==================== design 1
Figure 1. Clock distribution (design 1).
Scale: 3 px per um.
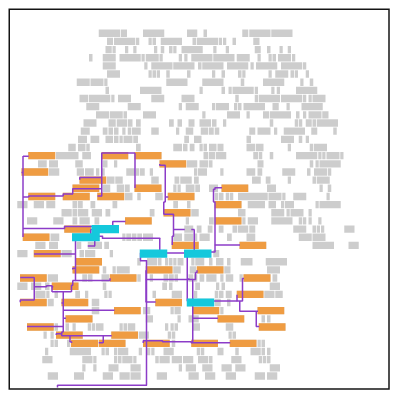

### config.mk
export PLATFORM = sky130hd
export DESIGN_NAME = pwl_div_ctrl_flat
export DESIGN_NICKNAME = d
export VERILOG_FILES = /design/src/rtl/pwl_div_if.sv /design/src/rtl/pwl_div_ctrl.sv /design/src/flat_wrapper.sv
export SDC_FILE = /design/constraint.sdc
export NUM_CORES = 1
export LEC_CHECK = 0
export CORE_MARGIN = 2
export CORE_UTILIZATION = 30
export DETAILED_ROUTE_END_ITERATION = 16
export GPL_TIMING_DRIVEN = 0
export PLACE_DENSITY = 0.48
export SYNTH_ARGS = -nofsm -noshare
export SYNTH_HDL_FRONTEND = slang
export SYNTH_SLANG_ARGS = --single-unit
### constraint.sdc
create_clock -name clk -period 12.2 [get_ports clk]
set_input_delay 3.66 -clock clk [delete_from_list [all_inputs] [get_ports clk]]
set_output_delay 3.66 -clock clk [all_outputs]
set_load 0.01 [all_outputs]
### src/rtl/pwl_div_if.sv
// Operand and result handshakes between the divider datapath and the PWL reciprocal sequencer.
interface pwl_div_if #(
   parameter int W = 8
);
   logic         in_valid;
   logic         in_ready;
   logic [W-1:0] dividend;
   logic [W-1:0] divisor;
   logic         out_valid;
   logic         out_ready;
   logic [W-1:0] quotient;
   logic         err;

   modport master (
      output in_valid, dividend, divisor, out_ready,
      input  in_ready, out_valid, quotient, err
   );

   modport slave (
      input  in_valid, dividend, divisor, out_ready,
      output in_ready, out_valid, quotient, err
   );
endinterface

### src/rtl/pwl_div_ctrl.sv
// Sequences one mantissa division: PWL reciprocal seed, Newton-Raphson refinement on a
// shared W x W multiplier, then quotient = dividend * reciprocal.
//
// state  | meaning
// IDLE   | ready for an operand pair
// WAIT_R | counting down PWL latency, captures the reciprocal seed
// NR_T   | t = d*r, latch e = 2 - t
// NR_R   | r = r*e (saturating), advance iteration count
// QUOT   | q = a*r, latch quotient and raise out_valid
// DONE   | hold result until out_ready
module pwl_div_ctrl #(
   parameter int MANT_WIDTH = 8,
   parameter int PWL_LAT    = 1,
   parameter int NR_ITERS   = 1
) (
   input  logic                  clk,
   input  logic                  rst,
   pwl_div_if.slave              bus,
   output logic [MANT_WIDTH-1:0] recip_in,
   input  logic [MANT_WIDTH-1:0] recip_data,
   output logic                  busy
);
   localparam int W  = MANT_WIDTH;
   localparam int CW = (PWL_LAT < 2) ? 1 : $clog2(PWL_LAT + 1);
   localparam logic [1:0] ITER_LAST = (NR_ITERS > 0) ? 2'(NR_ITERS - 1) : 2'd0;

   typedef enum logic [2:0] {IDLE, WAIT_R, NR_T, NR_R, QUOT, DONE} state_t;

   state_t          state, state_nx;
   logic [W-1:0]    a_q, d_q, r_q, e_q, quot_q;
   logic            err_q, oval_q;
   logic [CW-1:0]   cnt;
   logic [1:0]      iter;

   logic [W-1:0]    mul_x, mul_y, r_nr;
   logic [2*W-1:0]  prod, e_full;
   logic            unused_bits;

   // One multiplier; the state selects which product this cycle forms.
   always_comb begin
      mul_x = '0;
      mul_y = '0;
      case (state)
         NR_T:    begin mul_x = d_q; mul_y = r_q; end
         NR_R:    begin mul_x = r_q; mul_y = e_q; end
         QUOT:    begin mul_x = a_q; mul_y = r_q; end
         default: begin mul_x = '0;  mul_y = '0;  end
      endcase
   end

   assign prod        = {{W{1'b0}}, mul_x} * {{W{1'b0}}, mul_y};
   assign e_full      = -prod;
   assign r_nr        = prod[2*W-1] ? {W{1'b1}} : prod[2*W-2:W-1];
   assign unused_bits = ^{e_full[W-1:0], prod[W-2:0]};

   always_ff @(posedge clk or posedge rst) begin
      if (rst) state <= IDLE;
      else     state <= state_nx;
   end

   always_comb begin
      state_nx     = state;
      bus.in_ready = 1'b0;
      busy         = 1'b1;
      case (state)
         IDLE: begin
            bus.in_ready = 1'b1;
            busy         = 1'b0;
            if (bus.in_valid) state_nx = bus.divisor[W-1] ? WAIT_R : DONE;
         end
         WAIT_R:  if (cnt == CW'(1)) state_nx = (NR_ITERS > 0) ? NR_T : QUOT;
         NR_T:    state_nx = NR_R;
         NR_R:    state_nx = (iter == ITER_LAST) ? QUOT : NR_T;
         QUOT:    state_nx = DONE;
         DONE:    if (oval_q && bus.out_ready) state_nx = IDLE;
         default: state_nx = IDLE;
      endcase
   end

   always_ff @(posedge clk or posedge rst) begin
      if (rst) begin
         a_q      <= '0;
         d_q      <= '0;
         r_q      <= '0;
         e_q      <= '0;
         quot_q   <= '0;
         err_q    <= 1'b0;
         oval_q   <= 1'b0;
         cnt      <= '0;
         iter     <= '0;
         recip_in <= '0;
      end else begin
         case (state)
            IDLE: if (bus.in_valid) begin
               a_q      <= bus.dividend;
               d_q      <= bus.divisor;
               recip_in <= bus.divisor;
               cnt      <= CW'(PWL_LAT);
               iter     <= '0;
               if (!bus.divisor[W-1]) begin
                  quot_q <= {W{1'b1}};
                  err_q  <= 1'b1;
               end
            end
            WAIT_R: begin
               cnt <= cnt - CW'(1);
               if (cnt == CW'(1)) r_q <= recip_data;
            end
            NR_T: e_q <= e_full[2*W-1:W];
            NR_R: begin
               r_q  <= r_nr;
               iter <= iter + 2'd1;
            end
            QUOT: begin
               quot_q <= prod[2*W-1:W];
               err_q  <= 1'b0;
               oval_q <= 1'b1;
            end
            DONE: begin
               // Error path enters DONE with out_valid low; it rises one edge later.
               if (!oval_q)            oval_q <= 1'b1;
               else if (bus.out_ready) oval_q <= 1'b0;
            end
            default: ;
         endcase
      end
   end

   assign bus.out_valid = oval_q;
   assign bus.quotient  = quot_q;
   assign bus.err       = err_q;
endmodule

### src/flat_wrapper.sv
// flat-port wrapper written by rule: the top's interface ports become plain ports
module pwl_div_ctrl_flat 
#(
   parameter int MANT_WIDTH = 8,
   parameter int PWL_LAT    = 1,
   parameter int NR_ITERS   = 1
)
  (clk, rst, recip_in, recip_data, busy, bus_in_valid, bus_dividend, bus_divisor, bus_out_ready, bus_in_ready, bus_out_valid, bus_quotient, bus_err);
  pwl_div_if #(.W(8)) bus_i ();
  input  logic clk;
  input  logic rst;
  output logic [MANT_WIDTH-1:0] recip_in;
  input  logic [MANT_WIDTH-1:0] recip_data;
  output logic busy;
  input wire logic [$bits(bus_i.in_valid)-1:0] bus_in_valid;
  input wire logic [$bits(bus_i.dividend)-1:0] bus_dividend;
  input wire logic [$bits(bus_i.divisor)-1:0] bus_divisor;
  input wire logic [$bits(bus_i.out_ready)-1:0] bus_out_ready;
  output wire logic [$bits(bus_i.in_ready)-1:0] bus_in_ready;
  output wire logic [$bits(bus_i.out_valid)-1:0] bus_out_valid;
  output wire logic [$bits(bus_i.quotient)-1:0] bus_quotient;
  output wire logic [$bits(bus_i.err)-1:0] bus_err;
  assign bus_i.in_valid = bus_in_valid;
  assign bus_i.dividend = bus_dividend;
  assign bus_i.divisor = bus_divisor;
  assign bus_i.out_ready = bus_out_ready;
  assign bus_in_ready = bus_i.in_ready;
  assign bus_out_valid = bus_i.out_valid;
  assign bus_quotient = bus_i.quotient;
  assign bus_err = bus_i.err;
  pwl_div_ctrl #(.MANT_WIDTH(MANT_WIDTH), .PWL_LAT(PWL_LAT), .NR_ITERS(NR_ITERS)) u_core (.clk(clk), .rst(rst), .bus(bus_i), .recip_in(recip_in), .recip_data(recip_data), .busy(busy));
endmodule
==================== design 2
===== src/rtl/fredkin_seq_multiplier.sv =====
// fredkin_seq_multiplier
// Sequential unsigned shift-add multiplier. One multiplier bit is retired per
// cycle; the partial product for that bit is formed by a row of Fredkin
// (controlled-swap) gates whose z input is tied low, so r = x AND y.
// Handshake: start is accepted in IDLE or DONE, busy marks RUN, done pulses
// for one cycle in DONE, and product holds until the next result lands.

// Controlled-swap primitive: x is the control line and passes straight
// through on p. When x=1 the y and z lines are exchanged onto q and r.
module fredkin_gate (
  input  logic x,
  input  logic y,
  input  logic z,
  output logic p,
  output logic q,
  output logic r
);

  assign p = x;
  assign q = x ? z : y;
  assign r = x ? y : z;

endmodule

module fredkin_seq_multiplier #(
  parameter int WIDTH = 8
) (
  input  logic                 clk,
  input  logic                 rst,
  input  logic                 start,
  input  logic [WIDTH-1:0]     a,
  input  logic [WIDTH-1:0]     b,
  output logic                 busy,
  output logic                 done,
  output logic [2*WIDTH-1:0]   product
);

  // Accumulator layout is {carry, hi[WIDTH], lo[WIDTH]}; lo starts as the
  // multiplier and is shifted out one bit per step while the product grows
  // into hi and the vacated lo bits.
  localparam int ACC_W = 2*WIDTH + 1;
  localparam int CNT_W = $clog2(WIDTH + 1);
  localparam logic [CNT_W-1:0] LAST_CNT = CNT_W'(WIDTH - 1);
  localparam logic [CNT_W-1:0] CNT_ONE  = CNT_W'(1);

  typedef enum logic [1:0] {
    IDLE = 2'd0,
    RUN  = 2'd1,
    DONE = 2'd2
  } state_t;

  state_t               state_r;
  state_t               state_next_s;
  logic [WIDTH-1:0]     mcand_r;
  logic [WIDTH-1:0]     mcand_next_s;
  logic [ACC_W-1:0]     acc_r;
  logic [ACC_W-1:0]     acc_next_s;
  logic [ACC_W-1:0]     acc_step_s;
  logic [CNT_W-1:0]     cnt_r;
  logic [CNT_W-1:0]     cnt_next_s;
  logic [2*WIDTH-1:0]   product_r;
  logic [2*WIDTH-1:0]   product_next_s;
  logic                 busy_r;
  logic                 done_r;

  logic [WIDTH-1:0]     pp_s;
  logic [WIDTH:0]       sum_s;

  // Gate outputs that the multiplier has no use for: p mirrors the control
  // bit and q carries the swapped-out zero. The stored carry is always zero
  // at the start of a step because the previous shift consumed it.
  logic [WIDTH-1:0]     unused_p_s;
  logic [WIDTH-1:0]     unused_q_s;
  logic                 unused_carry_s;

  assign unused_carry_s = acc_r[ACC_W-1];

  // One Fredkin gate per multiplicand bit, all controlled by the current
  // multiplier bit acc[0]; r yields mcand[i] when that bit is set, else 0.
  genvar gi;
  generate
    for (gi = 0; gi < WIDTH; gi++) begin : g_pp
      fredkin_gate u_gate (
        .x (acc_r[0]),
        .y (mcand_r[gi]),
        .z (1'b0),
        .p (unused_p_s[gi]),
        .q (unused_q_s[gi]),
        .r (pp_s[gi])
      );
    end
  endgenerate

  // Add the selected partial product into the high half, then shift the
  // whole accumulator right by one with zero entering the top.
  always_comb begin
    sum_s      = {1'b0, acc_r[2*WIDTH-1:WIDTH]} + {1'b0, pp_s};
    acc_step_s = {1'b0, sum_s, acc_r[WIDTH-1:1]};
  end

  // Next-state and next-register values for the IDLE/RUN/DONE sequencer.
  always_comb begin
    state_next_s   = state_r;
    mcand_next_s   = mcand_r;
    acc_next_s     = acc_r;
    cnt_next_s     = cnt_r;
    product_next_s = product_r;
    case (state_r)
      IDLE, DONE: begin
        if (start) begin
          state_next_s = RUN;
          mcand_next_s = a;
          acc_next_s   = {1'b0, {WIDTH{1'b0}}, b};
          cnt_next_s   = {CNT_W{1'b0}};
        end else begin
          state_next_s = IDLE;
        end
      end
      RUN: begin
        acc_next_s = acc_step_s;
        cnt_next_s = cnt_r + CNT_ONE;
        if (cnt_r == LAST_CNT) begin
          state_next_s   = DONE;
          product_next_s = acc_step_s[2*WIDTH-1:0];
        end else begin
          state_next_s = RUN;
        end
      end
      default: begin
        state_next_s = IDLE;
      end
    endcase
  end

  // State, datapath and registered handshake outputs; rst clears everything.
  always_ff @(posedge clk) begin
    if (rst) begin
      state_r   <= IDLE;
      mcand_r   <= {WIDTH{1'b0}};
      acc_r     <= {ACC_W{1'b0}};
      cnt_r     <= {CNT_W{1'b0}};
      product_r <= {(2*WIDTH){1'b0}};
      busy_r    <= 1'b0;
      done_r    <= 1'b0;
    end else begin
      state_r   <= state_next_s;
      mcand_r   <= mcand_next_s;
      acc_r     <= acc_next_s;
      cnt_r     <= cnt_next_s;
      product_r <= product_next_s;
      busy_r    <= (state_next_s == RUN);
      done_r    <= (state_next_s == DONE);
    end
  end

  assign busy    = busy_r;
  assign done    = done_r;
  assign product = product_r;

endmodule


===== config.mk =====
export PLATFORM = sky130hd
export DESIGN_NAME = fredkin_seq_multiplier
export DESIGN_NICKNAME = d
export VERILOG_FILES = /design/src/rtl/fredkin_seq_multiplier.sv
export SDC_FILE = /design/constraint.sdc
export NUM_CORES = 1
export LEC_CHECK = 0
export CORE_AREA = 4 4 92 94
export CTS_BUF_LIST = sky130_fd_sc_hd__clkbuf_4
export CTS_CLUSTER_SIZE = 28
export DETAILED_ROUTE_END_ITERATION = 16
export DIE_AREA = 0 0 96 98
export PLACE_DENSITY_LB_ADDON = 0.3
export SETUP_SLACK_MARGIN = 0.02
export SLEW_MARGIN = 10
export SYNTH_ARGS = -nofsm -noshare
export SYNTH_HDL_FRONTEND = slang
export SYNTH_SLANG_ARGS = --single-unit

===== constraint.sdc =====
create_clock -name clk -period 2.45 [get_ports clk]
set_input_delay 0.3675 -clock clk [delete_from_list [all_inputs] [get_ports clk]]
set_output_delay 0.3675 -clock clk [all_outputs]
set_load 0.01 [all_outputs]

Figure 2. Track usage over the die (design 1).
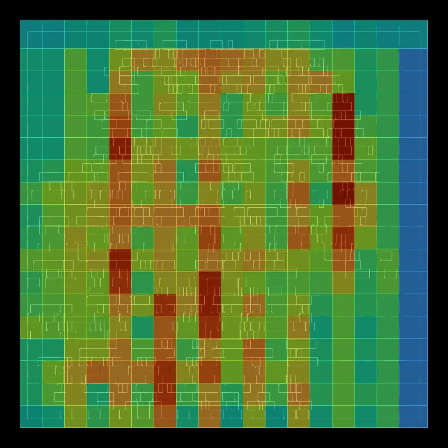
utilization after layout: 36.80%
met2 Resource Use GR: 24.60%

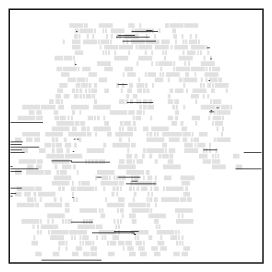
Figure 3: design 1, signal wires on met3.
Scale: 2 px per um.
The layer holds 2.8% of the routed length. The longest straight run is 29.7 um. The wires run mostly horizontal. 33 nets have wire on it.

## Picture notes: Figure 1
Key: flip-flops = orange [count 48]; clock wires = purple [length 659 um]; clock drivers = cyan [count 5]
There are 6 routed clock nets.

==> summary.txt, design 1 <==
Reports from this run.

- The worst IR drop on VDD is 0.1248 mV.
- Net switching is 49.71% of the power.
- The count of final hold-check violations is 0.
- The type of origin of the critical path is a register.
- The flow ran to the end, and the final reports show no timing, DRC or antenna violations.
- STA on the placed design reports a worst setup slack of 5.173 ns.
- The die boundary width reads roughly 130 um.
- The clock latency on the worst-skew pair reads 0.29 ns.
- Global routing consumed, on the met1 layer, 21.50% of the routing resources.
- The power report puts the leakage power at 2.520 nW.
- The number of post-CTS setup repair buffers reads 0.
- For this run the detailed placement stage logged an HPWL of roughly 9200 um.
- The hold-critical path endpoint reads u_core.e_q[1].
- The remaining antenna violation count reads 0.
- The critical path is of the register to register type.
- The power dissipated by switching net loads is 0.7069 mW.
- The number of buffers on the longest clock path reads 2.
- The shortest period the worst path allows is between 7 and 8 ns.
- Looking at the global route congestion table, the highest-usage layer is met2.
- In this run the cell area of the synthesized design comes to 4471 um2.
- The sink count of the clock tree is around 48.
- The buffers plus inverters on the worst setup path is 5.
- The combinational power is 0.985 mW.
- The initial antenna violation count was 0.
- The count of pins on the block boundary is 48.
- The simple-gate area share of the yosys netlist is between 15 and 20%.
- The power of the clock network is 0.143 mW.
- The TritonCTS clock tree reads done.
- The post-placement cell count reads 745.
- For reference, the top logic cell family by area is adder cells.
- The Yosys warning count is 0.
- The number of max-slew violations in the final report reads 0.
- The transition time at the pin with the least slew margin is slightly above 1 ns.
- The H-tree level count is 2.
==> design 1: synth_stat cells (2+ instances only) <==
cell,number,area [um2]
nor4bb_1,2,20.02
clkbuf_1,16,60.06
nor2b_1,2,12.51
xnor2_1,9,78.83
mux2i_1,11,110.1
and2_1,3,18.77
a31oi_1,2,12.51
a211oi_1,3,22.52
inv_1,60,225.2
a22oi_1,14,105.1
nor3b_1,3,22.52
nand2_1,68,255.2
or2_2,8,50.05
o21a_1,2,15.01
o22ai_1,2,12.51
a21o_1,5,37.54
or2_1,3,18.77
nor4b_1,2,17.52
ha_1,37,462.9
fa_1,36,720.7
xor2_1,6,52.55
dfrtp_1,48,1201
o22a_1,6,52.55
nor2_1,73,274.0
o21ai_0,5,25.02
nand3_1,5,25.02
nor3_1,12,60.06
a21oi_1,28,140.1
buf_2,2,10.01
nand4_1,2,12.51
o31ai_1,4,30.03
o21ai_1,10,50.05
==> design 1: final cells by class <==
class,instances,area share (%)
Clock buffer,6,2.596
Tap cell,184,4.304
Inverter,60,4.211
Multi-Input combinational cell,384,55.27
Buffer,21,1.731
Sequential cell,48,22.46
Clock inverter,2,0.2573
Timing Repair Buffer,48,9.170
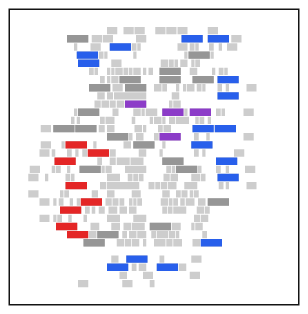
Figure 4: design 2, where the registers sit.
Scale: 3 px per um. Other sequential cells in the stronger gray, the rest of the logic in the fainter gray.
Key: `mcand_r` = red [flops 8]; `cnt_r` = purple [flops 4]; `product` = blue [flops 16]
Another 20 sequential cells are not colored.
utilization after layout: 35.67%
P_seq: 0.818 mW
sequential cell area: 960.9 um2

==> summary.txt, design 2 <==
Reports from this run.

- The floorplan die height reads 98 um.
- The worst min-delay path class is register to register.
- In the layout the commonest cells are nand2_1, dfxtp_1, a21oi_1.
- In this run the standard cell core region covers 7647 um2.
- The combinational gate area reads 1132 um2.
- Clock buffers in the final layout number 5.
- The number of non-clock buffers in the layout is approximately 41.
- Sequential cells burn 52.9% of the power.
- The die boundary width is roughly 96 um.
- The average detailed-routed wire length per instance is about 13 um.
- Per the layout report, the design carries 765 filler cells.
- The hold-critical path endpoint is mcand_r[3].
- The data required time of the worst path is 2.77 ns.
- In this run the maximum-capacitance check reported violations numbering 0.
- The slack of the critical path is 0.2404 ns.
- The netlist uses 38 different library cells.
- The run finished with clean final reports.
- The post-synthesis area per instance reads 8.313 um2.
- The total congestion overflow after global routing is 0.
- The master cell of the clock root buffer reads clkbuf_4.
- The remaining antenna violation count is 0.
- The power per standard cell area reads about 570 nW/um2.
- The power dissipated by switching net loads is 0.3613 mW.
- The tightest slew margin relative to the limit reads between 30% and 40%.
- For this block, the initial DRC count from the detailed router was 121.
- The post-cts hold buffer count reads 0.
- The starting density of the core is 28.37%.
- The initial antenna violation count came to 0.
- The type of origin of the critical path reads a register.
- The register-to-register setup slack reads roughly 0.24 ns.
- The clock passes through at most 2 buffers.
- The final weighted congestion of routability-driven global placement reads 0.8110.
- The arrival time of data at the worst endpoint is listed as 2.53 ns.
- The proportion of netlist area held by the largest area contributor reads about 44%.
- The first global-routing pass estimated approximately 8700 um of wire.
- There are between 40 and 50 flip-flops and latches.
- The area growth from synthesis to final layout reads 25.72%.
-- design 2: power by group through the flow --
stage	sequential, mW	clock (mW)	combinational (mW)
finish	0.818	0.592	0.135
global route	0.822	0.640	0.152
CTS	0.819	0.608	0.137
detailed placement	0.836	0	0.136
global placement	0.835	0	0.135
floorplan	0.832	0	0.0808
-- design 2: state kept, by name, indices dropped and copies added, names as in the netlist --
name / flops
acc_r: 16
busy: 1
cnt_r: 4
done: 1
mcand_r: 8
product: 16
state_r: 2
-- design 2: cells by family (layout without fill, tap and decap cells) --
kind of cell	after synthesis	after routing	share of synthesized area [%]
compound gates	68	68	19.20
xor+xnor	2	2	0.8075
fa+ha+maj	10	10	6.113
buf+inv	19	51	3.518
flops	48	48	44.29
mux	1	1	0.5190
simple gates	113	113	25.55
-- design 2: worst max-delay path: stages, from the launching register on --
cell	delay [ns]
dfxtp_1	0.38
and2_1	0.15
ha_1	0.20
fa_1	0.41
a21oi_1	0.27
o21ai_0	0.21
a2111o_1	0.46
nand3_1	0.08
-- design 2: per-layer routing --
metal	track usage [%]	vias to the layer above	routed length, um
met5	0	-	0
met4	3.611	0	78
met3	2.851	6	217
met2	17.26	28	2365
met1	16.18	867	2513
li1	-	977	-

==================== design 3
Figure 5. Track usage over the die (design 3).
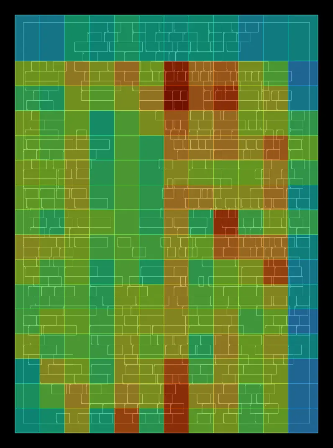

### config.mk
export PLATFORM = sky130hd
export DESIGN_NAME = mem_arbiter
export DESIGN_NICKNAME = d
export VERILOG_FILES = /design/src/rtl/cpu_mem_pkg.sv /design/src/rtl/sram_timer.sv /design/src/rtl/mem_arbiter.sv
export SDC_FILE = /design/constraint.sdc
export NUM_CORES = 1
export LEC_CHECK = 0
export CORE_ASPECT_RATIO = 1.4
export CORE_MARGIN = 2
export CORE_UTILIZATION = 35
export DETAILED_ROUTE_END_ITERATION = 10
export PLACE_DENSITY = 0.72
export SLEW_MARGIN = 20
export SYNTH_ARGS = -nofsm -noshare
export SYNTH_HDL_FRONTEND = slang
export SYNTH_SLANG_ARGS = --single-unit
### constraint.sdc
create_clock -name CLK -period 3.9 [get_ports CLK]
set_input_delay 0.78 -clock CLK [delete_from_list [all_inputs] [get_ports CLK]]
set_output_delay 0.78 -clock CLK [all_outputs]
set_load 0.02 [all_outputs]
### src/rtl/cpu_mem_pkg.sv
// Shared definitions for the SRAM arbiter: FSM state encodings, grant
// identifiers and a counter-width helper.
package cpu_mem_pkg;

    typedef enum logic [1:0] {
        ST_IDLE = 2'd0,
        ST_IF   = 2'd1,
        ST_MEM  = 2'd2
    } state_t;

    localparam logic GRANT_IF  = 1'b0;
    localparam logic GRANT_MEM = 1'b1;

    function automatic int cnt_width(input int n);
        return (n > 1) ? $clog2(n) : 1;
    endfunction

endpackage

### src/rtl/sram_timer.sv
// Access-cycle timer: starts on start_i, stays busy for WAIT_CYCLES cycles
// and flags the final cycle with last_o.
module sram_timer
    import cpu_mem_pkg::*;
#(
    parameter int WAIT_CYCLES = 2
) (
    input  logic CLK,
    input  logic RST,
    input  logic start_i,
    output logic busy_o,
    output logic last_o
);

    localparam int CNT_W = cnt_width(WAIT_CYCLES);
    localparam logic [CNT_W-1:0] CNT_LAST = CNT_W'(WAIT_CYCLES - 1);

    logic [CNT_W-1:0] cnt;
    logic             run;

    always_ff @(posedge CLK or negedge RST) begin
        if (!RST) begin
            run <= 1'b0;
            cnt <= '0;
        end else if (start_i) begin
            run <= 1'b1;
            cnt <= '0;
        end else if (run) begin
            if (cnt == CNT_LAST) begin
                run <= 1'b0;
                cnt <= '0;
            end else begin
                cnt <= cnt + 1'b1;
            end
        end
    end

    assign busy_o = run;
    assign last_o = run && (cnt == CNT_LAST);

endmodule

### src/rtl/mem_arbiter.sv
// Single-master arbiter sharing one asynchronous SRAM between instruction fetch
// and the MEM stage. Define IFETCH_BUF_EN to add a one-entry fetch tag buffer.
module mem_arbiter
    import cpu_mem_pkg::*;
#(
    parameter int ADDR_W      = 16,
    parameter int DATA_W      = 16,
    parameter int WAIT_CYCLES = 2
) (
    input  logic              CLK,
    input  logic              RST,
    input  logic              if_req_i,
    input  logic [ADDR_W-1:0] if_addr_i,
    output logic              if_done_o,
    output logic [DATA_W-1:0] instr_o,
    output logic              stall_pc_o,
    input  logic              mem_req_i,
    input  logic              mem_we_i,
    input  logic [ADDR_W-1:0] mem_addr_i,
    input  logic [DATA_W-1:0] mem_wdata_i,
    output logic              mem_done_o,
    output logic [DATA_W-1:0] mem_rdata_o,
    output logic [ADDR_W-1:0] sram_addr_o,
    output logic [DATA_W-1:0] sram_wdata_o,
    input  logic [DATA_W-1:0] sram_rdata_i,
    output logic              sram_ce_n_o,
    output logic              sram_oe_n_o,
    output logic              sram_we_n_o
);

    state_t            state, next_state;
    logic              last_grant;
    logic [ADDR_W-1:0] lat_addr;
    logic [DATA_W-1:0] lat_wdata;
    logic              lat_we;
    logic              grant_if, grant_mem;
    logic              buf_hit;
    logic              acc_busy, acc_last;
    logic              if_ok, mem_ok;
    logic              if_finish, mem_finish;

    // A request seen during its own done pulse is stale: the requester has
    // not yet had a clock edge to move on to its next address.
    assign if_ok      = if_req_i & ~if_done_o;
    assign mem_ok     = mem_req_i & ~mem_done_o;
    assign if_finish  = (state == ST_IF) && acc_last;
    assign mem_finish = (state == ST_MEM) && acc_last;

`ifdef IFETCH_BUF_EN
    logic              tag_valid;
    logic [ADDR_W-1:0] tag_addr;

    assign buf_hit = (state == ST_IDLE) && if_ok && tag_valid && (tag_addr == if_addr_i);

    always_ff @(posedge CLK or negedge RST) begin
        if (!RST) begin
            tag_valid <= 1'b0;
            tag_addr  <= '0;
        end else if (grant_mem && mem_we_i && (mem_addr_i == tag_addr)) begin
            tag_valid <= 1'b0;
        end else if (if_finish) begin
            tag_valid <= 1'b1;
            tag_addr  <= lat_addr;
        end
    end
`else
    assign buf_hit = 1'b0;
`endif

    sram_timer #(
        .WAIT_CYCLES (WAIT_CYCLES)
    ) u_timer (
        .CLK     (CLK),
        .RST     (RST),
        .start_i (grant_if | grant_mem),
        .busy_o  (acc_busy),
        .last_o  (acc_last)
    );

    always_ff @(posedge CLK or negedge RST) begin
        if (!RST) begin
            state <= ST_IDLE;
        end else begin
            state <= next_state;
        end
    end

    always_comb begin
        next_state = state;
        grant_if   = 1'b0;
        grant_mem  = 1'b0;
        case (state)
            ST_IDLE: begin
                if (!buf_hit) begin
                    if (if_ok && mem_ok) begin
                        if (last_grant == GRANT_IF) begin
                            grant_mem = 1'b1;
                        end else begin
                            grant_if = 1'b1;
                        end
                    end else if (if_ok) begin
                        grant_if = 1'b1;
                    end else if (mem_ok) begin
                        grant_mem = 1'b1;
                    end
                end
                if (grant_if) begin
                    next_state = ST_IF;
                end else if (grant_mem) begin
                    next_state = ST_MEM;
                end
            end
            ST_IF, ST_MEM: begin
                if (acc_last) begin
                    next_state = ST_IDLE;
                end
            end
            default: next_state = ST_IDLE;
        endcase
    end

    // Request fields are frozen at grant so the SRAM sees stable address and
    // data for the whole access even if the requester changes its inputs.
    always_ff @(posedge CLK or negedge RST) begin
        if (!RST) begin
            last_grant  <= GRANT_IF;
            lat_addr    <= '0;
            lat_wdata   <= '0;
            lat_we      <= 1'b0;
            instr_o     <= '0;
            mem_rdata_o <= '0;
            if_done_o   <= 1'b0;
            mem_done_o  <= 1'b0;
        end else begin
            if_done_o  <= if_finish | buf_hit;
            mem_done_o <= mem_finish;
            if (grant_if) begin
                last_grant <= GRANT_IF;
                lat_addr   <= if_addr_i;
                lat_we     <= 1'b0;
            end else if (grant_mem) begin
                last_grant <= GRANT_MEM;
                lat_addr   <= mem_addr_i;
                lat_wdata  <= mem_wdata_i;
                lat_we     <= mem_we_i;
            end
            if (if_finish) begin
                instr_o <= sram_rdata_i;
            end
            if (mem_finish && !lat_we) begin
                mem_rdata_o <= sram_rdata_i;
            end
        end
    end

    // Write enable is released on the final cycle so address and data are
    // still held when the SRAM latches the write on the rising we_n edge.
    assign sram_addr_o  = lat_addr;
    assign sram_wdata_o = lat_wdata;
    assign sram_ce_n_o  = ~acc_busy;
    assign sram_oe_n_o  = ~(acc_busy & ~lat_we);
    assign sram_we_n_o  = ~(acc_busy & lat_we & ~acc_last);
    assign stall_pc_o   = ~RST | (if_req_i & ~if_done_o);

endmodule

==================== design 4
**config.mk**
```make
export PLATFORM = sky130hd
export DESIGN_NAME = accum_table_rd_control
export DESIGN_NICKNAME = d
export VERILOG_FILES = /design/src/rtl/accum_table_rd_control_pkg.sv /design/src/rtl/accumTableAddr_control.sv /design/src/rtl/accum_table_rd_control.sv
export SDC_FILE = /design/constraint.sdc
export NUM_CORES = 1
export LEC_CHECK = 0
export CAP_MARGIN = 25
export CORE_AREA = 2 2 148 150
export CTS_BUF_LIST = sky130_fd_sc_hd__clkbuf_4
export DETAILED_ROUTE_END_ITERATION = 6
export DIE_AREA = 0 0 150 152
export GPL_TIMING_DRIVEN = 1
export PLACE_DENSITY_LB_ADDON = 0.12
export SYNTH_ARGS = -nofsm -noshare
export SYNTH_HDL_FRONTEND = slang
export SYNTH_HIERARCHICAL = 1
export SYNTH_SLANG_ARGS = --single-unit
```
**constraint.sdc**
```tcl
create_clock -name clk -period 2.05 [get_ports clk]
set_input_delay 0.41 -clock clk [delete_from_list [all_inputs] [get_ports clk]]
set_output_delay 0.41 -clock clk [all_outputs]
set_load 0.02 [all_outputs]
```
**src/rtl/accum_table_rd_control_pkg.sv**
```systemverilog
// Shared types and sizing helpers for the accumulator table read sequencer.
// Default geometry and the derived sizes live here so every file agrees.
package accum_table_rd_control_pkg;

  localparam int DEF_MAX_OUT_ROWS  = 128;
  localparam int DEF_MAX_OUT_COLS  = 128;
  localparam int DEF_SYS_ARR_ROWS  = 16;
  localparam int DEF_SYS_ARR_COLS  = 16;
  localparam int DEF_NUM_SUBMATS_M =
    DEF_MAX_OUT_ROWS / DEF_SYS_ARR_ROWS;
  localparam int DEF_NUM_SUBMATS_N =
    DEF_MAX_OUT_COLS / DEF_SYS_ARR_COLS;
  localparam int DEF_ADDR_WIDTH =
    $clog2(DEF_MAX_OUT_ROWS * DEF_NUM_SUBMATS_N);

  typedef enum logic [1:0] {
    IDLE  = 2'd0,
    READ  = 2'd1,
    DRAIN = 2'd2,
    DONE  = 2'd3
  } state_e;

  // Index fields never shrink below one bit, even for a 1-entry range.
  function automatic int idx_w(input int n);
    return (n > 1) ? $clog2(n) : 1;
  endfunction

endpackage

```
**src/rtl/accumTableAddr_control.sv**
```systemverilog
// Row/sub-matrix indices to accumulator table address.
// Shared by the write and read sides so both use one mapping.
module accumTableAddr_control
  import accum_table_rd_control_pkg::*;
#(
  parameter int MAX_OUT_ROWS = DEF_MAX_OUT_ROWS,
  parameter int SYS_ARR_ROWS = DEF_SYS_ARR_ROWS,
  parameter int RW           = 4,
  parameter int MW           = 3,
  parameter int NW           = 3,
  parameter int ADDR_WIDTH   = DEF_ADDR_WIDTH
) (
  input  logic [RW-1:0]         sub_row,
  input  logic [MW-1:0]         submat_m,
  input  logic [NW-1:0]         submat_n,
  output logic [ADDR_WIDTH-1:0] addr
);

  int sum;

  always_comb begin
    sum = int'(submat_n) * MAX_OUT_ROWS
        + int'(submat_m) * SYS_ARR_ROWS
        + int'(sub_row);
    addr = ADDR_WIDTH'(sum);
  end

endmodule

```
**src/rtl/accum_table_rd_control.sv**
```systemverilog
// Read-side sequencer: walks the output region one row per cycle,
// tags returned rows and optionally clears them as they come back.
module accum_table_rd_control
  import accum_table_rd_control_pkg::*;
#(
  parameter int MAX_OUT_ROWS = DEF_MAX_OUT_ROWS,
  parameter int MAX_OUT_COLS = DEF_MAX_OUT_COLS,
  parameter int SYS_ARR_ROWS = DEF_SYS_ARR_ROWS,
  parameter int SYS_ARR_COLS = DEF_SYS_ARR_COLS,
  localparam int NUM_SUBMATS_M = MAX_OUT_ROWS / SYS_ARR_ROWS,
  localparam int NUM_SUBMATS_N = MAX_OUT_COLS / SYS_ARR_COLS,
  localparam int ADDR_WIDTH =
    $clog2(MAX_OUT_ROWS * NUM_SUBMATS_N),
  localparam int RW = idx_w(SYS_ARR_ROWS),
  localparam int MW = idx_w(NUM_SUBMATS_M),
  localparam int NW = idx_w(NUM_SUBMATS_N),
  localparam int AW = ADDR_WIDTH * SYS_ARR_COLS
) (
  input  logic                    clk,
  input  logic                    reset,
  input  logic                    start,
  input  logic [MW-1:0]           submat_m_last,
  input  logic [NW-1:0]           submat_n_last,
  input  logic                    clear,
  input  logic                    out_ready,
  output logic [SYS_ARR_COLS-1:0] rd_en_out,
  output logic [AW-1:0]           rd_addr_out,
  output logic                    data_valid,
  output logic [RW-1:0]           data_sub_row,
  output logic [MW-1:0]           data_submat_m,
  output logic [NW-1:0]           data_submat_n,
  output logic [SYS_ARR_COLS-1:0] clr_en_out,
  output logic [AW-1:0]           clr_addr_out,
  output logic                    busy,
  output logic                    done
);

  state_e                state_q;
  logic [RW-1:0]         row_q, row_d;
  logic [MW-1:0]         m_q, m_d, m_last_q;
  logic [NW-1:0]         n_q, n_d, n_last_q;
  logic                  clear_q;
  logic [ADDR_WIDTH-1:0] addr, addr_q;
  logic                  issue;
  logic                  row_wrap, m_wrap, n_wrap;

  assign issue    = (state_q == READ) && out_ready;
  assign row_wrap = row_q == RW'(SYS_ARR_ROWS - 1);
  assign m_wrap   = m_q == m_last_q;
  assign n_wrap   = n_q == n_last_q;

  accumTableAddr_control #(
    .MAX_OUT_ROWS (MAX_OUT_ROWS),
    .SYS_ARR_ROWS (SYS_ARR_ROWS),
    .RW           (RW),
    .MW           (MW),
    .NW           (NW),
    .ADDR_WIDTH   (ADDR_WIDTH)
  ) u_addr (
    .sub_row  (row_q),
    .submat_m (m_q),
    .submat_n (n_q),
    .addr     (addr)
  );

  assign rd_en_out    = {SYS_ARR_COLS{issue}};
  assign rd_addr_out  = {SYS_ARR_COLS{addr}};
  assign clr_en_out   = {SYS_ARR_COLS{data_valid && clear_q}};
  assign clr_addr_out = {SYS_ARR_COLS{addr_q}};

  // sub_row is innermost, then m, then n
  always_comb begin
    row_d = row_q;
    m_d   = m_q;
    n_d   = n_q;
    if (issue) begin
      row_d = row_wrap ? '0 : row_q + RW'(1);
      if (row_wrap) begin
        m_d = m_wrap ? '0 : m_q + MW'(1);
        if (m_wrap) n_d = n_wrap ? '0 : n_q + NW'(1);
      end
    end
  end

  always_ff @(posedge clk) begin
    if (!reset) begin
      state_q       <= IDLE;
      row_q         <= '0;
      m_q           <= '0;
      n_q           <= '0;
      m_last_q      <= '0;
      n_last_q      <= '0;
      clear_q       <= 1'b0;
      addr_q        <= '0;
      data_valid    <= 1'b0;
      data_sub_row  <= '0;
      data_submat_m <= '0;
      data_submat_n <= '0;
      busy          <= 1'b0;
      done          <= 1'b0;
    end else begin
      data_valid    <= issue;
      data_sub_row  <= row_q;
      data_submat_m <= m_q;
      data_submat_n <= n_q;
      addr_q        <= addr;
      done          <= 1'b0;
      unique case (state_q)
        IDLE: begin
          if (start) begin
            state_q  <= READ;
            m_last_q <= submat_m_last;
            n_last_q <= submat_n_last;
            clear_q  <= clear;
            row_q    <= '0;
            m_q      <= '0;
            n_q      <= '0;
            busy     <= 1'b1;
          end
        end
        READ: begin
          row_q <= row_d;
          m_q   <= m_d;
          n_q   <= n_d;
          if (issue && row_wrap && m_wrap && n_wrap)
            state_q <= DRAIN;
        end
        DRAIN: begin
          state_q <= DONE;
          done    <= 1'b1;
        end
        DONE: begin
          state_q <= IDLE;
          busy    <= 1'b0;
        end
        default: state_q <= IDLE;
      endcase
    end
  end

endmodule

```
==================== design 5
===== config.mk =====
export PLATFORM = sky130hd
export DESIGN_NAME = midi_voice_alloc_flat
export DESIGN_NICKNAME = d
export VERILOG_FILES = /design/src/rtl/midi_voice_alloc_if.sv /design/src/rtl/midi_voice_alloc.sv /design/src/flat_wrapper.sv
export SDC_FILE = /design/constraint.sdc
export NUM_CORES = 1
export LEC_CHECK = 0
export ABC_CLOCK_PERIOD_IN_PS = 4700
export CAP_MARGIN = 20
export CORE_AREA = 2 2 238 240
export CTS_BUF_LIST = sky130_fd_sc_hd__clkbuf_16
export DETAILED_ROUTE_END_ITERATION = 8
export DIE_AREA = 0 0 240 242
export GPL_ROUTABILITY_DRIVEN = 0
export GPL_TIMING_DRIVEN = 0
export PLACE_DENSITY = 0.59
export SYNTH_ARGS = -nofsm -noshare
export SYNTH_HDL_FRONTEND = slang
export SYNTH_SLANG_ARGS = --single-unit

===== constraint.sdc =====
create_clock -name clk -period 4.7 [get_ports clk]
set_clock_uncertainty 0.2 [all_clocks]
set_input_delay 0.94 -clock clk [delete_from_list [all_inputs] [get_ports clk]]
set_output_delay 0.94 -clock clk [all_outputs]
set_load 0.005 [all_outputs]

===== src/rtl/midi_voice_alloc_if.sv =====
// Bundle between the MIDI receiver bitmap and the oscillator voice slots.
// master drives the bitmap and reads voices; slave is the allocator.
interface midi_voice_alloc_if #(
    parameter int NUM_VOICES = 8
);
    logic [127:0]               note_in;
    logic [127:0][2:0]          velocity_in;
    logic [NUM_VOICES-1:0]      voice_active;
    logic [NUM_VOICES-1:0][6:0] voice_note;
    logic [NUM_VOICES-1:0][2:0] voice_velocity;
    logic [NUM_VOICES-1:0]      voice_trigger;
    logic [7:0]                 drop_count;

    modport master (
        output note_in, velocity_in,
        input  voice_active, voice_note, voice_velocity,
        input  voice_trigger, drop_count
    );

    modport slave (
        input  note_in, velocity_in,
        output voice_active, voice_note, voice_velocity,
        output voice_trigger, drop_count
    );
endinterface


===== src/rtl/midi_voice_alloc.sv =====
// Scanning polyphonic voice allocator; optional VOICE_STEAL_EN macro makes a
// note-on with no free voice steal the oldest voice instead of dropping it.
module midi_voice_alloc #(
    parameter int NUM_VOICES = 8,
    parameter int AGE_W      = 4
) (
    input  logic               clk,
    input  logic               rst,
    midi_voice_alloc_if.slave  bus
);
    logic [6:0]                       scan_idx_q, scan_idx_d;
    logic [127:0]                     note_prev_q, note_prev_d;
    logic [NUM_VOICES-1:0]            active_q, active_d;
    logic [NUM_VOICES-1:0]            trig_q, trig_d;
    logic [NUM_VOICES-1:0][6:0]       note_q, note_d;
    logic [NUM_VOICES-1:0][2:0]       vel_q, vel_d;
    logic [NUM_VOICES-1:0][AGE_W-1:0] age_q, age_d;
    logic [7:0]                       drop_q, drop_d;

    logic cur_note, prev_note, note_on, note_off;
    logic free_found, alloc_en, drop_inc;
    int   free_idx, old_idx, alloc_idx;

    assign cur_note  = bus.note_in[scan_idx_q];
    assign prev_note = note_prev_q[scan_idx_q];
    assign note_on   = cur_note & ~prev_note;
    assign note_off  = ~cur_note & prev_note;

    always_comb begin
        free_found = 1'b0;
        free_idx   = 0;
        for (int v = NUM_VOICES - 1; v >= 0; v--) begin
            if (!active_q[v]) begin
                free_found = 1'b1;
                free_idx   = v;
            end
        end
        // strict compare keeps the lowest index among equal ages
        old_idx = 0;
        for (int v = 1; v < NUM_VOICES; v++) begin
            if (age_q[v] > age_q[old_idx]) old_idx = v;
        end
    end

    always_comb begin
`ifdef VOICE_STEAL_EN
        alloc_en  = note_on;
        alloc_idx = free_found ? free_idx : old_idx;
        drop_inc  = 1'b0;
`else
        alloc_en  = note_on & free_found;
        alloc_idx = free_idx;
        drop_inc  = note_on & ~free_found;
`endif
    end

    always_comb begin
        scan_idx_d  = scan_idx_q + 7'd1;
        note_prev_d = note_prev_q;
        active_d    = active_q;
        trig_d      = '0;
        note_d      = note_q;
        vel_d       = vel_q;
        age_d       = age_q;
        drop_d      = drop_q;

        // a dropped note is still latched so it is not retried every scan
        note_prev_d[scan_idx_q] = cur_note;

        for (int v = 0; v < NUM_VOICES; v++) begin
            if (alloc_en && v == alloc_idx) begin
                active_d[v] = 1'b1;
                note_d[v]   = scan_idx_q;
                vel_d[v]    = bus.velocity_in[scan_idx_q];
                age_d[v]    = '0;
                trig_d[v]   = 1'b1;
            end else if (alloc_en && active_q[v]) begin
                if (age_q[v] != '1) age_d[v] = age_q[v] + AGE_W'(1);
            end else if (note_off && active_q[v] &&
                         note_q[v] == scan_idx_q) begin
                active_d[v] = 1'b0;
            end
        end

        if (drop_inc && drop_q != 8'hFF) drop_d = drop_q + 8'd1;
    end

    always_ff @(posedge clk) begin
        if (rst) begin
            scan_idx_q  <= '0;
            note_prev_q <= '0;
            active_q    <= '0;
            trig_q      <= '0;
            note_q      <= '0;
            vel_q       <= '0;
            age_q       <= '0;
            drop_q      <= '0;
        end else begin
            scan_idx_q  <= scan_idx_d;
            note_prev_q <= note_prev_d;
            active_q    <= active_d;
            trig_q      <= trig_d;
            note_q      <= note_d;
            vel_q       <= vel_d;
            age_q       <= age_d;
            drop_q      <= drop_d;
        end
    end

    assign bus.voice_active   = active_q;
    assign bus.voice_note     = note_q;
    assign bus.voice_velocity = vel_q;
    assign bus.voice_trigger  = trig_q;
    assign bus.drop_count     = drop_q;
endmodule

===== src/flat_wrapper.sv =====
// flat-port wrapper written by rule: the top's interface ports become plain ports
module midi_voice_alloc_flat 
#(
    parameter int NUM_VOICES = 8,
    parameter int AGE_W      = 4
)
  (clk, rst, bus_note_in, bus_velocity_in, bus_voice_active, bus_voice_note, bus_voice_velocity, bus_voice_trigger, bus_drop_count);
  midi_voice_alloc_if #(.NUM_VOICES(NUM_VOICES)) bus_i ();
  input  logic clk;
  input  logic rst;
  input wire logic [$bits(bus_i.note_in)-1:0] bus_note_in;
  input wire logic [$bits(bus_i.velocity_in)-1:0] bus_velocity_in;
  output wire logic [$bits(bus_i.voice_active)-1:0] bus_voice_active;
  output wire logic [$bits(bus_i.voice_note)-1:0] bus_voice_note;
  output wire logic [$bits(bus_i.voice_velocity)-1:0] bus_voice_velocity;
  output wire logic [$bits(bus_i.voice_trigger)-1:0] bus_voice_trigger;
  output wire logic [$bits(bus_i.drop_count)-1:0] bus_drop_count;
  assign bus_i.note_in = bus_note_in;
  assign bus_i.velocity_in = bus_velocity_in;
  assign bus_voice_active = bus_i.voice_active;
  assign bus_voice_note = bus_i.voice_note;
  assign bus_voice_velocity = bus_i.voice_velocity;
  assign bus_voice_trigger = bus_i.voice_trigger;
  assign bus_drop_count = bus_i.drop_count;
  midi_voice_alloc #(.NUM_VOICES(NUM_VOICES), .AGE_W(AGE_W)) u_core (.clk(clk), .rst(rst), .bus(bus_i));
endmodule


==> layout pictures side by side <==
Where the registers sit.
panel A
Scale: 1 px per um. Other sequential cells in the stronger gray, the rest of the logic in the fainter gray.
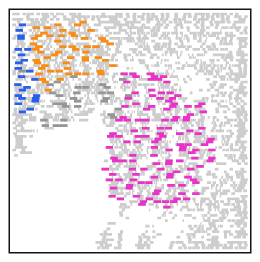
panel B
Scale: 2 px per um. Other sequential cells in the stronger gray, the rest of the logic in the fainter gray.
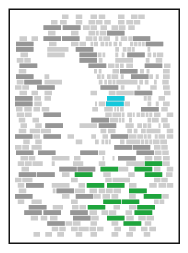
panel C
Scale: 2 px per um. Other sequential cells in the stronger gray, the rest of the logic in the fainter gray.
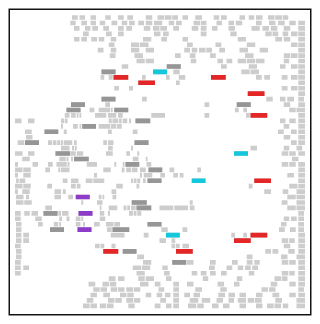
- largest die: panel A
Panel B comes from design 3.
Panel A comes from design 5.
Panel C comes from design 4.

Key to panel C:
Key: `data_sub_row` = cyan [flops 4, where middle]; `addr_q` = red [flops 10]; `n_last_q` = purple [flops 3]

Figure 6. Clock distribution (design 4).
Scale: 2 px per um.
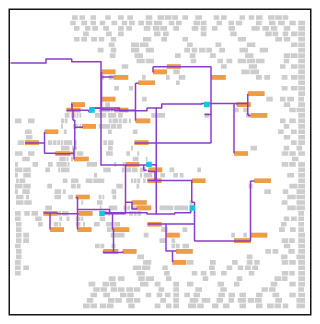
Key: clock drivers = cyan [count 5]; flip-flops = orange [count 42]; clock wires = purple [length 918 um]
There are 6 routed clock nets.
part of the total power dissipated in the clock network: 11.0%
final clock skew: 0.004174 ns
clock latency (worst-skew pair): 0.39 ns

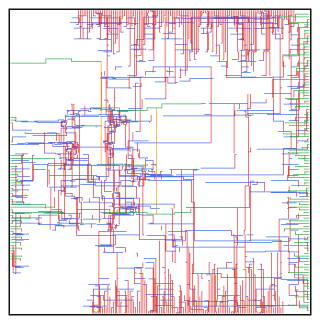
Figure 7: design 4, routed metal, one color a layer.
Scale: 2 px per um.
Key: metal 3 = green [wire length 927 um]; metal 1 = blue [wire length 4110 um]; metal 2 = red [wire length 5940 um]; metal 4 = orange [wire length 105 um]

==> summary.txt, design 4 <==
Reports from this run.

- The first TritonRoute pass finished after 4 iterations.
- Ranking logic cells in the layout by count gives the top entries clkdlybuf4s50_1, dlygate4sd2_1, dlymetal6s2s_1.
- Summed over all layers, the global routing overflow is 0.
- In the final layout, the registers with the most flip-flops are addr_q: 10 flops, data_sub_row: 4 flops, row_q: 4 flops.
- The worst hold slack across all endpoints is 0.4754 ns.
- The Yosys warning count is 6.
- The flow ran to the end, and the final reports show no timing, DRC or antenna violations.
- The area growth from synthesis to final layout reads 39.73%.
- The number of cell instances on the worst register-to-register path reads 5.
- Yosys stat counts 514 cells in the synthesized netlist.
- On the reported timing paths, the clock transition at the registers reads about 0.14 ns.
- The type of origin of the critical path reads a register.
- The number of max-cap violations reads 0.
- The number of synthesized register bits reads ~42.
- The via total after detailed routing is 2830.
- The most common cell in the synthesized netlist is buf_4.
- The region available for standard cell placement spans 21350 um2.
- The number of max-slew violations in the final report is 0.
- The flip-flop count of the largest register after layout reads 10.
- The sink count of the clock tree reads 42.
- The count of final hold-check violations is 0.
- The post-route setup TNS is 0 ns.
- The completed layout was analyzed and its total power is 4.109 mW.
- At the worst endpoint, the arrival time is approximately 1.5 ns.
- Counting distinct cell types in the post-synthesis netlist gives 39.
- The total die area is 22800 um2.
- The initial antenna violation count is 1.
==> design 4: per-layer routing <==
layer,track usage [%],up-vias,part of all wire [%],routed length (um)
li1,-,1382,-,-
met1,9.043,1282,37,4110
met2,17.29,161,54,5937
met3,2.793,5,8.4,927
met4,2.156,0,0.94,104
met5,0,-,0,0
==> design 4: layout make-up <==
cell class | count | share of cell area [%]
diodes | 1 | 0.04169
clock buffers | 5 | 0.6254
clock inverters | 3 | 0.2710
inverters | 4 | 0.2502
multi-input cells | 121 | 14.28
flip-flops and latches | 42 | 14.68
well taps | 280 | 5.837
repair buffers | 393 | 64.02
==> design 4: power breakdown <==
part	internal [mW]	switching [mW]
registers	0.917	0.115
logic	1.11	1.52
clock network	0.128	0.323
==> design 4: worst register-to-register path, cell delays in order, from the launching register on <==
cell and delay [ns]:
dfxtp_1 0.39, ha_1 0.21, and3_1 0.24, a41oi_1 0.28, or4_4 0.50, a21oi_2 0.13
==> design 4: worst paths after layout <==
path	startpoint	to	slack, ns
worst max register to register	row_q[1]	n_q[2]	0.24
worst min register to register	clear_q	clear_q	0.48
worst max-delay path	addr_q[9]	clr_addr_out[79]	0.12
worst min-delay path	clear_q	clear_q	0.48
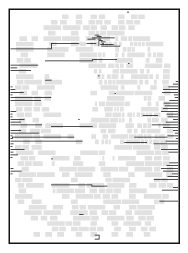
Figure 8: design 3, signal wires on met3.
Scale: 2 px per um.
80 nets have wire on it. The layer holds 7.6% of the routed length. The layer carries 625 um of wire. The wires run mostly horizontal.

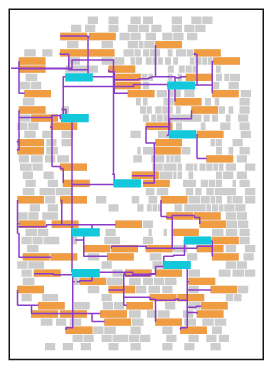
Figure 9: design 3, clock distribution.
Scale: 3 px per um.
Key: clock wires = purple [length 936 um]; flip-flops = orange [count 72]; clock drivers = cyan [count 9]
There are 10 routed clock nets.
part of the total power dissipated in the clock network: 19.8%
final clock skew: 0.003869 ns
Clock group: 0.870 mW

About Figure 5:
met2 Resource Use GR: 28.68%
met3 track demand over resource: 6.007%
combined global-route utilization of all metal layers: 16.99%
global routing usage on met1: 19.70%

==> summary.txt, design 3 <==
Reports from this run.

- The first global-routing pass estimated 12920 um of wire.
- After global routing the overflow that remains totals 0.
- Based on the critical path, the design can be clocked at up to 341.3 MHz.
- The chip area line in the Yosys stat output reads approximately 3200 um2.
- The number of non-clock buffers in the layout is roughly 140.
- The type of origin of the critical path reads a primary input.
- The synthesized design contains 0 enable-type register cells.
- The final weighted congestion recorded by global placement is 0.8649.
- After the first detailed-routing iteration, the DRC count stood at 169.
- The worst IR drop on VDD is 0.4484 mV.
- The run finished with clean final reports.
- The largest net degree at the start of global routing reads 73.
- The count of pins on the block boundary reads roughly 140.
- The tree is rooted in a clkbuf_16.
- At the end of the flow, the number of nets in the layout was ~450.
- The global-route layer with the greatest usage reads met2.
- The cell sequence reported for the critical path is clkdlybuf4s50_1, nand2b_1, nand2_1, clkdlybuf4s50_1.
- The setup path with the least slack is of type primary input to primary output.
- The number of well-tap cells placed reads 107.
==> design 3: worst paths after layout <==
kind,slack (ns),start,end,depth (start not counted)
max,0.97,if_req_i,stall_pc_o,4
min,0.50,instr_o[3],instr_o[3],1
max reg2reg,1.75,state[0],sram_wdata_o[14],5
min reg2reg,0.50,instr_o[3],instr_o[3],1
max in group asynchronous,2.61,RST,instr_o[9],2
min in group asynchronous,0.69,RST,sram_wdata_o[13],2
==> design 3: power by group <==
group          switching (mW)  internal, mW
Combinational            1.06          1.11
Clock                   0.297         0.573
Sequential              0.218          1.13
Total                    1.57          2.81
==> design 3: metal layers <==
metal | up-vias | share of wire [%] | routed length (um)
met3 | 14 | 7.6 | 625
met5 | - | 0 | 0
met4 | 0 | 1.9 | 156
met1 | 1193 | 40 | 3277
met2 | 105 | 51 | 4148
li1 | 1157 | - | -
==> design 3: registers in the layout, summed over array words and instances (netlist names) <==
name / count
sram_addr_o: 16
u_timer.busy_o: 1
instr_o: 16
mem_done_o: 1
state: 2
lat_we: 1
last_grant: 1
u_timer.cnt: 1
mem_rdata_o: 16
if_done_o: 1
sram_wdata_o: 16
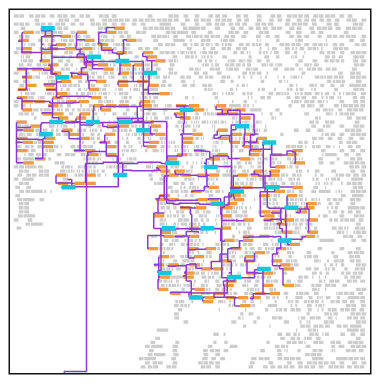
Figure 10: design 5, clock distribution.
Scale: 1.5 px per um.
Key: clock wires = purple [length 3360 um]; clock drivers = cyan [count 28]; flip-flops = orange [count 239]
There are 29 routed clock nets.
clock latency (worst-skew pair): 0.57 ns
part of the total power dissipated in the clock network: 35.4%
Clock group: 2.13 mW

==> summary.txt, design 5 <==
Reports from this run.

- The worst hold slack across all endpoints is 0.2697 ns.
- The number of design rule violations left after detail routing is 0.
- For the worst reg-to-reg path, the endpoint reported by OpenROAD is u_core.bus.voice_velocity[9].
- The final tally of setup violations is 3.
- The count of final hold-check violations reads 0.
- The gate family responsible for the most delay along the worst path is buffers and inverters.
- In the final layout, the multi-input gates occupy between 9000 and 10000 um2.
- The post-cts hold buffer count reads 0.
- The commonest cells after synthesis are dfxtp_1, a21oi_1, nand2_1.
- The combined area of all synthesized cells is 15470 um2.
- The slack of the critical path reads -0.009727 ns.
- The portion of the layout cell area used by clock cells is 3.704%.
- The worst IR drop on VDD is about 0.29 mV.
- The transition time recorded at the tightest slew-check pin is between 1 and 1.5 ns.
- The final instance area is approximately 24000 um2.
- Per the synth stats, the proportion of register bits with asynchronous set or reset is 0%.
- Combinational logic is responsible for approximately 30% of the overall power.
- The antenna diode instance count reads 22.
- The chip occupies roughly 58000 um2.
- The register-to-register setup slack reads -0.01 ns.
- For reference, the critical path is launched at u_core.scan_idx_q[1].
- Sequential cells burn between 30% and 40% of the power.
- The run finished, with violations left.
- The number of non-clock buffers in the layout is 822.
- From synthesis to final layout, the design area changed by 53.30%.
- The count of pins on the block boundary is 618.
- Per the OpenROAD floorplan log, the width of the die is 240 um.
- The number of search-and-repair iterations in the first detailed-routing pass is 7.
- Internal power comes to 4.066 mW.
- The sequential group power is 2.08 mW.
- The final reports fail on setup timing.
- The post-detailed-placement half-perimeter wirelength reads 79970 um.
design 5: flip-flops by register name, indices dropped and copies added, names as in the netlist:
| name | cells |
|---|---|
| u_core.note_prev_q | 128 |
| u_core.bus.voice_note | 56 |
| u_core.bus.voice_velocity | 24 |
| u_core.bus.drop_count | 8 |
| u_core.bus.voice_active | 8 |
| u_core.bus.voice_trigger | 8 |
| u_core.scan_idx_q | 7 |
design 5: timing repair:
item / CTS / global route
endpoints found under the hold margin: 0 / 0
buffers inserted: 3 / 0
endpoints found under the setup margin: 225 / 126
gates resized: 29 / 28
pin swaps: 2 / 0
design 5: worst reg2reg max path: cells and delay by family, from the launching register on:
family                 cells  cell delay, ns
AND-OR/OR-AND              6            1.57
buffers and inverters      8            2.26
flip-flops                 1            0.46
multiplexers               1            0.16
design 5: layer usage:
| metal | global-route usage [%] | routed length, um |
|---|---|---|
| met1 | 41.51 | 39090 |
| met2 | 52.41 | 45410 |
| met3 | 9.287 | 11710 |
| met4 | 22.65 | 7673 |
| met5 | 0 | 13 |

==================== design 6
Figure 11. Signal wires on met3 (design 6).
Scale: 4 px per um.
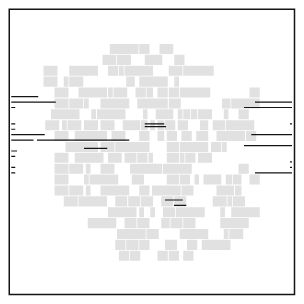

==> src/rtl/wolfram_lut_pkg.sv <==
// Shared types and helpers for the Wolfram rule truth-table evaluator.
// Table bit ordering is reversed: input value 0 maps to the MSB of the rule word.
package wolfram_lut_pkg;

  localparam int TT_MAX = 64;

  typedef enum logic [1:0] {
    IDLE,
    RUN,
    DONE
  } state_t;

  // Returns the table entry for input value idx in a rule word tt_w bits wide.
  function automatic logic tt_bit(input logic [TT_MAX-1:0] tt, input int tt_w, input int idx);
    logic [5:0] pos;
    pos = 6'(tt_w - 1 - idx);
    return tt[pos];
  endfunction

endpackage

==> src/rtl/wolfram_lut_seq.sv <==
// Registered N-input truth-table evaluator with a runtime-loadable rule word
// and a table sweep that reports the table contents and its popcount.
module wolfram_lut_seq
  import wolfram_lut_pkg::*;
#(
  parameter int N_IN = 3,
  parameter logic [(1<<N_IN)-1:0] TT_INIT = 8'h2C,
  localparam int TT_W = 1 << N_IN,
  localparam int IW = (TT_W > 1) ? $clog2(TT_W) : 1,
  localparam int OW = $clog2(TT_W + 1)
) (
  input  logic            clk,
  input  logic            rst,
  input  logic [N_IN-1:0] in,
  input  logic            in_valid,
  output logic            out,
  output logic            out_valid,
  input  logic [TT_W-1:0] cfg_tt,
  input  logic            cfg_valid,
  output logic            cfg_ready,
  input  logic            sweep_start,
  output logic            sweep_busy,
  output logic            sweep_done,
  output logic [TT_W-1:0] sweep_tt,
  output logic [OW-1:0]   sweep_ones
);

  state_t            state, state_nx;
  logic [TT_W-1:0]   tt_q;
  logic [TT_MAX-1:0] tt_ext;
  logic [IW-1:0]     idx;
  logic [IW-1:0]     rpos;
  logic              run_bit;
  logic              idx_last;

  assign tt_ext   = TT_MAX'(tt_q);
  // TT_W is a power of two, so (TT_W-1-idx) is just the bitwise complement.
  assign rpos     = ~idx;
  assign run_bit  = tt_bit(tt_ext, TT_W, 32'(idx));
  assign idx_last = (idx == IW'(TT_W - 1));

  always_ff @(posedge clk) begin
    if (rst) begin
      tt_q <= TT_INIT;
    end else if (cfg_valid && cfg_ready) begin
      tt_q <= cfg_tt;
    end
  end

  always_ff @(posedge clk) begin
    if (rst) begin
      out       <= 1'b0;
      out_valid <= 1'b0;
    end else begin
      out_valid <= in_valid;
      if (in_valid) begin
        out <= tt_bit(tt_ext, TT_W, 32'(in));
      end
    end
  end

  always_ff @(posedge clk) begin
    if (rst) begin
      state <= IDLE;
    end else begin
      state <= state_nx;
    end
  end

  always_comb begin
    state_nx = state;
    unique case (state)
      IDLE:    if (sweep_start) state_nx = RUN;
      RUN:     if (idx_last) state_nx = DONE;
      DONE:    state_nx = IDLE;
      default: state_nx = IDLE;
    endcase
  end

  always_comb begin
    cfg_ready  = 1'b0;
    sweep_busy = 1'b0;
    sweep_done = 1'b0;
    unique case (state)
      IDLE:    cfg_ready = 1'b1;
      RUN:     sweep_busy = 1'b1;
      DONE:    sweep_done = 1'b1;
      default: cfg_ready = 1'b0;
    endcase
  end

  // idx stops at the last entry rather than wrapping; results hold until the next start.
  always_ff @(posedge clk) begin
    if (rst) begin
      idx        <= '0;
      sweep_tt   <= '0;
      sweep_ones <= '0;
    end else if (state == IDLE && sweep_start) begin
      idx        <= '0;
      sweep_tt   <= '0;
      sweep_ones <= '0;
    end else if (state == RUN) begin
      sweep_tt[rpos] <= run_bit;
      sweep_ones     <= sweep_ones + OW'(run_bit);
      if (!idx_last) begin
        idx <= idx + IW'(1);
      end
    end
  end

endmodule

==> config.mk <==
export PLATFORM = sky130hd
export DESIGN_NAME = wolfram_lut_seq
export DESIGN_NICKNAME = d
export VERILOG_FILES = /design/src/rtl/wolfram_lut_pkg.sv /design/src/rtl/wolfram_lut_seq.sv
export SDC_FILE = /design/constraint.sdc
export NUM_CORES = 1
export LEC_CHECK = 0
export CORE_MARGIN = 8
export CORE_UTILIZATION = 43
export CTS_CLUSTER_DIAMETER = 80
export DETAILED_ROUTE_END_ITERATION = 10
export PLACE_DENSITY = 0.74
export SLEW_MARGIN = 10
export SYNTH_ARGS = -nofsm -noshare
export SYNTH_HDL_FRONTEND = slang
export SYNTH_SLANG_ARGS = --single-unit
==> constraint.sdc <==
create_clock -name clk -period 2.1 [get_ports clk]
set_clock_uncertainty 0.1 [all_clocks]
set_input_delay 0.525 -clock clk [delete_from_list [all_inputs] [get_ports clk]]
set_output_delay 0.525 -clock clk [all_outputs]
set_load 0.05 [all_outputs]
==================== design 7
==> src/rtl/axi_rab_pkg.sv <==
// Shared definitions for the RAB AXI slave-port stages.
//   state_e      : AR sender FSM states
//   BURST_*      : AXI burst type encodings
//   RESP_*       : AXI response encodings used by the R-channel sender
package axi_rab_pkg;

  typedef enum logic [1:0] {
    IDLE    = 2'd0,
    LOOKUP  = 2'd1,
    FORWARD = 2'd2,
    DROP    = 2'd3
  } state_e;

  localparam logic [1:0] BURST_FIXED = 2'b00;
  localparam logic [1:0] BURST_INCR  = 2'b01;
  localparam logic [1:0] BURST_WRAP  = 2'b10;

  localparam logic [1:0] RESP_OKAY   = 2'b00;
  localparam logic [1:0] RESP_SLVERR = 2'b10;

endpackage

==> src/rtl/axi4_ar_sender_if.sv <==
// AXI4 read-address channel bundle.
//   master modport : drives id/addr/len/size/burst/prot/user/valid, samples ready
//   slave  modport : samples the payload and valid, drives ready
interface axi4_ar_sender_if #(
  parameter int AXI_ADDR_WIDTH = 32,
  parameter int AXI_ID_WIDTH   = 4,
  parameter int AXI_USER_WIDTH = 4
);
  logic [AXI_ID_WIDTH-1:0]   arid;
  logic [AXI_ADDR_WIDTH-1:0] araddr;
  logic [7:0]                arlen;
  logic [2:0]                arsize;
  logic [1:0]                arburst;
  logic [2:0]                arprot;
  logic [AXI_USER_WIDTH-1:0] aruser;
  logic                      arvalid;
  logic                      arready;

  modport master (
    output arid, araddr, arlen, arsize, arburst, arprot, aruser, arvalid,
    input  arready
  );

  modport slave (
    input  arid, araddr, arlen, arsize, arburst, arprot, aruser, arvalid,
    output arready
  );
endinterface

==> src/rtl/axi4_ar_sender.sv <==
// Read-address stage of the RAB slave port.
// Takes one AR at a time, asks the TLB for a translation, then either
// forwards the AR with the translated address or hands its id to the
// R-channel sender as a drop request. Prefetches are always dropped.
//   axi4_aclk, axi4_arst : clock, synchronous active-high reset
//   s_axi4               : incoming AR channel (virtual address)
//   m_axi4               : outgoing AR channel (physical address)
//   lu_*                 : translation lookup request / response
//   trans_*              : drop request towards the R-channel sender
//   drop_cnt             : saturating count of issued drops
module axi4_ar_sender
  import axi_rab_pkg::*;
#(
  parameter int AXI_ADDR_WIDTH = 32,
  parameter int AXI_ID_WIDTH   = 4,
  parameter int AXI_USER_WIDTH = 4,
  parameter int CNT_WIDTH      = 16
) (
  input  logic                      axi4_aclk,
  input  logic                      axi4_arst,
  axi4_ar_sender_if.slave           s_axi4,
  axi4_ar_sender_if.master          m_axi4,
  output logic                      lu_req,
  output logic [AXI_ADDR_WIDTH-1:0] lu_addr,
  output logic [AXI_ID_WIDTH-1:0]   lu_id,
  input  logic                      lu_resp_valid,
  input  logic                      lu_accept,
  input  logic                      lu_prefetch,
  input  logic [AXI_ADDR_WIDTH-1:0] lu_out_addr,
  output logic [AXI_ID_WIDTH-1:0]   trans_id,
  output logic                      trans_drop,
  output logic                      trans_prefetch,
  input  logic                      trans_ready,
  output logic [CNT_WIDTH-1:0]      drop_cnt
);

  state_e state_q, state_d;

  logic [AXI_ID_WIDTH-1:0]   id_q;
  logic [AXI_ADDR_WIDTH-1:0] addr_q;
  logic [7:0]                len_q;
  logic [2:0]                size_q;
  logic [1:0]                burst_q;
  logic [2:0]                prot_q;
  logic [AXI_USER_WIDTH-1:0] user_q;
  logic                      trans_prefetch_q;
  logic [CNT_WIDTH-1:0]      cnt_q;

  logic arready_c, arvalid_c, lu_req_c, drop_c;

  // prefetch wins over accept: a prefetch is never forwarded
  logic fwd_ok;
  assign fwd_ok = lu_accept && !lu_prefetch;

  always_comb begin
    state_d   = state_q;
    arready_c = 1'b0;
    arvalid_c = 1'b0;
    lu_req_c  = 1'b0;
    drop_c    = 1'b0;
    unique case (state_q)
      IDLE: begin
        arready_c = 1'b1;
        if (s_axi4.arvalid) state_d = LOOKUP;
      end
      LOOKUP: begin
        lu_req_c = 1'b1;
        if (lu_resp_valid) state_d = fwd_ok ? FORWARD : DROP;
      end
      FORWARD: begin
        arvalid_c = 1'b1;
        if (m_axi4.arready) state_d = IDLE;
      end
      DROP: begin
        // one-cycle pulse: leaving DROP in the same cycle it is accepted
        drop_c = trans_ready;
        if (trans_ready) state_d = IDLE;
      end
      default: state_d = IDLE;
    endcase
  end

  always_ff @(posedge axi4_aclk) begin
    if (axi4_arst) begin
      state_q          <= IDLE;
      id_q             <= '0;
      addr_q           <= '0;
      len_q            <= '0;
      size_q           <= '0;
      burst_q          <= '0;
      prot_q           <= '0;
      user_q           <= '0;
      trans_prefetch_q <= 1'b0;
      cnt_q            <= '0;
    end else begin
      state_q <= state_d;
      if (arready_c && s_axi4.arvalid) begin
        id_q    <= s_axi4.arid;
        addr_q  <= s_axi4.araddr;
        len_q   <= s_axi4.arlen;
        size_q  <= s_axi4.arsize;
        burst_q <= s_axi4.arburst;
        prot_q  <= s_axi4.arprot;
        user_q  <= s_axi4.aruser;
      end
      if (lu_req_c && lu_resp_valid) begin
        // the captured virtual address is replaced only on a real hit
        if (fwd_ok) addr_q <= lu_out_addr;
        else        trans_prefetch_q <= lu_prefetch;
      end
      if (drop_c && (cnt_q != {CNT_WIDTH{1'b1}}))
        cnt_q <= cnt_q + CNT_WIDTH'(1);
    end
  end

  assign s_axi4.arready  = arready_c;

  assign m_axi4.arvalid  = arvalid_c;
  assign m_axi4.arid     = id_q;
  assign m_axi4.araddr   = addr_q;
  assign m_axi4.arlen    = len_q;
  assign m_axi4.arsize   = size_q;
  assign m_axi4.arburst  = burst_q;
  assign m_axi4.arprot   = prot_q;
  assign m_axi4.aruser   = user_q;

  assign lu_req          = lu_req_c;
  assign lu_addr         = addr_q;
  assign lu_id           = id_q;

  assign trans_drop      = drop_c;
  assign trans_id        = id_q;
  assign trans_prefetch  = trans_prefetch_q;

  assign drop_cnt        = cnt_q;

endmodule

==> src/flat_wrapper.sv <==
// flat-port wrapper written by rule: the top's interface ports become plain ports
module axi4_ar_sender_flat import axi_rab_pkg::*;
#(
  parameter int AXI_ADDR_WIDTH = 32,
  parameter int AXI_ID_WIDTH   = 4,
  parameter int AXI_USER_WIDTH = 4,
  parameter int CNT_WIDTH      = 16
)
  (axi4_aclk, axi4_arst, lu_req, lu_addr, lu_id, lu_resp_valid, lu_accept, lu_prefetch, lu_out_addr, trans_id, trans_drop, trans_prefetch, trans_ready, drop_cnt, s_axi4_arid, s_axi4_araddr, s_axi4_arlen, s_axi4_arsize, s_axi4_arburst, s_axi4_arprot, s_axi4_aruser, s_axi4_arvalid, s_axi4_arready, m_axi4_arid, m_axi4_araddr, m_axi4_arlen, m_axi4_arsize, m_axi4_arburst, m_axi4_arprot, m_axi4_aruser, m_axi4_arvalid, m_axi4_arready);
  axi4_ar_sender_if #(.AXI_ADDR_WIDTH(AXI_ADDR_WIDTH), .AXI_ID_WIDTH(AXI_ID_WIDTH), .AXI_USER_WIDTH(AXI_USER_WIDTH)) s_axi4_i ();
  axi4_ar_sender_if #(.AXI_ADDR_WIDTH(AXI_ADDR_WIDTH), .AXI_ID_WIDTH(AXI_ID_WIDTH), .AXI_USER_WIDTH(AXI_USER_WIDTH)) m_axi4_i ();
  input  logic axi4_aclk;
  input  logic axi4_arst;
  output logic lu_req;
  output logic [AXI_ADDR_WIDTH-1:0] lu_addr;
  output logic [AXI_ID_WIDTH-1:0] lu_id;
  input  logic lu_resp_valid;
  input  logic lu_accept;
  input  logic lu_prefetch;
  input  logic [AXI_ADDR_WIDTH-1:0] lu_out_addr;
  output logic [AXI_ID_WIDTH-1:0] trans_id;
  output logic trans_drop;
  output logic trans_prefetch;
  input  logic trans_ready;
  output logic [CNT_WIDTH-1:0] drop_cnt;
  input wire logic [$bits(s_axi4_i.arid)-1:0] s_axi4_arid;
  input wire logic [$bits(s_axi4_i.araddr)-1:0] s_axi4_araddr;
  input wire logic [$bits(s_axi4_i.arlen)-1:0] s_axi4_arlen;
  input wire logic [$bits(s_axi4_i.arsize)-1:0] s_axi4_arsize;
  input wire logic [$bits(s_axi4_i.arburst)-1:0] s_axi4_arburst;
  input wire logic [$bits(s_axi4_i.arprot)-1:0] s_axi4_arprot;
  input wire logic [$bits(s_axi4_i.aruser)-1:0] s_axi4_aruser;
  input wire logic [$bits(s_axi4_i.arvalid)-1:0] s_axi4_arvalid;
  output wire logic [$bits(s_axi4_i.arready)-1:0] s_axi4_arready;
  output wire logic [$bits(m_axi4_i.arid)-1:0] m_axi4_arid;
  output wire logic [$bits(m_axi4_i.araddr)-1:0] m_axi4_araddr;
  output wire logic [$bits(m_axi4_i.arlen)-1:0] m_axi4_arlen;
  output wire logic [$bits(m_axi4_i.arsize)-1:0] m_axi4_arsize;
  output wire logic [$bits(m_axi4_i.arburst)-1:0] m_axi4_arburst;
  output wire logic [$bits(m_axi4_i.arprot)-1:0] m_axi4_arprot;
  output wire logic [$bits(m_axi4_i.aruser)-1:0] m_axi4_aruser;
  output wire logic [$bits(m_axi4_i.arvalid)-1:0] m_axi4_arvalid;
  input wire logic [$bits(m_axi4_i.arready)-1:0] m_axi4_arready;
  assign s_axi4_i.arid = s_axi4_arid;
  assign s_axi4_i.araddr = s_axi4_araddr;
  assign s_axi4_i.arlen = s_axi4_arlen;
  assign s_axi4_i.arsize = s_axi4_arsize;
  assign s_axi4_i.arburst = s_axi4_arburst;
  assign s_axi4_i.arprot = s_axi4_arprot;
  assign s_axi4_i.aruser = s_axi4_aruser;
  assign s_axi4_i.arvalid = s_axi4_arvalid;
  assign s_axi4_arready = s_axi4_i.arready;
  assign m_axi4_arid = m_axi4_i.arid;
  assign m_axi4_araddr = m_axi4_i.araddr;
  assign m_axi4_arlen = m_axi4_i.arlen;
  assign m_axi4_arsize = m_axi4_i.arsize;
  assign m_axi4_arburst = m_axi4_i.arburst;
  assign m_axi4_arprot = m_axi4_i.arprot;
  assign m_axi4_aruser = m_axi4_i.aruser;
  assign m_axi4_arvalid = m_axi4_i.arvalid;
  assign m_axi4_i.arready = m_axi4_arready;
  axi4_ar_sender #(.AXI_ADDR_WIDTH(AXI_ADDR_WIDTH), .AXI_ID_WIDTH(AXI_ID_WIDTH), .AXI_USER_WIDTH(AXI_USER_WIDTH), .CNT_WIDTH(CNT_WIDTH)) u_core (.axi4_aclk(axi4_aclk), .axi4_arst(axi4_arst), .s_axi4(s_axi4_i), .m_axi4(m_axi4_i), .lu_req(lu_req), .lu_addr(lu_addr), .lu_id(lu_id), .lu_resp_valid(lu_resp_valid), .lu_accept(lu_accept), .lu_prefetch(lu_prefetch), .lu_out_addr(lu_out_addr), .trans_id(trans_id), .trans_drop(trans_drop), .trans_prefetch(trans_prefetch), .trans_ready(trans_ready), .drop_cnt(drop_cnt));
endmodule
==> config.mk <==
export PLATFORM = sky130hd
export DESIGN_NAME = axi4_ar_sender_flat
export DESIGN_NICKNAME = d
export VERILOG_FILES = /design/src/rtl/axi_rab_pkg.sv /design/src/rtl/axi4_ar_sender_if.sv /design/src/rtl/axi4_ar_sender.sv /design/src/flat_wrapper.sv
export SDC_FILE = /design/constraint.sdc
export NUM_CORES = 1
export LEC_CHECK = 0
export CORE_ASPECT_RATIO = 0.8
export CORE_MARGIN = 2
export CORE_UTILIZATION = 38
export DETAILED_ROUTE_END_ITERATION = 10
export PLACE_DENSITY = 0.82
export SYNTH_ARGS = -nofsm -noshare
export SYNTH_HDL_FRONTEND = slang
export SYNTH_SLANG_ARGS = --single-unit
==> constraint.sdc <==
create_clock -name axi4_aclk -period 2.1 [get_ports axi4_aclk]
set_input_delay 0.315 -clock axi4_aclk [delete_from_list [all_inputs] [get_ports axi4_aclk]]
set_output_delay 0.315 -clock axi4_aclk [all_outputs]
set_load 0.005 [all_outputs]

==> gallery <==
Where the registers sit.
image #1
Scale: 4 px per um. Other sequential cells in the stronger gray, the rest of the logic in the fainter gray.
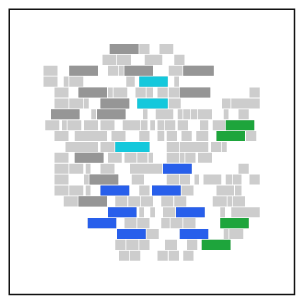
image #2
Scale: 2 px per um. Other sequential cells in the stronger gray, the rest of the logic in the fainter gray.
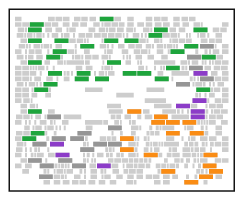
- largest die: image #2
- most sequential cells: image #2
Image #2 comes from design 7.
Image #1 comes from design 6.

Key to image #2:
Key: `u_core.lu_addr` = green [flops 32]; `u_core.m_axi4.arlen` = purple [flops 8]; `u_core.drop_cnt` = orange [flops 16]

Figure 12. Track usage over the die (design 6).
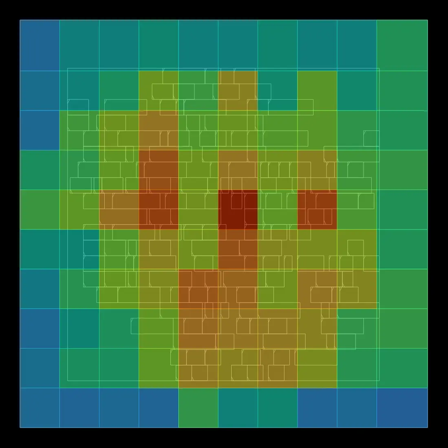
met2 Resource Use GR: 21.52%
busiest layer in global routing: met2

Notes on Figure 11 above:
The longest straight run is 22.8 um. The layer carries 133 um of wire. The wires run mostly horizontal. The layer holds 4.5% of the routed length.
met3 track demand over resource: 2.825%
total length of routed wires: 2971 um
routed via count: 1046

==> summary.txt, design 6 <==
Reports from this run.

- The post-layout instance count excluding filler cells reads 190.
- The cell count listed in synth_stat.txt reads 122.
- The global-route usage over all layers is about an eighth.
- With fillers left out, the area of the finished cells amounts to 1667 um2.
- The number of gates on the worst path with buffers counted reads 7.
- For hold timing, the worst endpoint is out.
- The area of the core is ~3000 um2.
- By instance count, the leading cell after synthesis is dfxtp_1.
- The buffers plus inverters on the worst setup path reads 1.
- The gate family responsible for the most delay along the worst path is multiplexers.
- Looking at the setup timing report, the critical path kind is register to register.
- The number of inserted filler cells in the final layout is 270.
- The sink count of the clock tree reads 27.
- The worst min-delay path class reads register to register.
- The cell taking the most area after synthesis reads dfxtp_1.
- The slack of the critical path reads around 0.11 ns.
- The share of layout cells above drive strength 1 is 25.48%.
- The cell sequence reported for the critical path is mux2i_1, mux4_2, inv_1, ha_1, nand3_1, or3_1, a21oi_2.
- The tightest slew margin relative to the limit is 66.15%.
- In this run the most critical hold path is launched from out.
- The cell-mix breakdown from Yosys lists the adder-cell area share as 3.854%.
- The post-detailed-placement half-perimeter wirelength reads 2279 um.
- The power per standard cell area reads 562.2 nW/um2.
- The highest attainable clock frequency is 503.7 MHz.
- At the later pin of the worst-skew pair, clock insertion delay measures 0.31 ns.
- Across the run, the number of max-cap violations was 0.
- The floorplan die height reads 70.96 um.
- The flow ran to the end, and the final reports show no timing, DRC or antenna violations.
- The xor/xnor share of the synthesized area is 1.349%.
- The data required time of the worst path is 2.26 ns.
- Per the final report, max-transition violations number 0.
-- design 6: per-layer routing --
| layer | track usage (%) | share of wire, % | vias up |
|---|---|---|---|
| met4 | 4.619 | 0.34 | 0 |
| met3 | 2.825 | 4.4 | 2 |
| met5 | 0 | 0 | - |
| met1 | 13.58 | 43 | 490 |
| met2 | 21.52 | 52 | 29 |
| li1 | - | - | 525 |
-- design 6: power breakdown --
| part | switching, mW | leakage, nW | internal, mW | total, mW |
|---|---|---|---|---|
| logic | 0.0857 | 0.443 | 0.0872 | 0.173 |
| clock network | 0.145 | 0.0150 | 0.0742 | 0.220 |
| registers | 0.0162 | 0.222 | 0.528 | 0.544 |
-- design 6: layout make-up --
type / instances / area, um2 / area share, %
timing repair buffer: 40 / 380.4 / 22.82
clock buffer: 4 / 26.28 / 1.577
tap: 33 / 41.29 / 2.477
sequential: 27 / 548.0 / 32.88
multi-input combinational: 82 / 655.6 / 39.34
inverter: 4 / 15.01 / 0.9009
-- design 6: state kept, by name, indices dropped and copies added (netlist names) --
register and flops:
sweep_tt 8, tt_q 8, sweep_ones 4, idx 3
out_valid 1, state 2, out 1
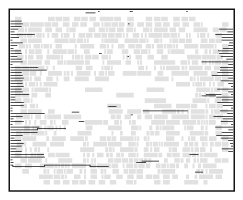
Figure 13: design 7, signal wires on met3.
Scale: 2 px per um.
112 nets have wire on it. The wires run mostly horizontal.
met3 track demand over resource: 5.394%
routed via count: 3698

==> summary.txt, design 7 <==
Reports from this run.

- The master cell of the clock root buffer is clkbuf_16.
- The average vias per placed instance is approximately 5.1.
- The post-synthesis area per instance reads 7.893 um2.
- The largest power group is clock.
- The buffers plus inverters on the worst setup path reads 1.
- Counting the clock-network buffers in the layout gives 11.
- The start point of the worst min-delay path reads axi4_arst.
- The combinational power reads 0.726 mW.
- Clock-pin slew was measured on the worst setup and hold paths at roughly 0.06 ns.
- The slack of the critical path is 0.1487 ns.
- Summing every instance area after synthesis gives 3528 um2.
- The setup check on the worst reg-to-reg path leaves a slack of ~0.28 ns.
- The mux contribution to synthesized area is 2.518%.
- The Yosys warning count reads 0.
- The wire length after detailed routing reads 10840 um.
- The worst setup path is captured at a primary output.
- The clock share of power is just over 40%.
- The run finished with clean final reports.
- The power dissipated by switching net loads is 0.8907 mW.
- Pin placement for this block handled 213 I/O pins.
- In this run the deepest clock path goes through 2 buffers.
- The fraction of the mapped netlist area in compound gates is between 10% and 20%.
-- design 7: synthesized netlist by cell type (all sizes together) (2+ instances only) --
| library cell | instances |
|---|---|
| nand4 | 4 |
| o31ai | 3 |
| inv | 2 |
| and4 | 2 |
| buf | 51 |
| nor4 | 4 |
| mux2 | 7 |
| and3 | 3 |
| dfxtp | 75 |
| a21oi | 36 |
| nand3 | 7 |
| a311oi | 32 |
| or4 | 3 |
| o21ai | 5 |
| nor2 | 45 |
| nand2 | 126 |
| or3 | 2 |
| nor2b | 8 |
| clkbuf | 19 |
-- design 7: timing repair --
action                     in CTS  in global routing
buffers inserted                0                  0
setup endpoints to repair       0                  1
gates resized                   0                  1
-- design 7: routing by layer --
layer	vias up	GRT usage [%]	share of wire, %
li1	1817	-	-
met1	1745	23.67	43
met2	124	36.46	50
met3	12	5.394	6.3
met4	0	7.922	1.6
met5	-	0	0
-- design 7: through the flow --
| step | total power [mW] | hold slack (ns) |
|---|---|---|
| 2_1_floorplan | 1.877 | 0.4510 |
| 3_3_place_gp | 2.317 | 0.4409 |
| 3_5_place_dp | 2.333 | 0.4473 |
| 4_1_cts | 3.949 | 0.3907 |
| 5_1_grt | 4.073 | 0.4251 |
| 6_report | 3.902 | 0.4045 |

==================== design 8
--- src/rtl/line_output_sched.sv ---
// Line output scheduler: shared strobe generator (delay/width FSM) with miss
// counting, plus a registered per-line source mux for three output lines.
module line_output_sched #(
    parameter int CNT_WIDTH = 16
) (
    input  logic                 clk,
    input  logic                 reset,
    input  logic                 i_trigger,
    input  logic                 i_exposure_active,
    input  logic [2:0]           iv_user_output,
    input  logic [1:0]           iv_line1_src,
    input  logic [1:0]           iv_line2_src,
    input  logic [1:0]           iv_line3_src,
    input  logic                 i_strobe_en,
    input  logic [CNT_WIDTH-1:0] iv_strobe_delay,
    input  logic [CNT_WIDTH-1:0] iv_strobe_width,
    input  logic                 i_miss_clr,
    output logic [2:0]           ov_lineout,
    output logic                 o_strobe_busy,
    output logic [7:0]           ov_miss_cnt
);

    typedef enum logic [1:0] {
        IDLE,
        DELAY,
        PULSE
    } state_t;

    localparam logic [CNT_WIDTH-1:0] ONE = CNT_WIDTH'(1);

    state_t               state, state_next;
    logic [CNT_WIDTH-1:0] cnt, cnt_next;
    logic [CNT_WIDTH-1:0] width_lat, width_next;
    logic                 strobe;
    logic                 exposure_q;
    logic                 miss;
    logic [2:0]           line_next;

    function automatic logic pick(input logic [1:0] src, input logic user_bit,
                                  input logic exp_bit, input logic strobe_bit);
        case (src)
            2'd0:    pick = user_bit;
            2'd1:    pick = exp_bit;
            2'd2:    pick = strobe_bit;
            default: pick = 1'b0;
        endcase
    endfunction

    assign miss          = (state != IDLE) && i_strobe_en && i_trigger;
    assign o_strobe_busy = (state != IDLE);

    always_comb begin
        state_next = state;
        cnt_next   = cnt;
        width_next = width_lat;
        case (state)
            IDLE: begin
                // A zero-width request is accepted but produces nothing.
                if (i_trigger && i_strobe_en && iv_strobe_width != '0) begin
                    width_next = iv_strobe_width;
                    if (iv_strobe_delay == '0) begin
                        state_next = PULSE;
                        cnt_next   = iv_strobe_width - ONE;
                    end else begin
                        state_next = DELAY;
                        cnt_next   = iv_strobe_delay - ONE;
                    end
                end
            end
            DELAY: begin
                if (!i_strobe_en) begin
                    state_next = IDLE;
                    cnt_next   = '0;
                end else if (cnt == '0) begin
                    state_next = PULSE;
                    cnt_next   = width_lat - ONE;
                end else begin
                    cnt_next = cnt - ONE;
                end
            end
            PULSE: begin
                if (!i_strobe_en || cnt == '0) begin
                    state_next = IDLE;
                    cnt_next   = '0;
                end else begin
                    cnt_next = cnt - ONE;
                end
            end
            default: begin
                state_next = IDLE;
                cnt_next   = '0;
            end
        endcase
    end

    always_comb begin
        line_next = {pick(iv_line3_src, iv_user_output[2], exposure_q, strobe),
                     pick(iv_line2_src, iv_user_output[1], exposure_q, strobe),
                     pick(iv_line1_src, iv_user_output[0], exposure_q, strobe)};
    end

    always_ff @(posedge clk) begin
        if (reset) begin
            state       <= IDLE;
            cnt         <= '0;
            width_lat   <= '0;
            strobe      <= 1'b0;
            exposure_q  <= 1'b0;
            ov_lineout  <= '0;
            ov_miss_cnt <= '0;
        end else begin
            state      <= state_next;
            cnt        <= cnt_next;
            width_lat  <= width_next;
            strobe     <= (state_next == PULSE);
            exposure_q <= i_exposure_active;
            ov_lineout <= line_next;
            // Clear wins over the old value but not over a coincident miss.
            if (i_miss_clr)
                ov_miss_cnt <= miss ? 8'd1 : 8'd0;
            else if (miss && ov_miss_cnt != '1)
                ov_miss_cnt <= ov_miss_cnt + 8'd1;
        end
    end

endmodule

--- config.mk ---
export PLATFORM = sky130hd
export DESIGN_NAME = line_output_sched
export DESIGN_NICKNAME = d
export VERILOG_FILES = /design/src/rtl/line_output_sched.sv
export SDC_FILE = /design/constraint.sdc
export NUM_CORES = 1
export LEC_CHECK = 0
export CORE_MARGIN = 2
export CORE_UTILIZATION = 53
export CTS_BUF_LIST = sky130_fd_sc_hd__clkbuf_16
export CTS_CLUSTER_SIZE = 25
export DETAILED_ROUTE_END_ITERATION = 8
export PLACE_DENSITY_LB_ADDON = 0.08
export SLEW_MARGIN = 20
export SYNTH_ARGS = -nofsm -noshare
export SYNTH_HDL_FRONTEND = slang
export SYNTH_SLANG_ARGS = --single-unit
--- constraint.sdc ---
create_clock -name clk -period 3.9 [get_ports clk]
set_input_delay 0.585 -clock clk [delete_from_list [all_inputs] [get_ports clk]]
set_output_delay 0.585 -clock clk [all_outputs]
set_load 0.1 [all_outputs]
==================== design 9
`config.mk`:
```
export PLATFORM = sky130hd
export DESIGN_NAME = fetch_unit
export DESIGN_NICKNAME = d
export VERILOG_FILES = /design/src/rtl/riscv_pkg.sv /design/src/rtl/next_pc_logic.sv /design/src/rtl/fetch_unit.sv
export SDC_FILE = /design/constraint.sdc
export NUM_CORES = 1
export LEC_CHECK = 0
export CAP_MARGIN = 20
export CORE_UTILIZATION = 50
export CTS_CLUSTER_DIAMETER = 40
export DETAILED_ROUTE_END_ITERATION = 8
export MAX_ROUTING_LAYER = met4
export PLACE_DENSITY = 0.83
export SETUP_SLACK_MARGIN = 0.02
export SLEW_MARGIN = 5
export SYNTH_ARGS = -nofsm -noshare
export SYNTH_HDL_FRONTEND = slang
export SYNTH_SLANG_ARGS = --single-unit
```
`constraint.sdc`:
```
create_clock -name clk -period 6.6 [get_ports clk]
set_clock_uncertainty 0.05 [all_clocks]
set_input_delay 0.66 -clock clk [delete_from_list [all_inputs] [get_ports clk]]
set_output_delay 0.66 -clock clk [all_outputs]
set_load 0.005 [all_outputs]
```
`src/rtl/riscv_pkg.sv`:
```
// Shared types and constants for the fetch/control slice of the core.
// Imported by fetch_unit and next_pc_logic.
package riscv_pkg;

  localparam int XLEN = 32;
  localparam logic [31:0] NOP_INSTR = 32'h0000_0013;

  typedef enum logic [1:0] {
    PC_PLUS4  = 2'b00,
    PC_TARGET = 2'b01,
    PC_ALU    = 2'b10
  } pcsrc_e;

  typedef enum logic [2:0] {
    IDLE,
    REQ,
    WAIT,
    VALID,
    HALT
  } fetch_state_e;

endpackage

```
`src/rtl/next_pc_logic.sv`:
```
// Combinational next-PC selection for the fetch stage.
// Also reports whether the chosen target is off a word boundary.
module next_pc_logic #(
  parameter int XLEN = riscv_pkg::XLEN
) (
  input  logic [XLEN-1:0] PC,
  input  logic [1:0]      PCSrc,
  input  logic [XLEN-1:0] ImmExt,
  input  logic [XLEN-1:0] ALUResult,
  output logic [XLEN-1:0] next,
  output logic            misaligned
);

  import riscv_pkg::*;

  logic [XLEN-1:0] alu_even;

  // JALR always drops bit 0 of the computed target; the reserved encoding falls back to PC+4
  assign alu_even = ALUResult & ~XLEN'(1);

  always_comb begin
    next = PC + XLEN'(4);
    case (PCSrc)
      PC_TARGET: next = PC + ImmExt;
      PC_ALU:    next = alu_even;
      default:   next = PC + XLEN'(4);
    endcase
  end

  assign misaligned = |next[1:0];

endmodule

```
`src/rtl/fetch_unit.sv`:
```
// Instruction-fetch stage: owns the PC, requests words from instruction memory
// and hands each fetched instruction to control_unit until it retires.
module fetch_unit #(
  parameter int               XLEN     = 32,
  parameter logic [XLEN-1:0]  RESET_PC = 32'h0000_0000
) (
  input  logic            clk,
  input  logic            rst_n,
  output logic            imem_req_valid,
  input  logic            imem_req_ready,
  output logic [XLEN-1:0] imem_addr,
  input  logic            imem_rsp_valid,
  input  logic [XLEN-1:0] imem_rsp_data,
  output logic [XLEN-1:0] Instr,
  output logic            instr_valid,
  input  logic            instr_ready,
  output logic [XLEN-1:0] PC,
  output logic [XLEN-1:0] PCPlus4,
  input  logic [1:0]      PCSrc,
  input  logic [XLEN-1:0] ImmExt,
  input  logic [XLEN-1:0] ALUResult,
  output logic            fetch_misaligned,
  output logic [31:0]     instret
);

  import riscv_pkg::*;

  fetch_state_e    state;
  logic [XLEN-1:0] next_pc;
  logic            next_misaligned;
  logic            retire;

  assign retire    = instr_valid & instr_ready;
  assign imem_addr = PC;
  assign PCPlus4   = PC + XLEN'(4);

  next_pc_logic #(.XLEN(XLEN)) u_next_pc (
    .PC         (PC),
    .PCSrc      (PCSrc),
    .ImmExt     (ImmExt),
    .ALUResult  (ALUResult),
    .next       (next_pc),
    .misaligned (next_misaligned)
  );

  // A misaligned target still retires the current instruction, then parks in HALT
  // with PC left pointing at the offending instruction.
  always_ff @(posedge clk or negedge rst_n) begin
    if (!rst_n) begin
      state            <= IDLE;
      PC               <= RESET_PC;
      Instr            <= XLEN'(NOP_INSTR);
      instr_valid      <= 1'b0;
      imem_req_valid   <= 1'b0;
      fetch_misaligned <= 1'b0;
      instret          <= 32'd0;
    end else begin
      case (state)
        IDLE: begin
          state          <= REQ;
          imem_req_valid <= 1'b1;
        end
        REQ: begin
          if (imem_req_ready) begin
            state          <= WAIT;
            imem_req_valid <= 1'b0;
          end
        end
        WAIT: begin
          if (imem_rsp_valid) begin
            Instr       <= imem_rsp_data;
            instr_valid <= 1'b1;
            state       <= VALID;
          end
        end
        VALID: begin
          if (retire) begin
            instret     <= instret + 32'd1;
            instr_valid <= 1'b0;
            if (!next_misaligned) begin
              PC             <= next_pc;
              state          <= REQ;
              imem_req_valid <= 1'b1;
            end else begin
              fetch_misaligned <= 1'b1;
              state            <= HALT;
            end
          end
        end
        HALT: begin
        end
        default: begin
          state          <= IDLE;
          imem_req_valid <= 1'b0;
        end
      endcase
    end
  end

endmodule

```
==================== design 10
### src/rtl/datapath_param.sv
// Single-bus CPU datapath: register file, PC/IR/Y/Z/HI/LO/MAR/MDR around one
// priority-resolved bus, with an ALU and an iterative signed MUL/DIV engine.
module datapath_param #(
  parameter int unsigned WIDTH = 32,
  parameter int unsigned NREGS = 16
) (
  input  logic             clk,
  input  logic             clr,
  input  logic [NREGS-1:0] reg_in,
  input  logic [NREGS-1:0] reg_out,
  input  logic             pc_in,
  input  logic             ir_in,
  input  logic             y_in,
  input  logic             hi_in,
  input  logic             lo_in,
  input  logic             mar_in,
  input  logic             mdr_in,
  input  logic             pc_out,
  input  logic             hi_out,
  input  logic             lo_out,
  input  logic             zhi_out,
  input  logic             zlo_out,
  input  logic             mdr_out,
  input  logic             c_out,
  input  logic [WIDTH-1:0] imm,
  input  logic             read,
  input  logic [WIDTH-1:0] mem_data,
  input  logic             z_in,
  input  logic [3:0]       alu_op,
  output logic [WIDTH-1:0] bus,
  output logic [WIDTH-1:0] mar_q,
  output logic [WIDTH-1:0] ir_q,
  output logic [WIDTH-1:0] pc_q,
  output logic             busy,
  output logic             done,
  output logic             div_by_zero,
  output logic             bus_conflict
);

  localparam int unsigned SW   = $clog2(WIDTH);
  localparam int unsigned NREQ = NREGS + 7;

  localparam logic [3:0] OpAdd  = 4'd0;
  localparam logic [3:0] OpSub  = 4'd1;
  localparam logic [3:0] OpAnd  = 4'd2;
  localparam logic [3:0] OpOr   = 4'd3;
  localparam logic [3:0] OpShr  = 4'd4;
  localparam logic [3:0] OpShra = 4'd5;
  localparam logic [3:0] OpShl  = 4'd6;
  localparam logic [3:0] OpRor  = 4'd7;
  localparam logic [3:0] OpRol  = 4'd8;
  localparam logic [3:0] OpNeg  = 4'd9;
  localparam logic [3:0] OpNot  = 4'd10;
  localparam logic [3:0] OpInc  = 4'd11;
  localparam logic [3:0] OpMul  = 4'd12;
  localparam logic [3:0] OpDiv  = 4'd13;

  logic [WIDTH-1:0] regs_q [NREGS];
  logic [WIDTH-1:0] hi_q, lo_q, y_q, mdr_q;
  logic [WIDTH-1:0] z_hi_q, z_hi_d, z_lo_q, z_lo_d;

  // Iterative engine state
  logic             busy_q, busy_d, done_q, done_d, dbz_q, dbz_d;
  logic             op_div_q, op_div_d, neg_q, neg_d, zero_q, zero_d;
  logic [SW-1:0]    cnt_q, cnt_d;
  logic [WIDTH-1:0] a_q, a_d, b_mag_q, b_mag_d;
  logic [WIDTH-1:0] p_hi_q, p_hi_d, p_lo_q, p_lo_d;

  // ---------------------------------------------------------------------------
  // Bus: bit 0 of req has the highest priority
  // ---------------------------------------------------------------------------
  logic [NREQ-1:0] req;
  logic            bus_found;

  assign req          = {c_out, mdr_out, pc_out, zlo_out, zhi_out, lo_out, hi_out, reg_out};
  assign bus_conflict = |(req & (req - NREQ'(1)));

  always_comb begin
    bus       = '0;
    bus_found = 1'b0;
    for (int i = 0; i < int'(NREGS); i++) begin
      if (!bus_found && reg_out[i]) begin
        bus       = regs_q[i];
        bus_found = 1'b1;
      end
    end
    if (!bus_found) begin
      if (hi_out)       bus = hi_q;
      else if (lo_out)  bus = lo_q;
      else if (zhi_out) bus = z_hi_q;
      else if (zlo_out) bus = z_lo_q;
      else if (pc_out)  bus = pc_q;
      else if (mdr_out) bus = mdr_q;
      else if (c_out)   bus = imm;
    end
  end

  // ---------------------------------------------------------------------------
  // Single-cycle ALU: A = Y, B = bus
  // ---------------------------------------------------------------------------
  logic [WIDTH-1:0]   alu_res;
  logic [SW-1:0]      shamt;
  logic [2*WIDTH-1:0] rot_tmp;

  assign shamt = bus[SW-1:0];

  always_comb begin
    alu_res = '0;
    rot_tmp = '0;
    case (alu_op)
      OpAdd:  alu_res = y_q + bus;
      OpSub:  alu_res = y_q - bus;
      OpAnd:  alu_res = y_q & bus;
      OpOr:   alu_res = y_q | bus;
      OpShr:  alu_res = y_q >> shamt;
      OpShra: alu_res = $signed(y_q) >>> shamt;
      OpShl:  alu_res = y_q << shamt;
      OpRor: begin
        rot_tmp = {y_q, y_q} >> shamt;
        alu_res = rot_tmp[WIDTH-1:0];
      end
      OpRol: begin
        rot_tmp = {y_q, y_q} << shamt;
        alu_res = rot_tmp[2*WIDTH-1:WIDTH];
      end
      OpNeg:  alu_res = -bus;
      OpNot:  alu_res = ~bus;
      OpInc:  alu_res = bus + WIDTH'(1);
      default: alu_res = '0;
    endcase
  end

  // ---------------------------------------------------------------------------
  // MUL/DIV step logic on unsigned magnitudes; signs are re-applied at the end
  // ---------------------------------------------------------------------------
  logic             accept, is_iter, last;
  logic [WIDTH-1:0] a_mag, b_mag;
  logic [WIDTH:0]   mul_sum, div_rsh, div_diff;
  logic [WIDTH-1:0] mul_hi_n, mul_lo_n, div_hi_n, div_lo_n;
  logic [2*WIDTH-1:0] prod;
  logic [WIDTH-1:0] quo, rem, fin_hi, fin_lo;

  assign accept  = z_in && !busy_q;
  assign is_iter = (alu_op == OpMul) || (alu_op == OpDiv);
  assign last    = (cnt_q == SW'(WIDTH - 1));
  assign a_mag   = y_q[WIDTH-1] ? -y_q : y_q;
  assign b_mag   = bus[WIDTH-1] ? -bus : bus;

  always_comb begin
    mul_sum  = {1'b0, p_hi_q} + (p_lo_q[0] ? {1'b0, b_mag_q} : '0);
    mul_hi_n = mul_sum[WIDTH:1];
    mul_lo_n = {mul_sum[0], p_lo_q[WIDTH-1:1]};

    div_rsh  = {p_hi_q, p_lo_q[WIDTH-1]};
    div_diff = div_rsh - {1'b0, b_mag_q};
    div_hi_n = div_diff[WIDTH] ? div_rsh[WIDTH-1:0] : div_diff[WIDTH-1:0];
    div_lo_n = {p_lo_q[WIDTH-2:0], ~div_diff[WIDTH]};

    prod = {mul_hi_n, mul_lo_n};
    if (neg_q) prod = -prod;
    quo = neg_q ? -div_lo_n : div_lo_n;
    rem = a_q[WIDTH-1] ? -div_hi_n : div_hi_n;

    if (!op_div_q) begin
      fin_hi = prod[2*WIDTH-1:WIDTH];
      fin_lo = prod[WIDTH-1:0];
    end else if (zero_q) begin
      fin_hi = a_q;
      fin_lo = '1;
    end else begin
      fin_hi = rem;
      fin_lo = quo;
    end
  end

  always_comb begin
    busy_d   = busy_q;
    done_d   = 1'b0;
    dbz_d    = dbz_q;
    op_div_d = op_div_q;
    neg_d    = neg_q;
    zero_d   = zero_q;
    cnt_d    = cnt_q;
    a_d      = a_q;
    b_mag_d  = b_mag_q;
    p_hi_d   = p_hi_q;
    p_lo_d   = p_lo_q;
    z_hi_d   = z_hi_q;
    z_lo_d   = z_lo_q;
    if (accept) begin
      dbz_d = 1'b0;
      if (is_iter) begin
        busy_d   = 1'b1;
        cnt_d    = '0;
        op_div_d = (alu_op == OpDiv);
        neg_d    = y_q[WIDTH-1] ^ bus[WIDTH-1];
        zero_d   = (bus == '0);
        a_d      = y_q;
        b_mag_d  = b_mag;
        p_hi_d   = '0;
        p_lo_d   = a_mag;
      end else begin
        z_hi_d = '0;
        z_lo_d = alu_res;
      end
    end else if (busy_q) begin
      cnt_d  = cnt_q + SW'(1);
      p_hi_d = op_div_q ? div_hi_n : mul_hi_n;
      p_lo_d = op_div_q ? div_lo_n : mul_lo_n;
      if (last) begin
        busy_d = 1'b0;
        done_d = 1'b1;
        dbz_d  = op_div_q && zero_q;
        z_hi_d = fin_hi;
        z_lo_d = fin_lo;
      end
    end
  end

  // ---------------------------------------------------------------------------
  // State registers
  // ---------------------------------------------------------------------------
  always_ff @(posedge clk) begin
    if (!clr) begin
      for (int i = 0; i < int'(NREGS); i++) regs_q[i] <= '0;
      pc_q     <= '0;
      ir_q     <= '0;
      y_q      <= '0;
      hi_q     <= '0;
      lo_q     <= '0;
      mar_q    <= '0;
      mdr_q    <= '0;
      z_hi_q   <= '0;
      z_lo_q   <= '0;
      busy_q   <= 1'b0;
      done_q   <= 1'b0;
      dbz_q    <= 1'b0;
      op_div_q <= 1'b0;
      neg_q    <= 1'b0;
      zero_q   <= 1'b0;
      cnt_q    <= '0;
      a_q      <= '0;
      b_mag_q  <= '0;
      p_hi_q   <= '0;
      p_lo_q   <= '0;
    end else begin
      // A register that drives the bus while loading keeps its own value
      for (int i = 0; i < int'(NREGS); i++) begin
        if (reg_in[i] && !reg_out[i]) regs_q[i] <= bus;
      end
      if (pc_in && !pc_out) pc_q <= bus;
      if (hi_in && !hi_out) hi_q <= bus;
      if (lo_in && !lo_out) lo_q <= bus;
      if (ir_in)            ir_q <= bus;
      if (y_in)             y_q  <= bus;
      if (mar_in)           mar_q <= bus;
      if (mdr_in) begin
        if (read)          mdr_q <= mem_data;
        else if (!mdr_out) mdr_q <= bus;
      end
      z_hi_q   <= z_hi_d;
      z_lo_q   <= z_lo_d;
      busy_q   <= busy_d;
      done_q   <= done_d;
      dbz_q    <= dbz_d;
      op_div_q <= op_div_d;
      neg_q    <= neg_d;
      zero_q   <= zero_d;
      cnt_q    <= cnt_d;
      a_q      <= a_d;
      b_mag_q  <= b_mag_d;
      p_hi_q   <= p_hi_d;
      p_lo_q   <= p_lo_d;
    end
  end

  assign busy        = busy_q;
  assign done        = done_q;
  assign div_by_zero = dbz_q;

endmodule
### config.mk
export PLATFORM = sky130hd
export DESIGN_NAME = datapath_param
export DESIGN_NICKNAME = d
export VERILOG_FILES = /design/src/rtl/datapath_param.sv
export SDC_FILE = /design/constraint.sdc
export NUM_CORES = 2
export LEC_CHECK = 0
export CAP_MARGIN = 40
export CORE_UTILIZATION = 40
export DETAILED_ROUTE_END_ITERATION = 8
export PLACE_DENSITY = 0.55
export SLEW_MARGIN = 20
export SYNTH_ARGS = -nofsm -noshare
export SYNTH_HDL_FRONTEND = slang
export SYNTH_SLANG_ARGS = --single-unit
### constraint.sdc
create_clock -name clk -period 8.8 [get_ports clk]
set_clock_uncertainty 0.1 [all_clocks]
set_input_delay 1.76 -clock clk [delete_from_list [all_inputs] [get_ports clk]]
set_output_delay 1.76 -clock clk [all_outputs]
set_load 0.02 [all_outputs]
Figure 14. Where the registers sit (design 9).
Scale: 2 px per um. Other sequential cells in the stronger gray, the rest of the logic in the fainter gray.
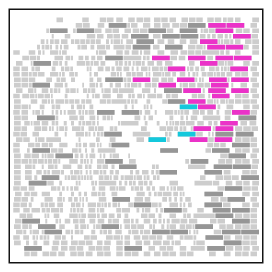
Key: `instret` = magenta [flops 32]; `state` = cyan [flops 3]
P_seq: 1.05 mW
sequential cell area share: 24.41%
sequential cell area: 2556 um2
utilization after layout: 70.96%

==> summary.txt, design 9 <==
Reports from this run.

- The non-clock buffer area fraction after layout is 25.65%.
- Entering global routing, the biggest net connects around 55 pins.
- The maximum fanout along the worst path is 31.
- The area fraction in full adders, half adders and majority gates reads 5.958%.
- The worst setup slack after placement reads 2.311 ns.
- The number of non-clock buffers in the layout reads 270.
- The number of post-CTS setup repair buffers reads 0.
- The synthesized netlist cell count is ~900.
- The mux contribution to synthesized area is under 10%.
- The flow ran to the end, and the final reports show no timing, DRC or antenna violations.
- The peak per-stage delay on the critical path is 0.53 ns.
- The cell row count reads 44.
- The number of well-tap cells placed reads 184.
- In this run the horizontal extent of the chip is 126.0 um.
- The post-layout instance count excluding filler cells is 1273.
- The number of gates on the worst path with buffers counted reads 12.
- The register-to-register setup slack reads 2.74 ns.
- The routing usage on met3 is under 10%.
- Summing the areas of all compound-gate instances in the mapped netlist gives 19.36% of the synthesized area.
- The clock share of power reads 17.0%.
- The cell count listed in synth_stat.txt reads 878.
- The clock edge transition at the registers on the reported setup and hold paths reads 0.08 ns.
- The post-route clock period utilization reads 60.14%.
- The cell with the biggest individual delay on the critical path is or4_1.
- The worst hold slack across all endpoints reads 0.2560 ns.
- The transition time at the pin with the least slew margin reads 1.001 ns.
[design 9: synthesized netlist by cell type (all sizes together), types with 6 or more instances]
cell type	count	area [um2]
o21bai	7	56.30
inv	27	101.3
nor2b	9	56.30
o31ai	6	45.04
o21ba	7	70.07
and3	16	101.4
xnor2	56	490.5
a221oi	9	78.83
buf	46	334.1
mux2	34	382.9
and2	8	50.05
nand2b	11	68.82
nand3	37	190.2
a211oi	14	110.1
a21oi	74	374.1
or2	6	40.04
nand2	85	319.1
dfrtp	99	2477
ha	35	437.9
nor2	59	221.5
a21o	17	127.6
nor3	14	70.07
clkbuf	29	108.9
nand4	19	146.4
xor2	20	182.7
o21ai	50	250.2
and4	6	53.80
[design 9: power by group through the flow]
stage	clock [mW]	sequential, mW	combinational (mW)
2_1_floorplan	0	0.992	0.988
3_3_place_gp	0	1.05	1.70
3_5_place_dp	0	1.06	1.72
4_1_cts	0.577	1.05	1.74
5_1_grt	0.606	1.08	1.88
6_report	0.572	1.05	1.74
[design 9: flip-flops by register name (all words and copies together) (netlist names)]
name / flops
fetch_misaligned: 1
PC: 32
instret: 32
state: 3
instr_valid: 1
imem_req_valid: 1
Instr: 32
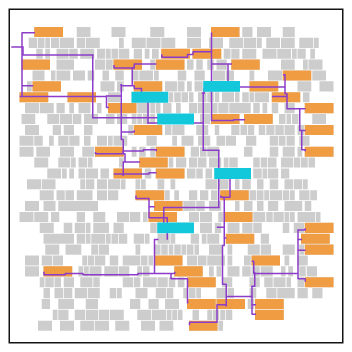
Figure 15: design 8, clock distribution.
Scale: 4 px per um.
Key: clock drivers = cyan [count 5]; flip-flops = orange [count 47]; clock wires = purple [length 562 um]
Position of the flops: widely spread. There are 6 routed clock nets.
Clock group: 0.427 mW
part of the total power dissipated in the clock network: 31.3%
clock latency (worst-skew pair): 0.29 ns
final clock skew: 0.006438 ns

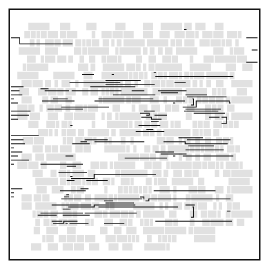
Figure 16: design 8, signal wires on met3.
Scale: 3 px per um.
86 nets have wire on it. The layer carries 933 um of wire.
met3 track demand over resource: 3.976%
routed via count: 3705
total length of routed wires: 9958 um

==> summary.txt, design 8 <==
Reports from this run.

- Data on the critical path arrives at its endpoint at between 3 and 4 ns.
- Summed over all nets, wire length on met3 after detailed routing comes to 932 um.
- The element type at the critical path end is a register.
- The filler cells instantiated in the layout total 531.
- The total number of nets in the final design reads 542.
- The flow ran to the end, and the final reports show no timing, DRC or antenna violations.
- The synthesized netlist devotes 26.16% of its cell area to compound gates.
- During synthesis, Yosys emitted a total of 0 warnings.
- The number of post-CTS setup repair buffers reads 0.
- The area growth from synthesis to final layout is 24.27%.
- The portion of the layout cell area used by clock cells is 3.499%.
- The cell taking the most area after synthesis reads dfxtp_1.
- The post-route netlist has 7.332% of its cells at a drive strength greater than 1.
- The number of max-slew violations in the final report reads 0.
- The final instance area reads 4113 um2.
==> design 8: path summary, 6_finish.rpt <==
kind	startpoint	end	slack (ns)	cells after the start
setup reg to reg	cnt[2]	cnt[0]	1.26	6
hold / removal	width_lat[1]	width_lat[1]	0.49	2
setup / recovery	iv_strobe_delay[4]	cnt[12]	0.47	11
hold reg to reg	width_lat[1]	width_lat[1]	0.49	2
==> design 8: report_power, final <==
part / switching, mW / internal [mW] / leakage [nW]
clock: 0.189 / 0.238 / 0.0740
sequential: 0.0354 / 0.509 / 0.384
combinational: 0.226 / 0.169 / 0.989
==> design 8: cell usage after synthesis, types with 2 or more instances <==
library cell  instances
mux2i_1               7
nor3_1               17
nand3b_1              4
nand2_1              53
nor2_1               39
nor2b_1               2
a31o_2                2
o22ai_1              13
or4_1                10
xor2_1               17
or4_4                 2
a221oi_1              2
nor4_1                7
o21ai_0              19
a311oi_1              6
a211oi_1             12
o22a_1                2
or3_1                14
dfxtp_1              47
nand4_1               9
or2_2                 5
nand3_1               7
and2_1                4
nor3b_1               6
a21oi_1              37
and3_1                2
o31ai_1               6
o21a_1                2
a31oi_1               8
inv_1                 8
ha_1                  5
xnor2_1              11
clkbuf_1             18
a22oi_1               5
buf_2                 3
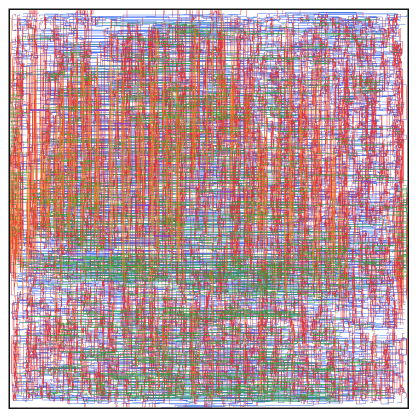
Figure 17: design 10, routed metal, one color a layer.
Scale: 1 px per um.
Key: metal 3 = green [wire length 45.6 mm]; metal 5 = purple [wire length 132 um]; metal 1 = blue [wire length 147 mm]; metal 4 = orange [wire length 22.9 mm]; metal 2 = red [wire length 140 mm]

==> summary.txt, design 10 <==
Reports from this run.

- The run finished with clean final reports.
- The met3 wire length reads about 46000 um.
- For this run, the chip area from Yosys synthesis comes to 62600 um2.
- In the synthesized netlist, the dominant kind of combinational cell is AND-OR/OR-AND gates.
- Yosys reports that the most numerous cell types are nand2_1, nor2_1, clkbuf_1.
- The routed design uses approximately 140000 um of met2 wire.
- The area fraction in full adders, half adders and majority gates reads 4.090%.
- The post-route clock period utilization reads 92.16%.
- The fraction of the mapped netlist area in compound gates is 26.45%.
- In this run, CTS created clock tree buffers numbering ~110.
- For reference, the top cells by area after synthesis are edfxtp_1, dfxtp_1, nand2_1.
- The number of buffers on the longest clock path is 3.
- The element type at the critical path end reads a primary output.
- In the Yosys stats the netlist draws on roughly 110 distinct library cells.
- Traced cell by cell, the critical path runs through clkdlybuf4s50_1, buf_4, nor4_4, nand4_1, buf_4, nor2_1, nand2_1, o2111ai_4, nand2_2, inv_2, buf_4, clkdlybuf4s50_1.
- The synthesized design spends more area on one cell type than any other, namely edfxtp_1.
- Entering global routing, the biggest net connects around 110 pins.
- The data required time of the worst path is 6.94 ns.
- The startpoint of the most critical register-to-register path reads p_lo_q[31].
- The final tally of setup violations reads 0.
- The power per standard cell area reads between 150 and 200 nW/um2.
- Leaving out buffers and inverters, the combinational logic in the layout accounts for 35500 um2.
- The critical path's slowest stage uses the library cell clkdlybuf4s50_1.
[design 10: worst reg2reg max path: stages (launching register included)]
cell	delay, ns
dfxtp_1	0.44
inv_1	0.30
ha_1	0.26
inv_1	0.07
fa_1	0.50
a211oi_2	0.31
o21a_2	0.25
o211ai_2	0.16
a31oi_1	0.39
or3_1	0.16
and4_2	0.63
inv_2	0.15
a21oi_1	0.29
ha_1	0.28
nand2_1	0.06
or4_1	0.47
or2_2	0.34
a2111oi_0	0.45
buf_4	0.22
or4b_4	0.51
o31ai_4	0.20
xnor2_1	0.22
o221ai_1	0.15
and3_1	0.21
[design 10: power by group]
| group | switching (mW) | internal (mW) |
|---|---|---|
| registers | 0.163 | 4.91 |
| logic | 2.72 | 1.15 |
| clock network | 2.09 | 2.64 |
| total | 4.97 | 8.70 |
[design 10: sequential cells by signal, indices dropped and copies added, names as in the netlist, 5 cells and up]
signal	flops
regs_q	512
mar_q	32
b_mag_q	32
p_lo_q	32
z_lo_q	32
ir_q	32
lo_q	32
y_q	32
mdr_q	32
p_hi_q	32
z_hi_q	32
hi_q	32
pc_q	32
a_q	32
cnt_q	5


==> gallery <==
Signal wires on met3.
Plate I
Scale: 2 px per um.
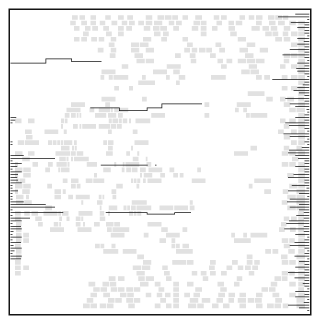
Plate II
Scale: 1 px per um.
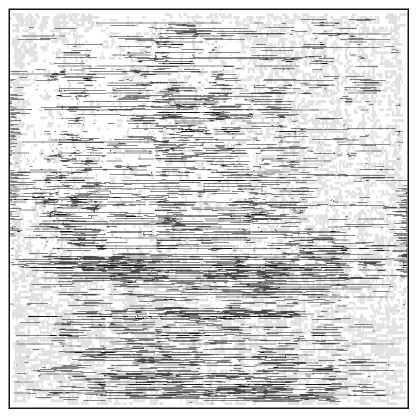
Plate III
Scale: 3 px per um.
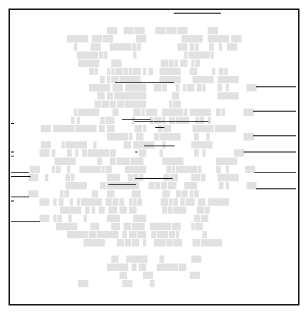
Plate IV
Scale: 2 px per um.
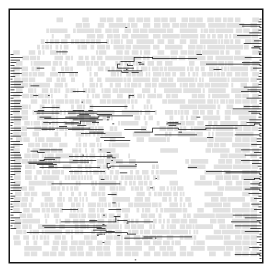
Plate V
Scale: 1 px per um.
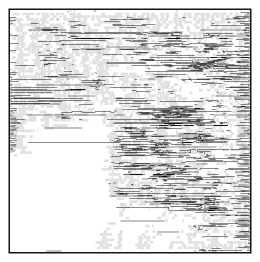
Plate V -> design 5
Plate II -> design 10
Plate I -> design 4
Plate IV -> design 9
Plate III -> design 2


==> gallery <==
Routed metal, one color a layer.
shot_01.png
Scale: 2 px per um.
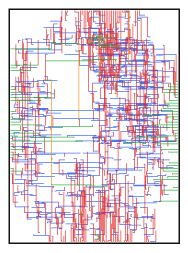
shot_02.png
Scale: 2 px per um.
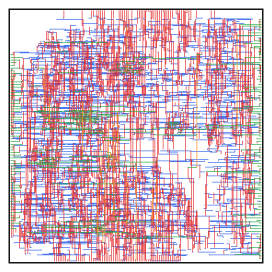
shot_03.png
Scale: 2 px per um.
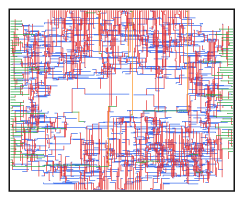
shot_04.png
Scale: 3 px per um.
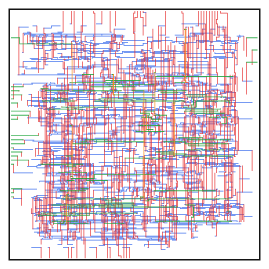
shot_05.png
Scale: 4 px per um.
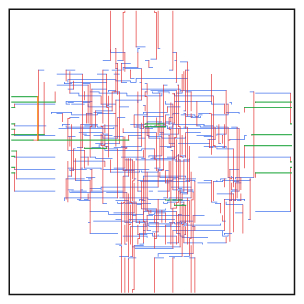
shot_06.png
Scale: 2 px per um.
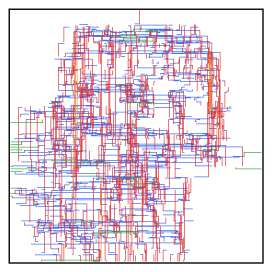
| from | picture |
|---|---|
| design 6 | shot_05.png |
| design 8 | shot_04.png |
| design 7 | shot_03.png |
| design 9 | shot_02.png |
| design 1 | shot_06.png |
| design 3 | shot_01.png |
The one with the smallest die is shot_05.png.
The one with the most wire is shot_02.png.

Key to shot_01.png:
Key: metal 2 = red [wire length 4150 um]; metal 3 = green [wire length 625 um]; metal 4 = orange [wire length 156 um]; metal 1 = blue [wire length 3280 um]

No activity file was given, so power comes from the tool's default toggle rates.
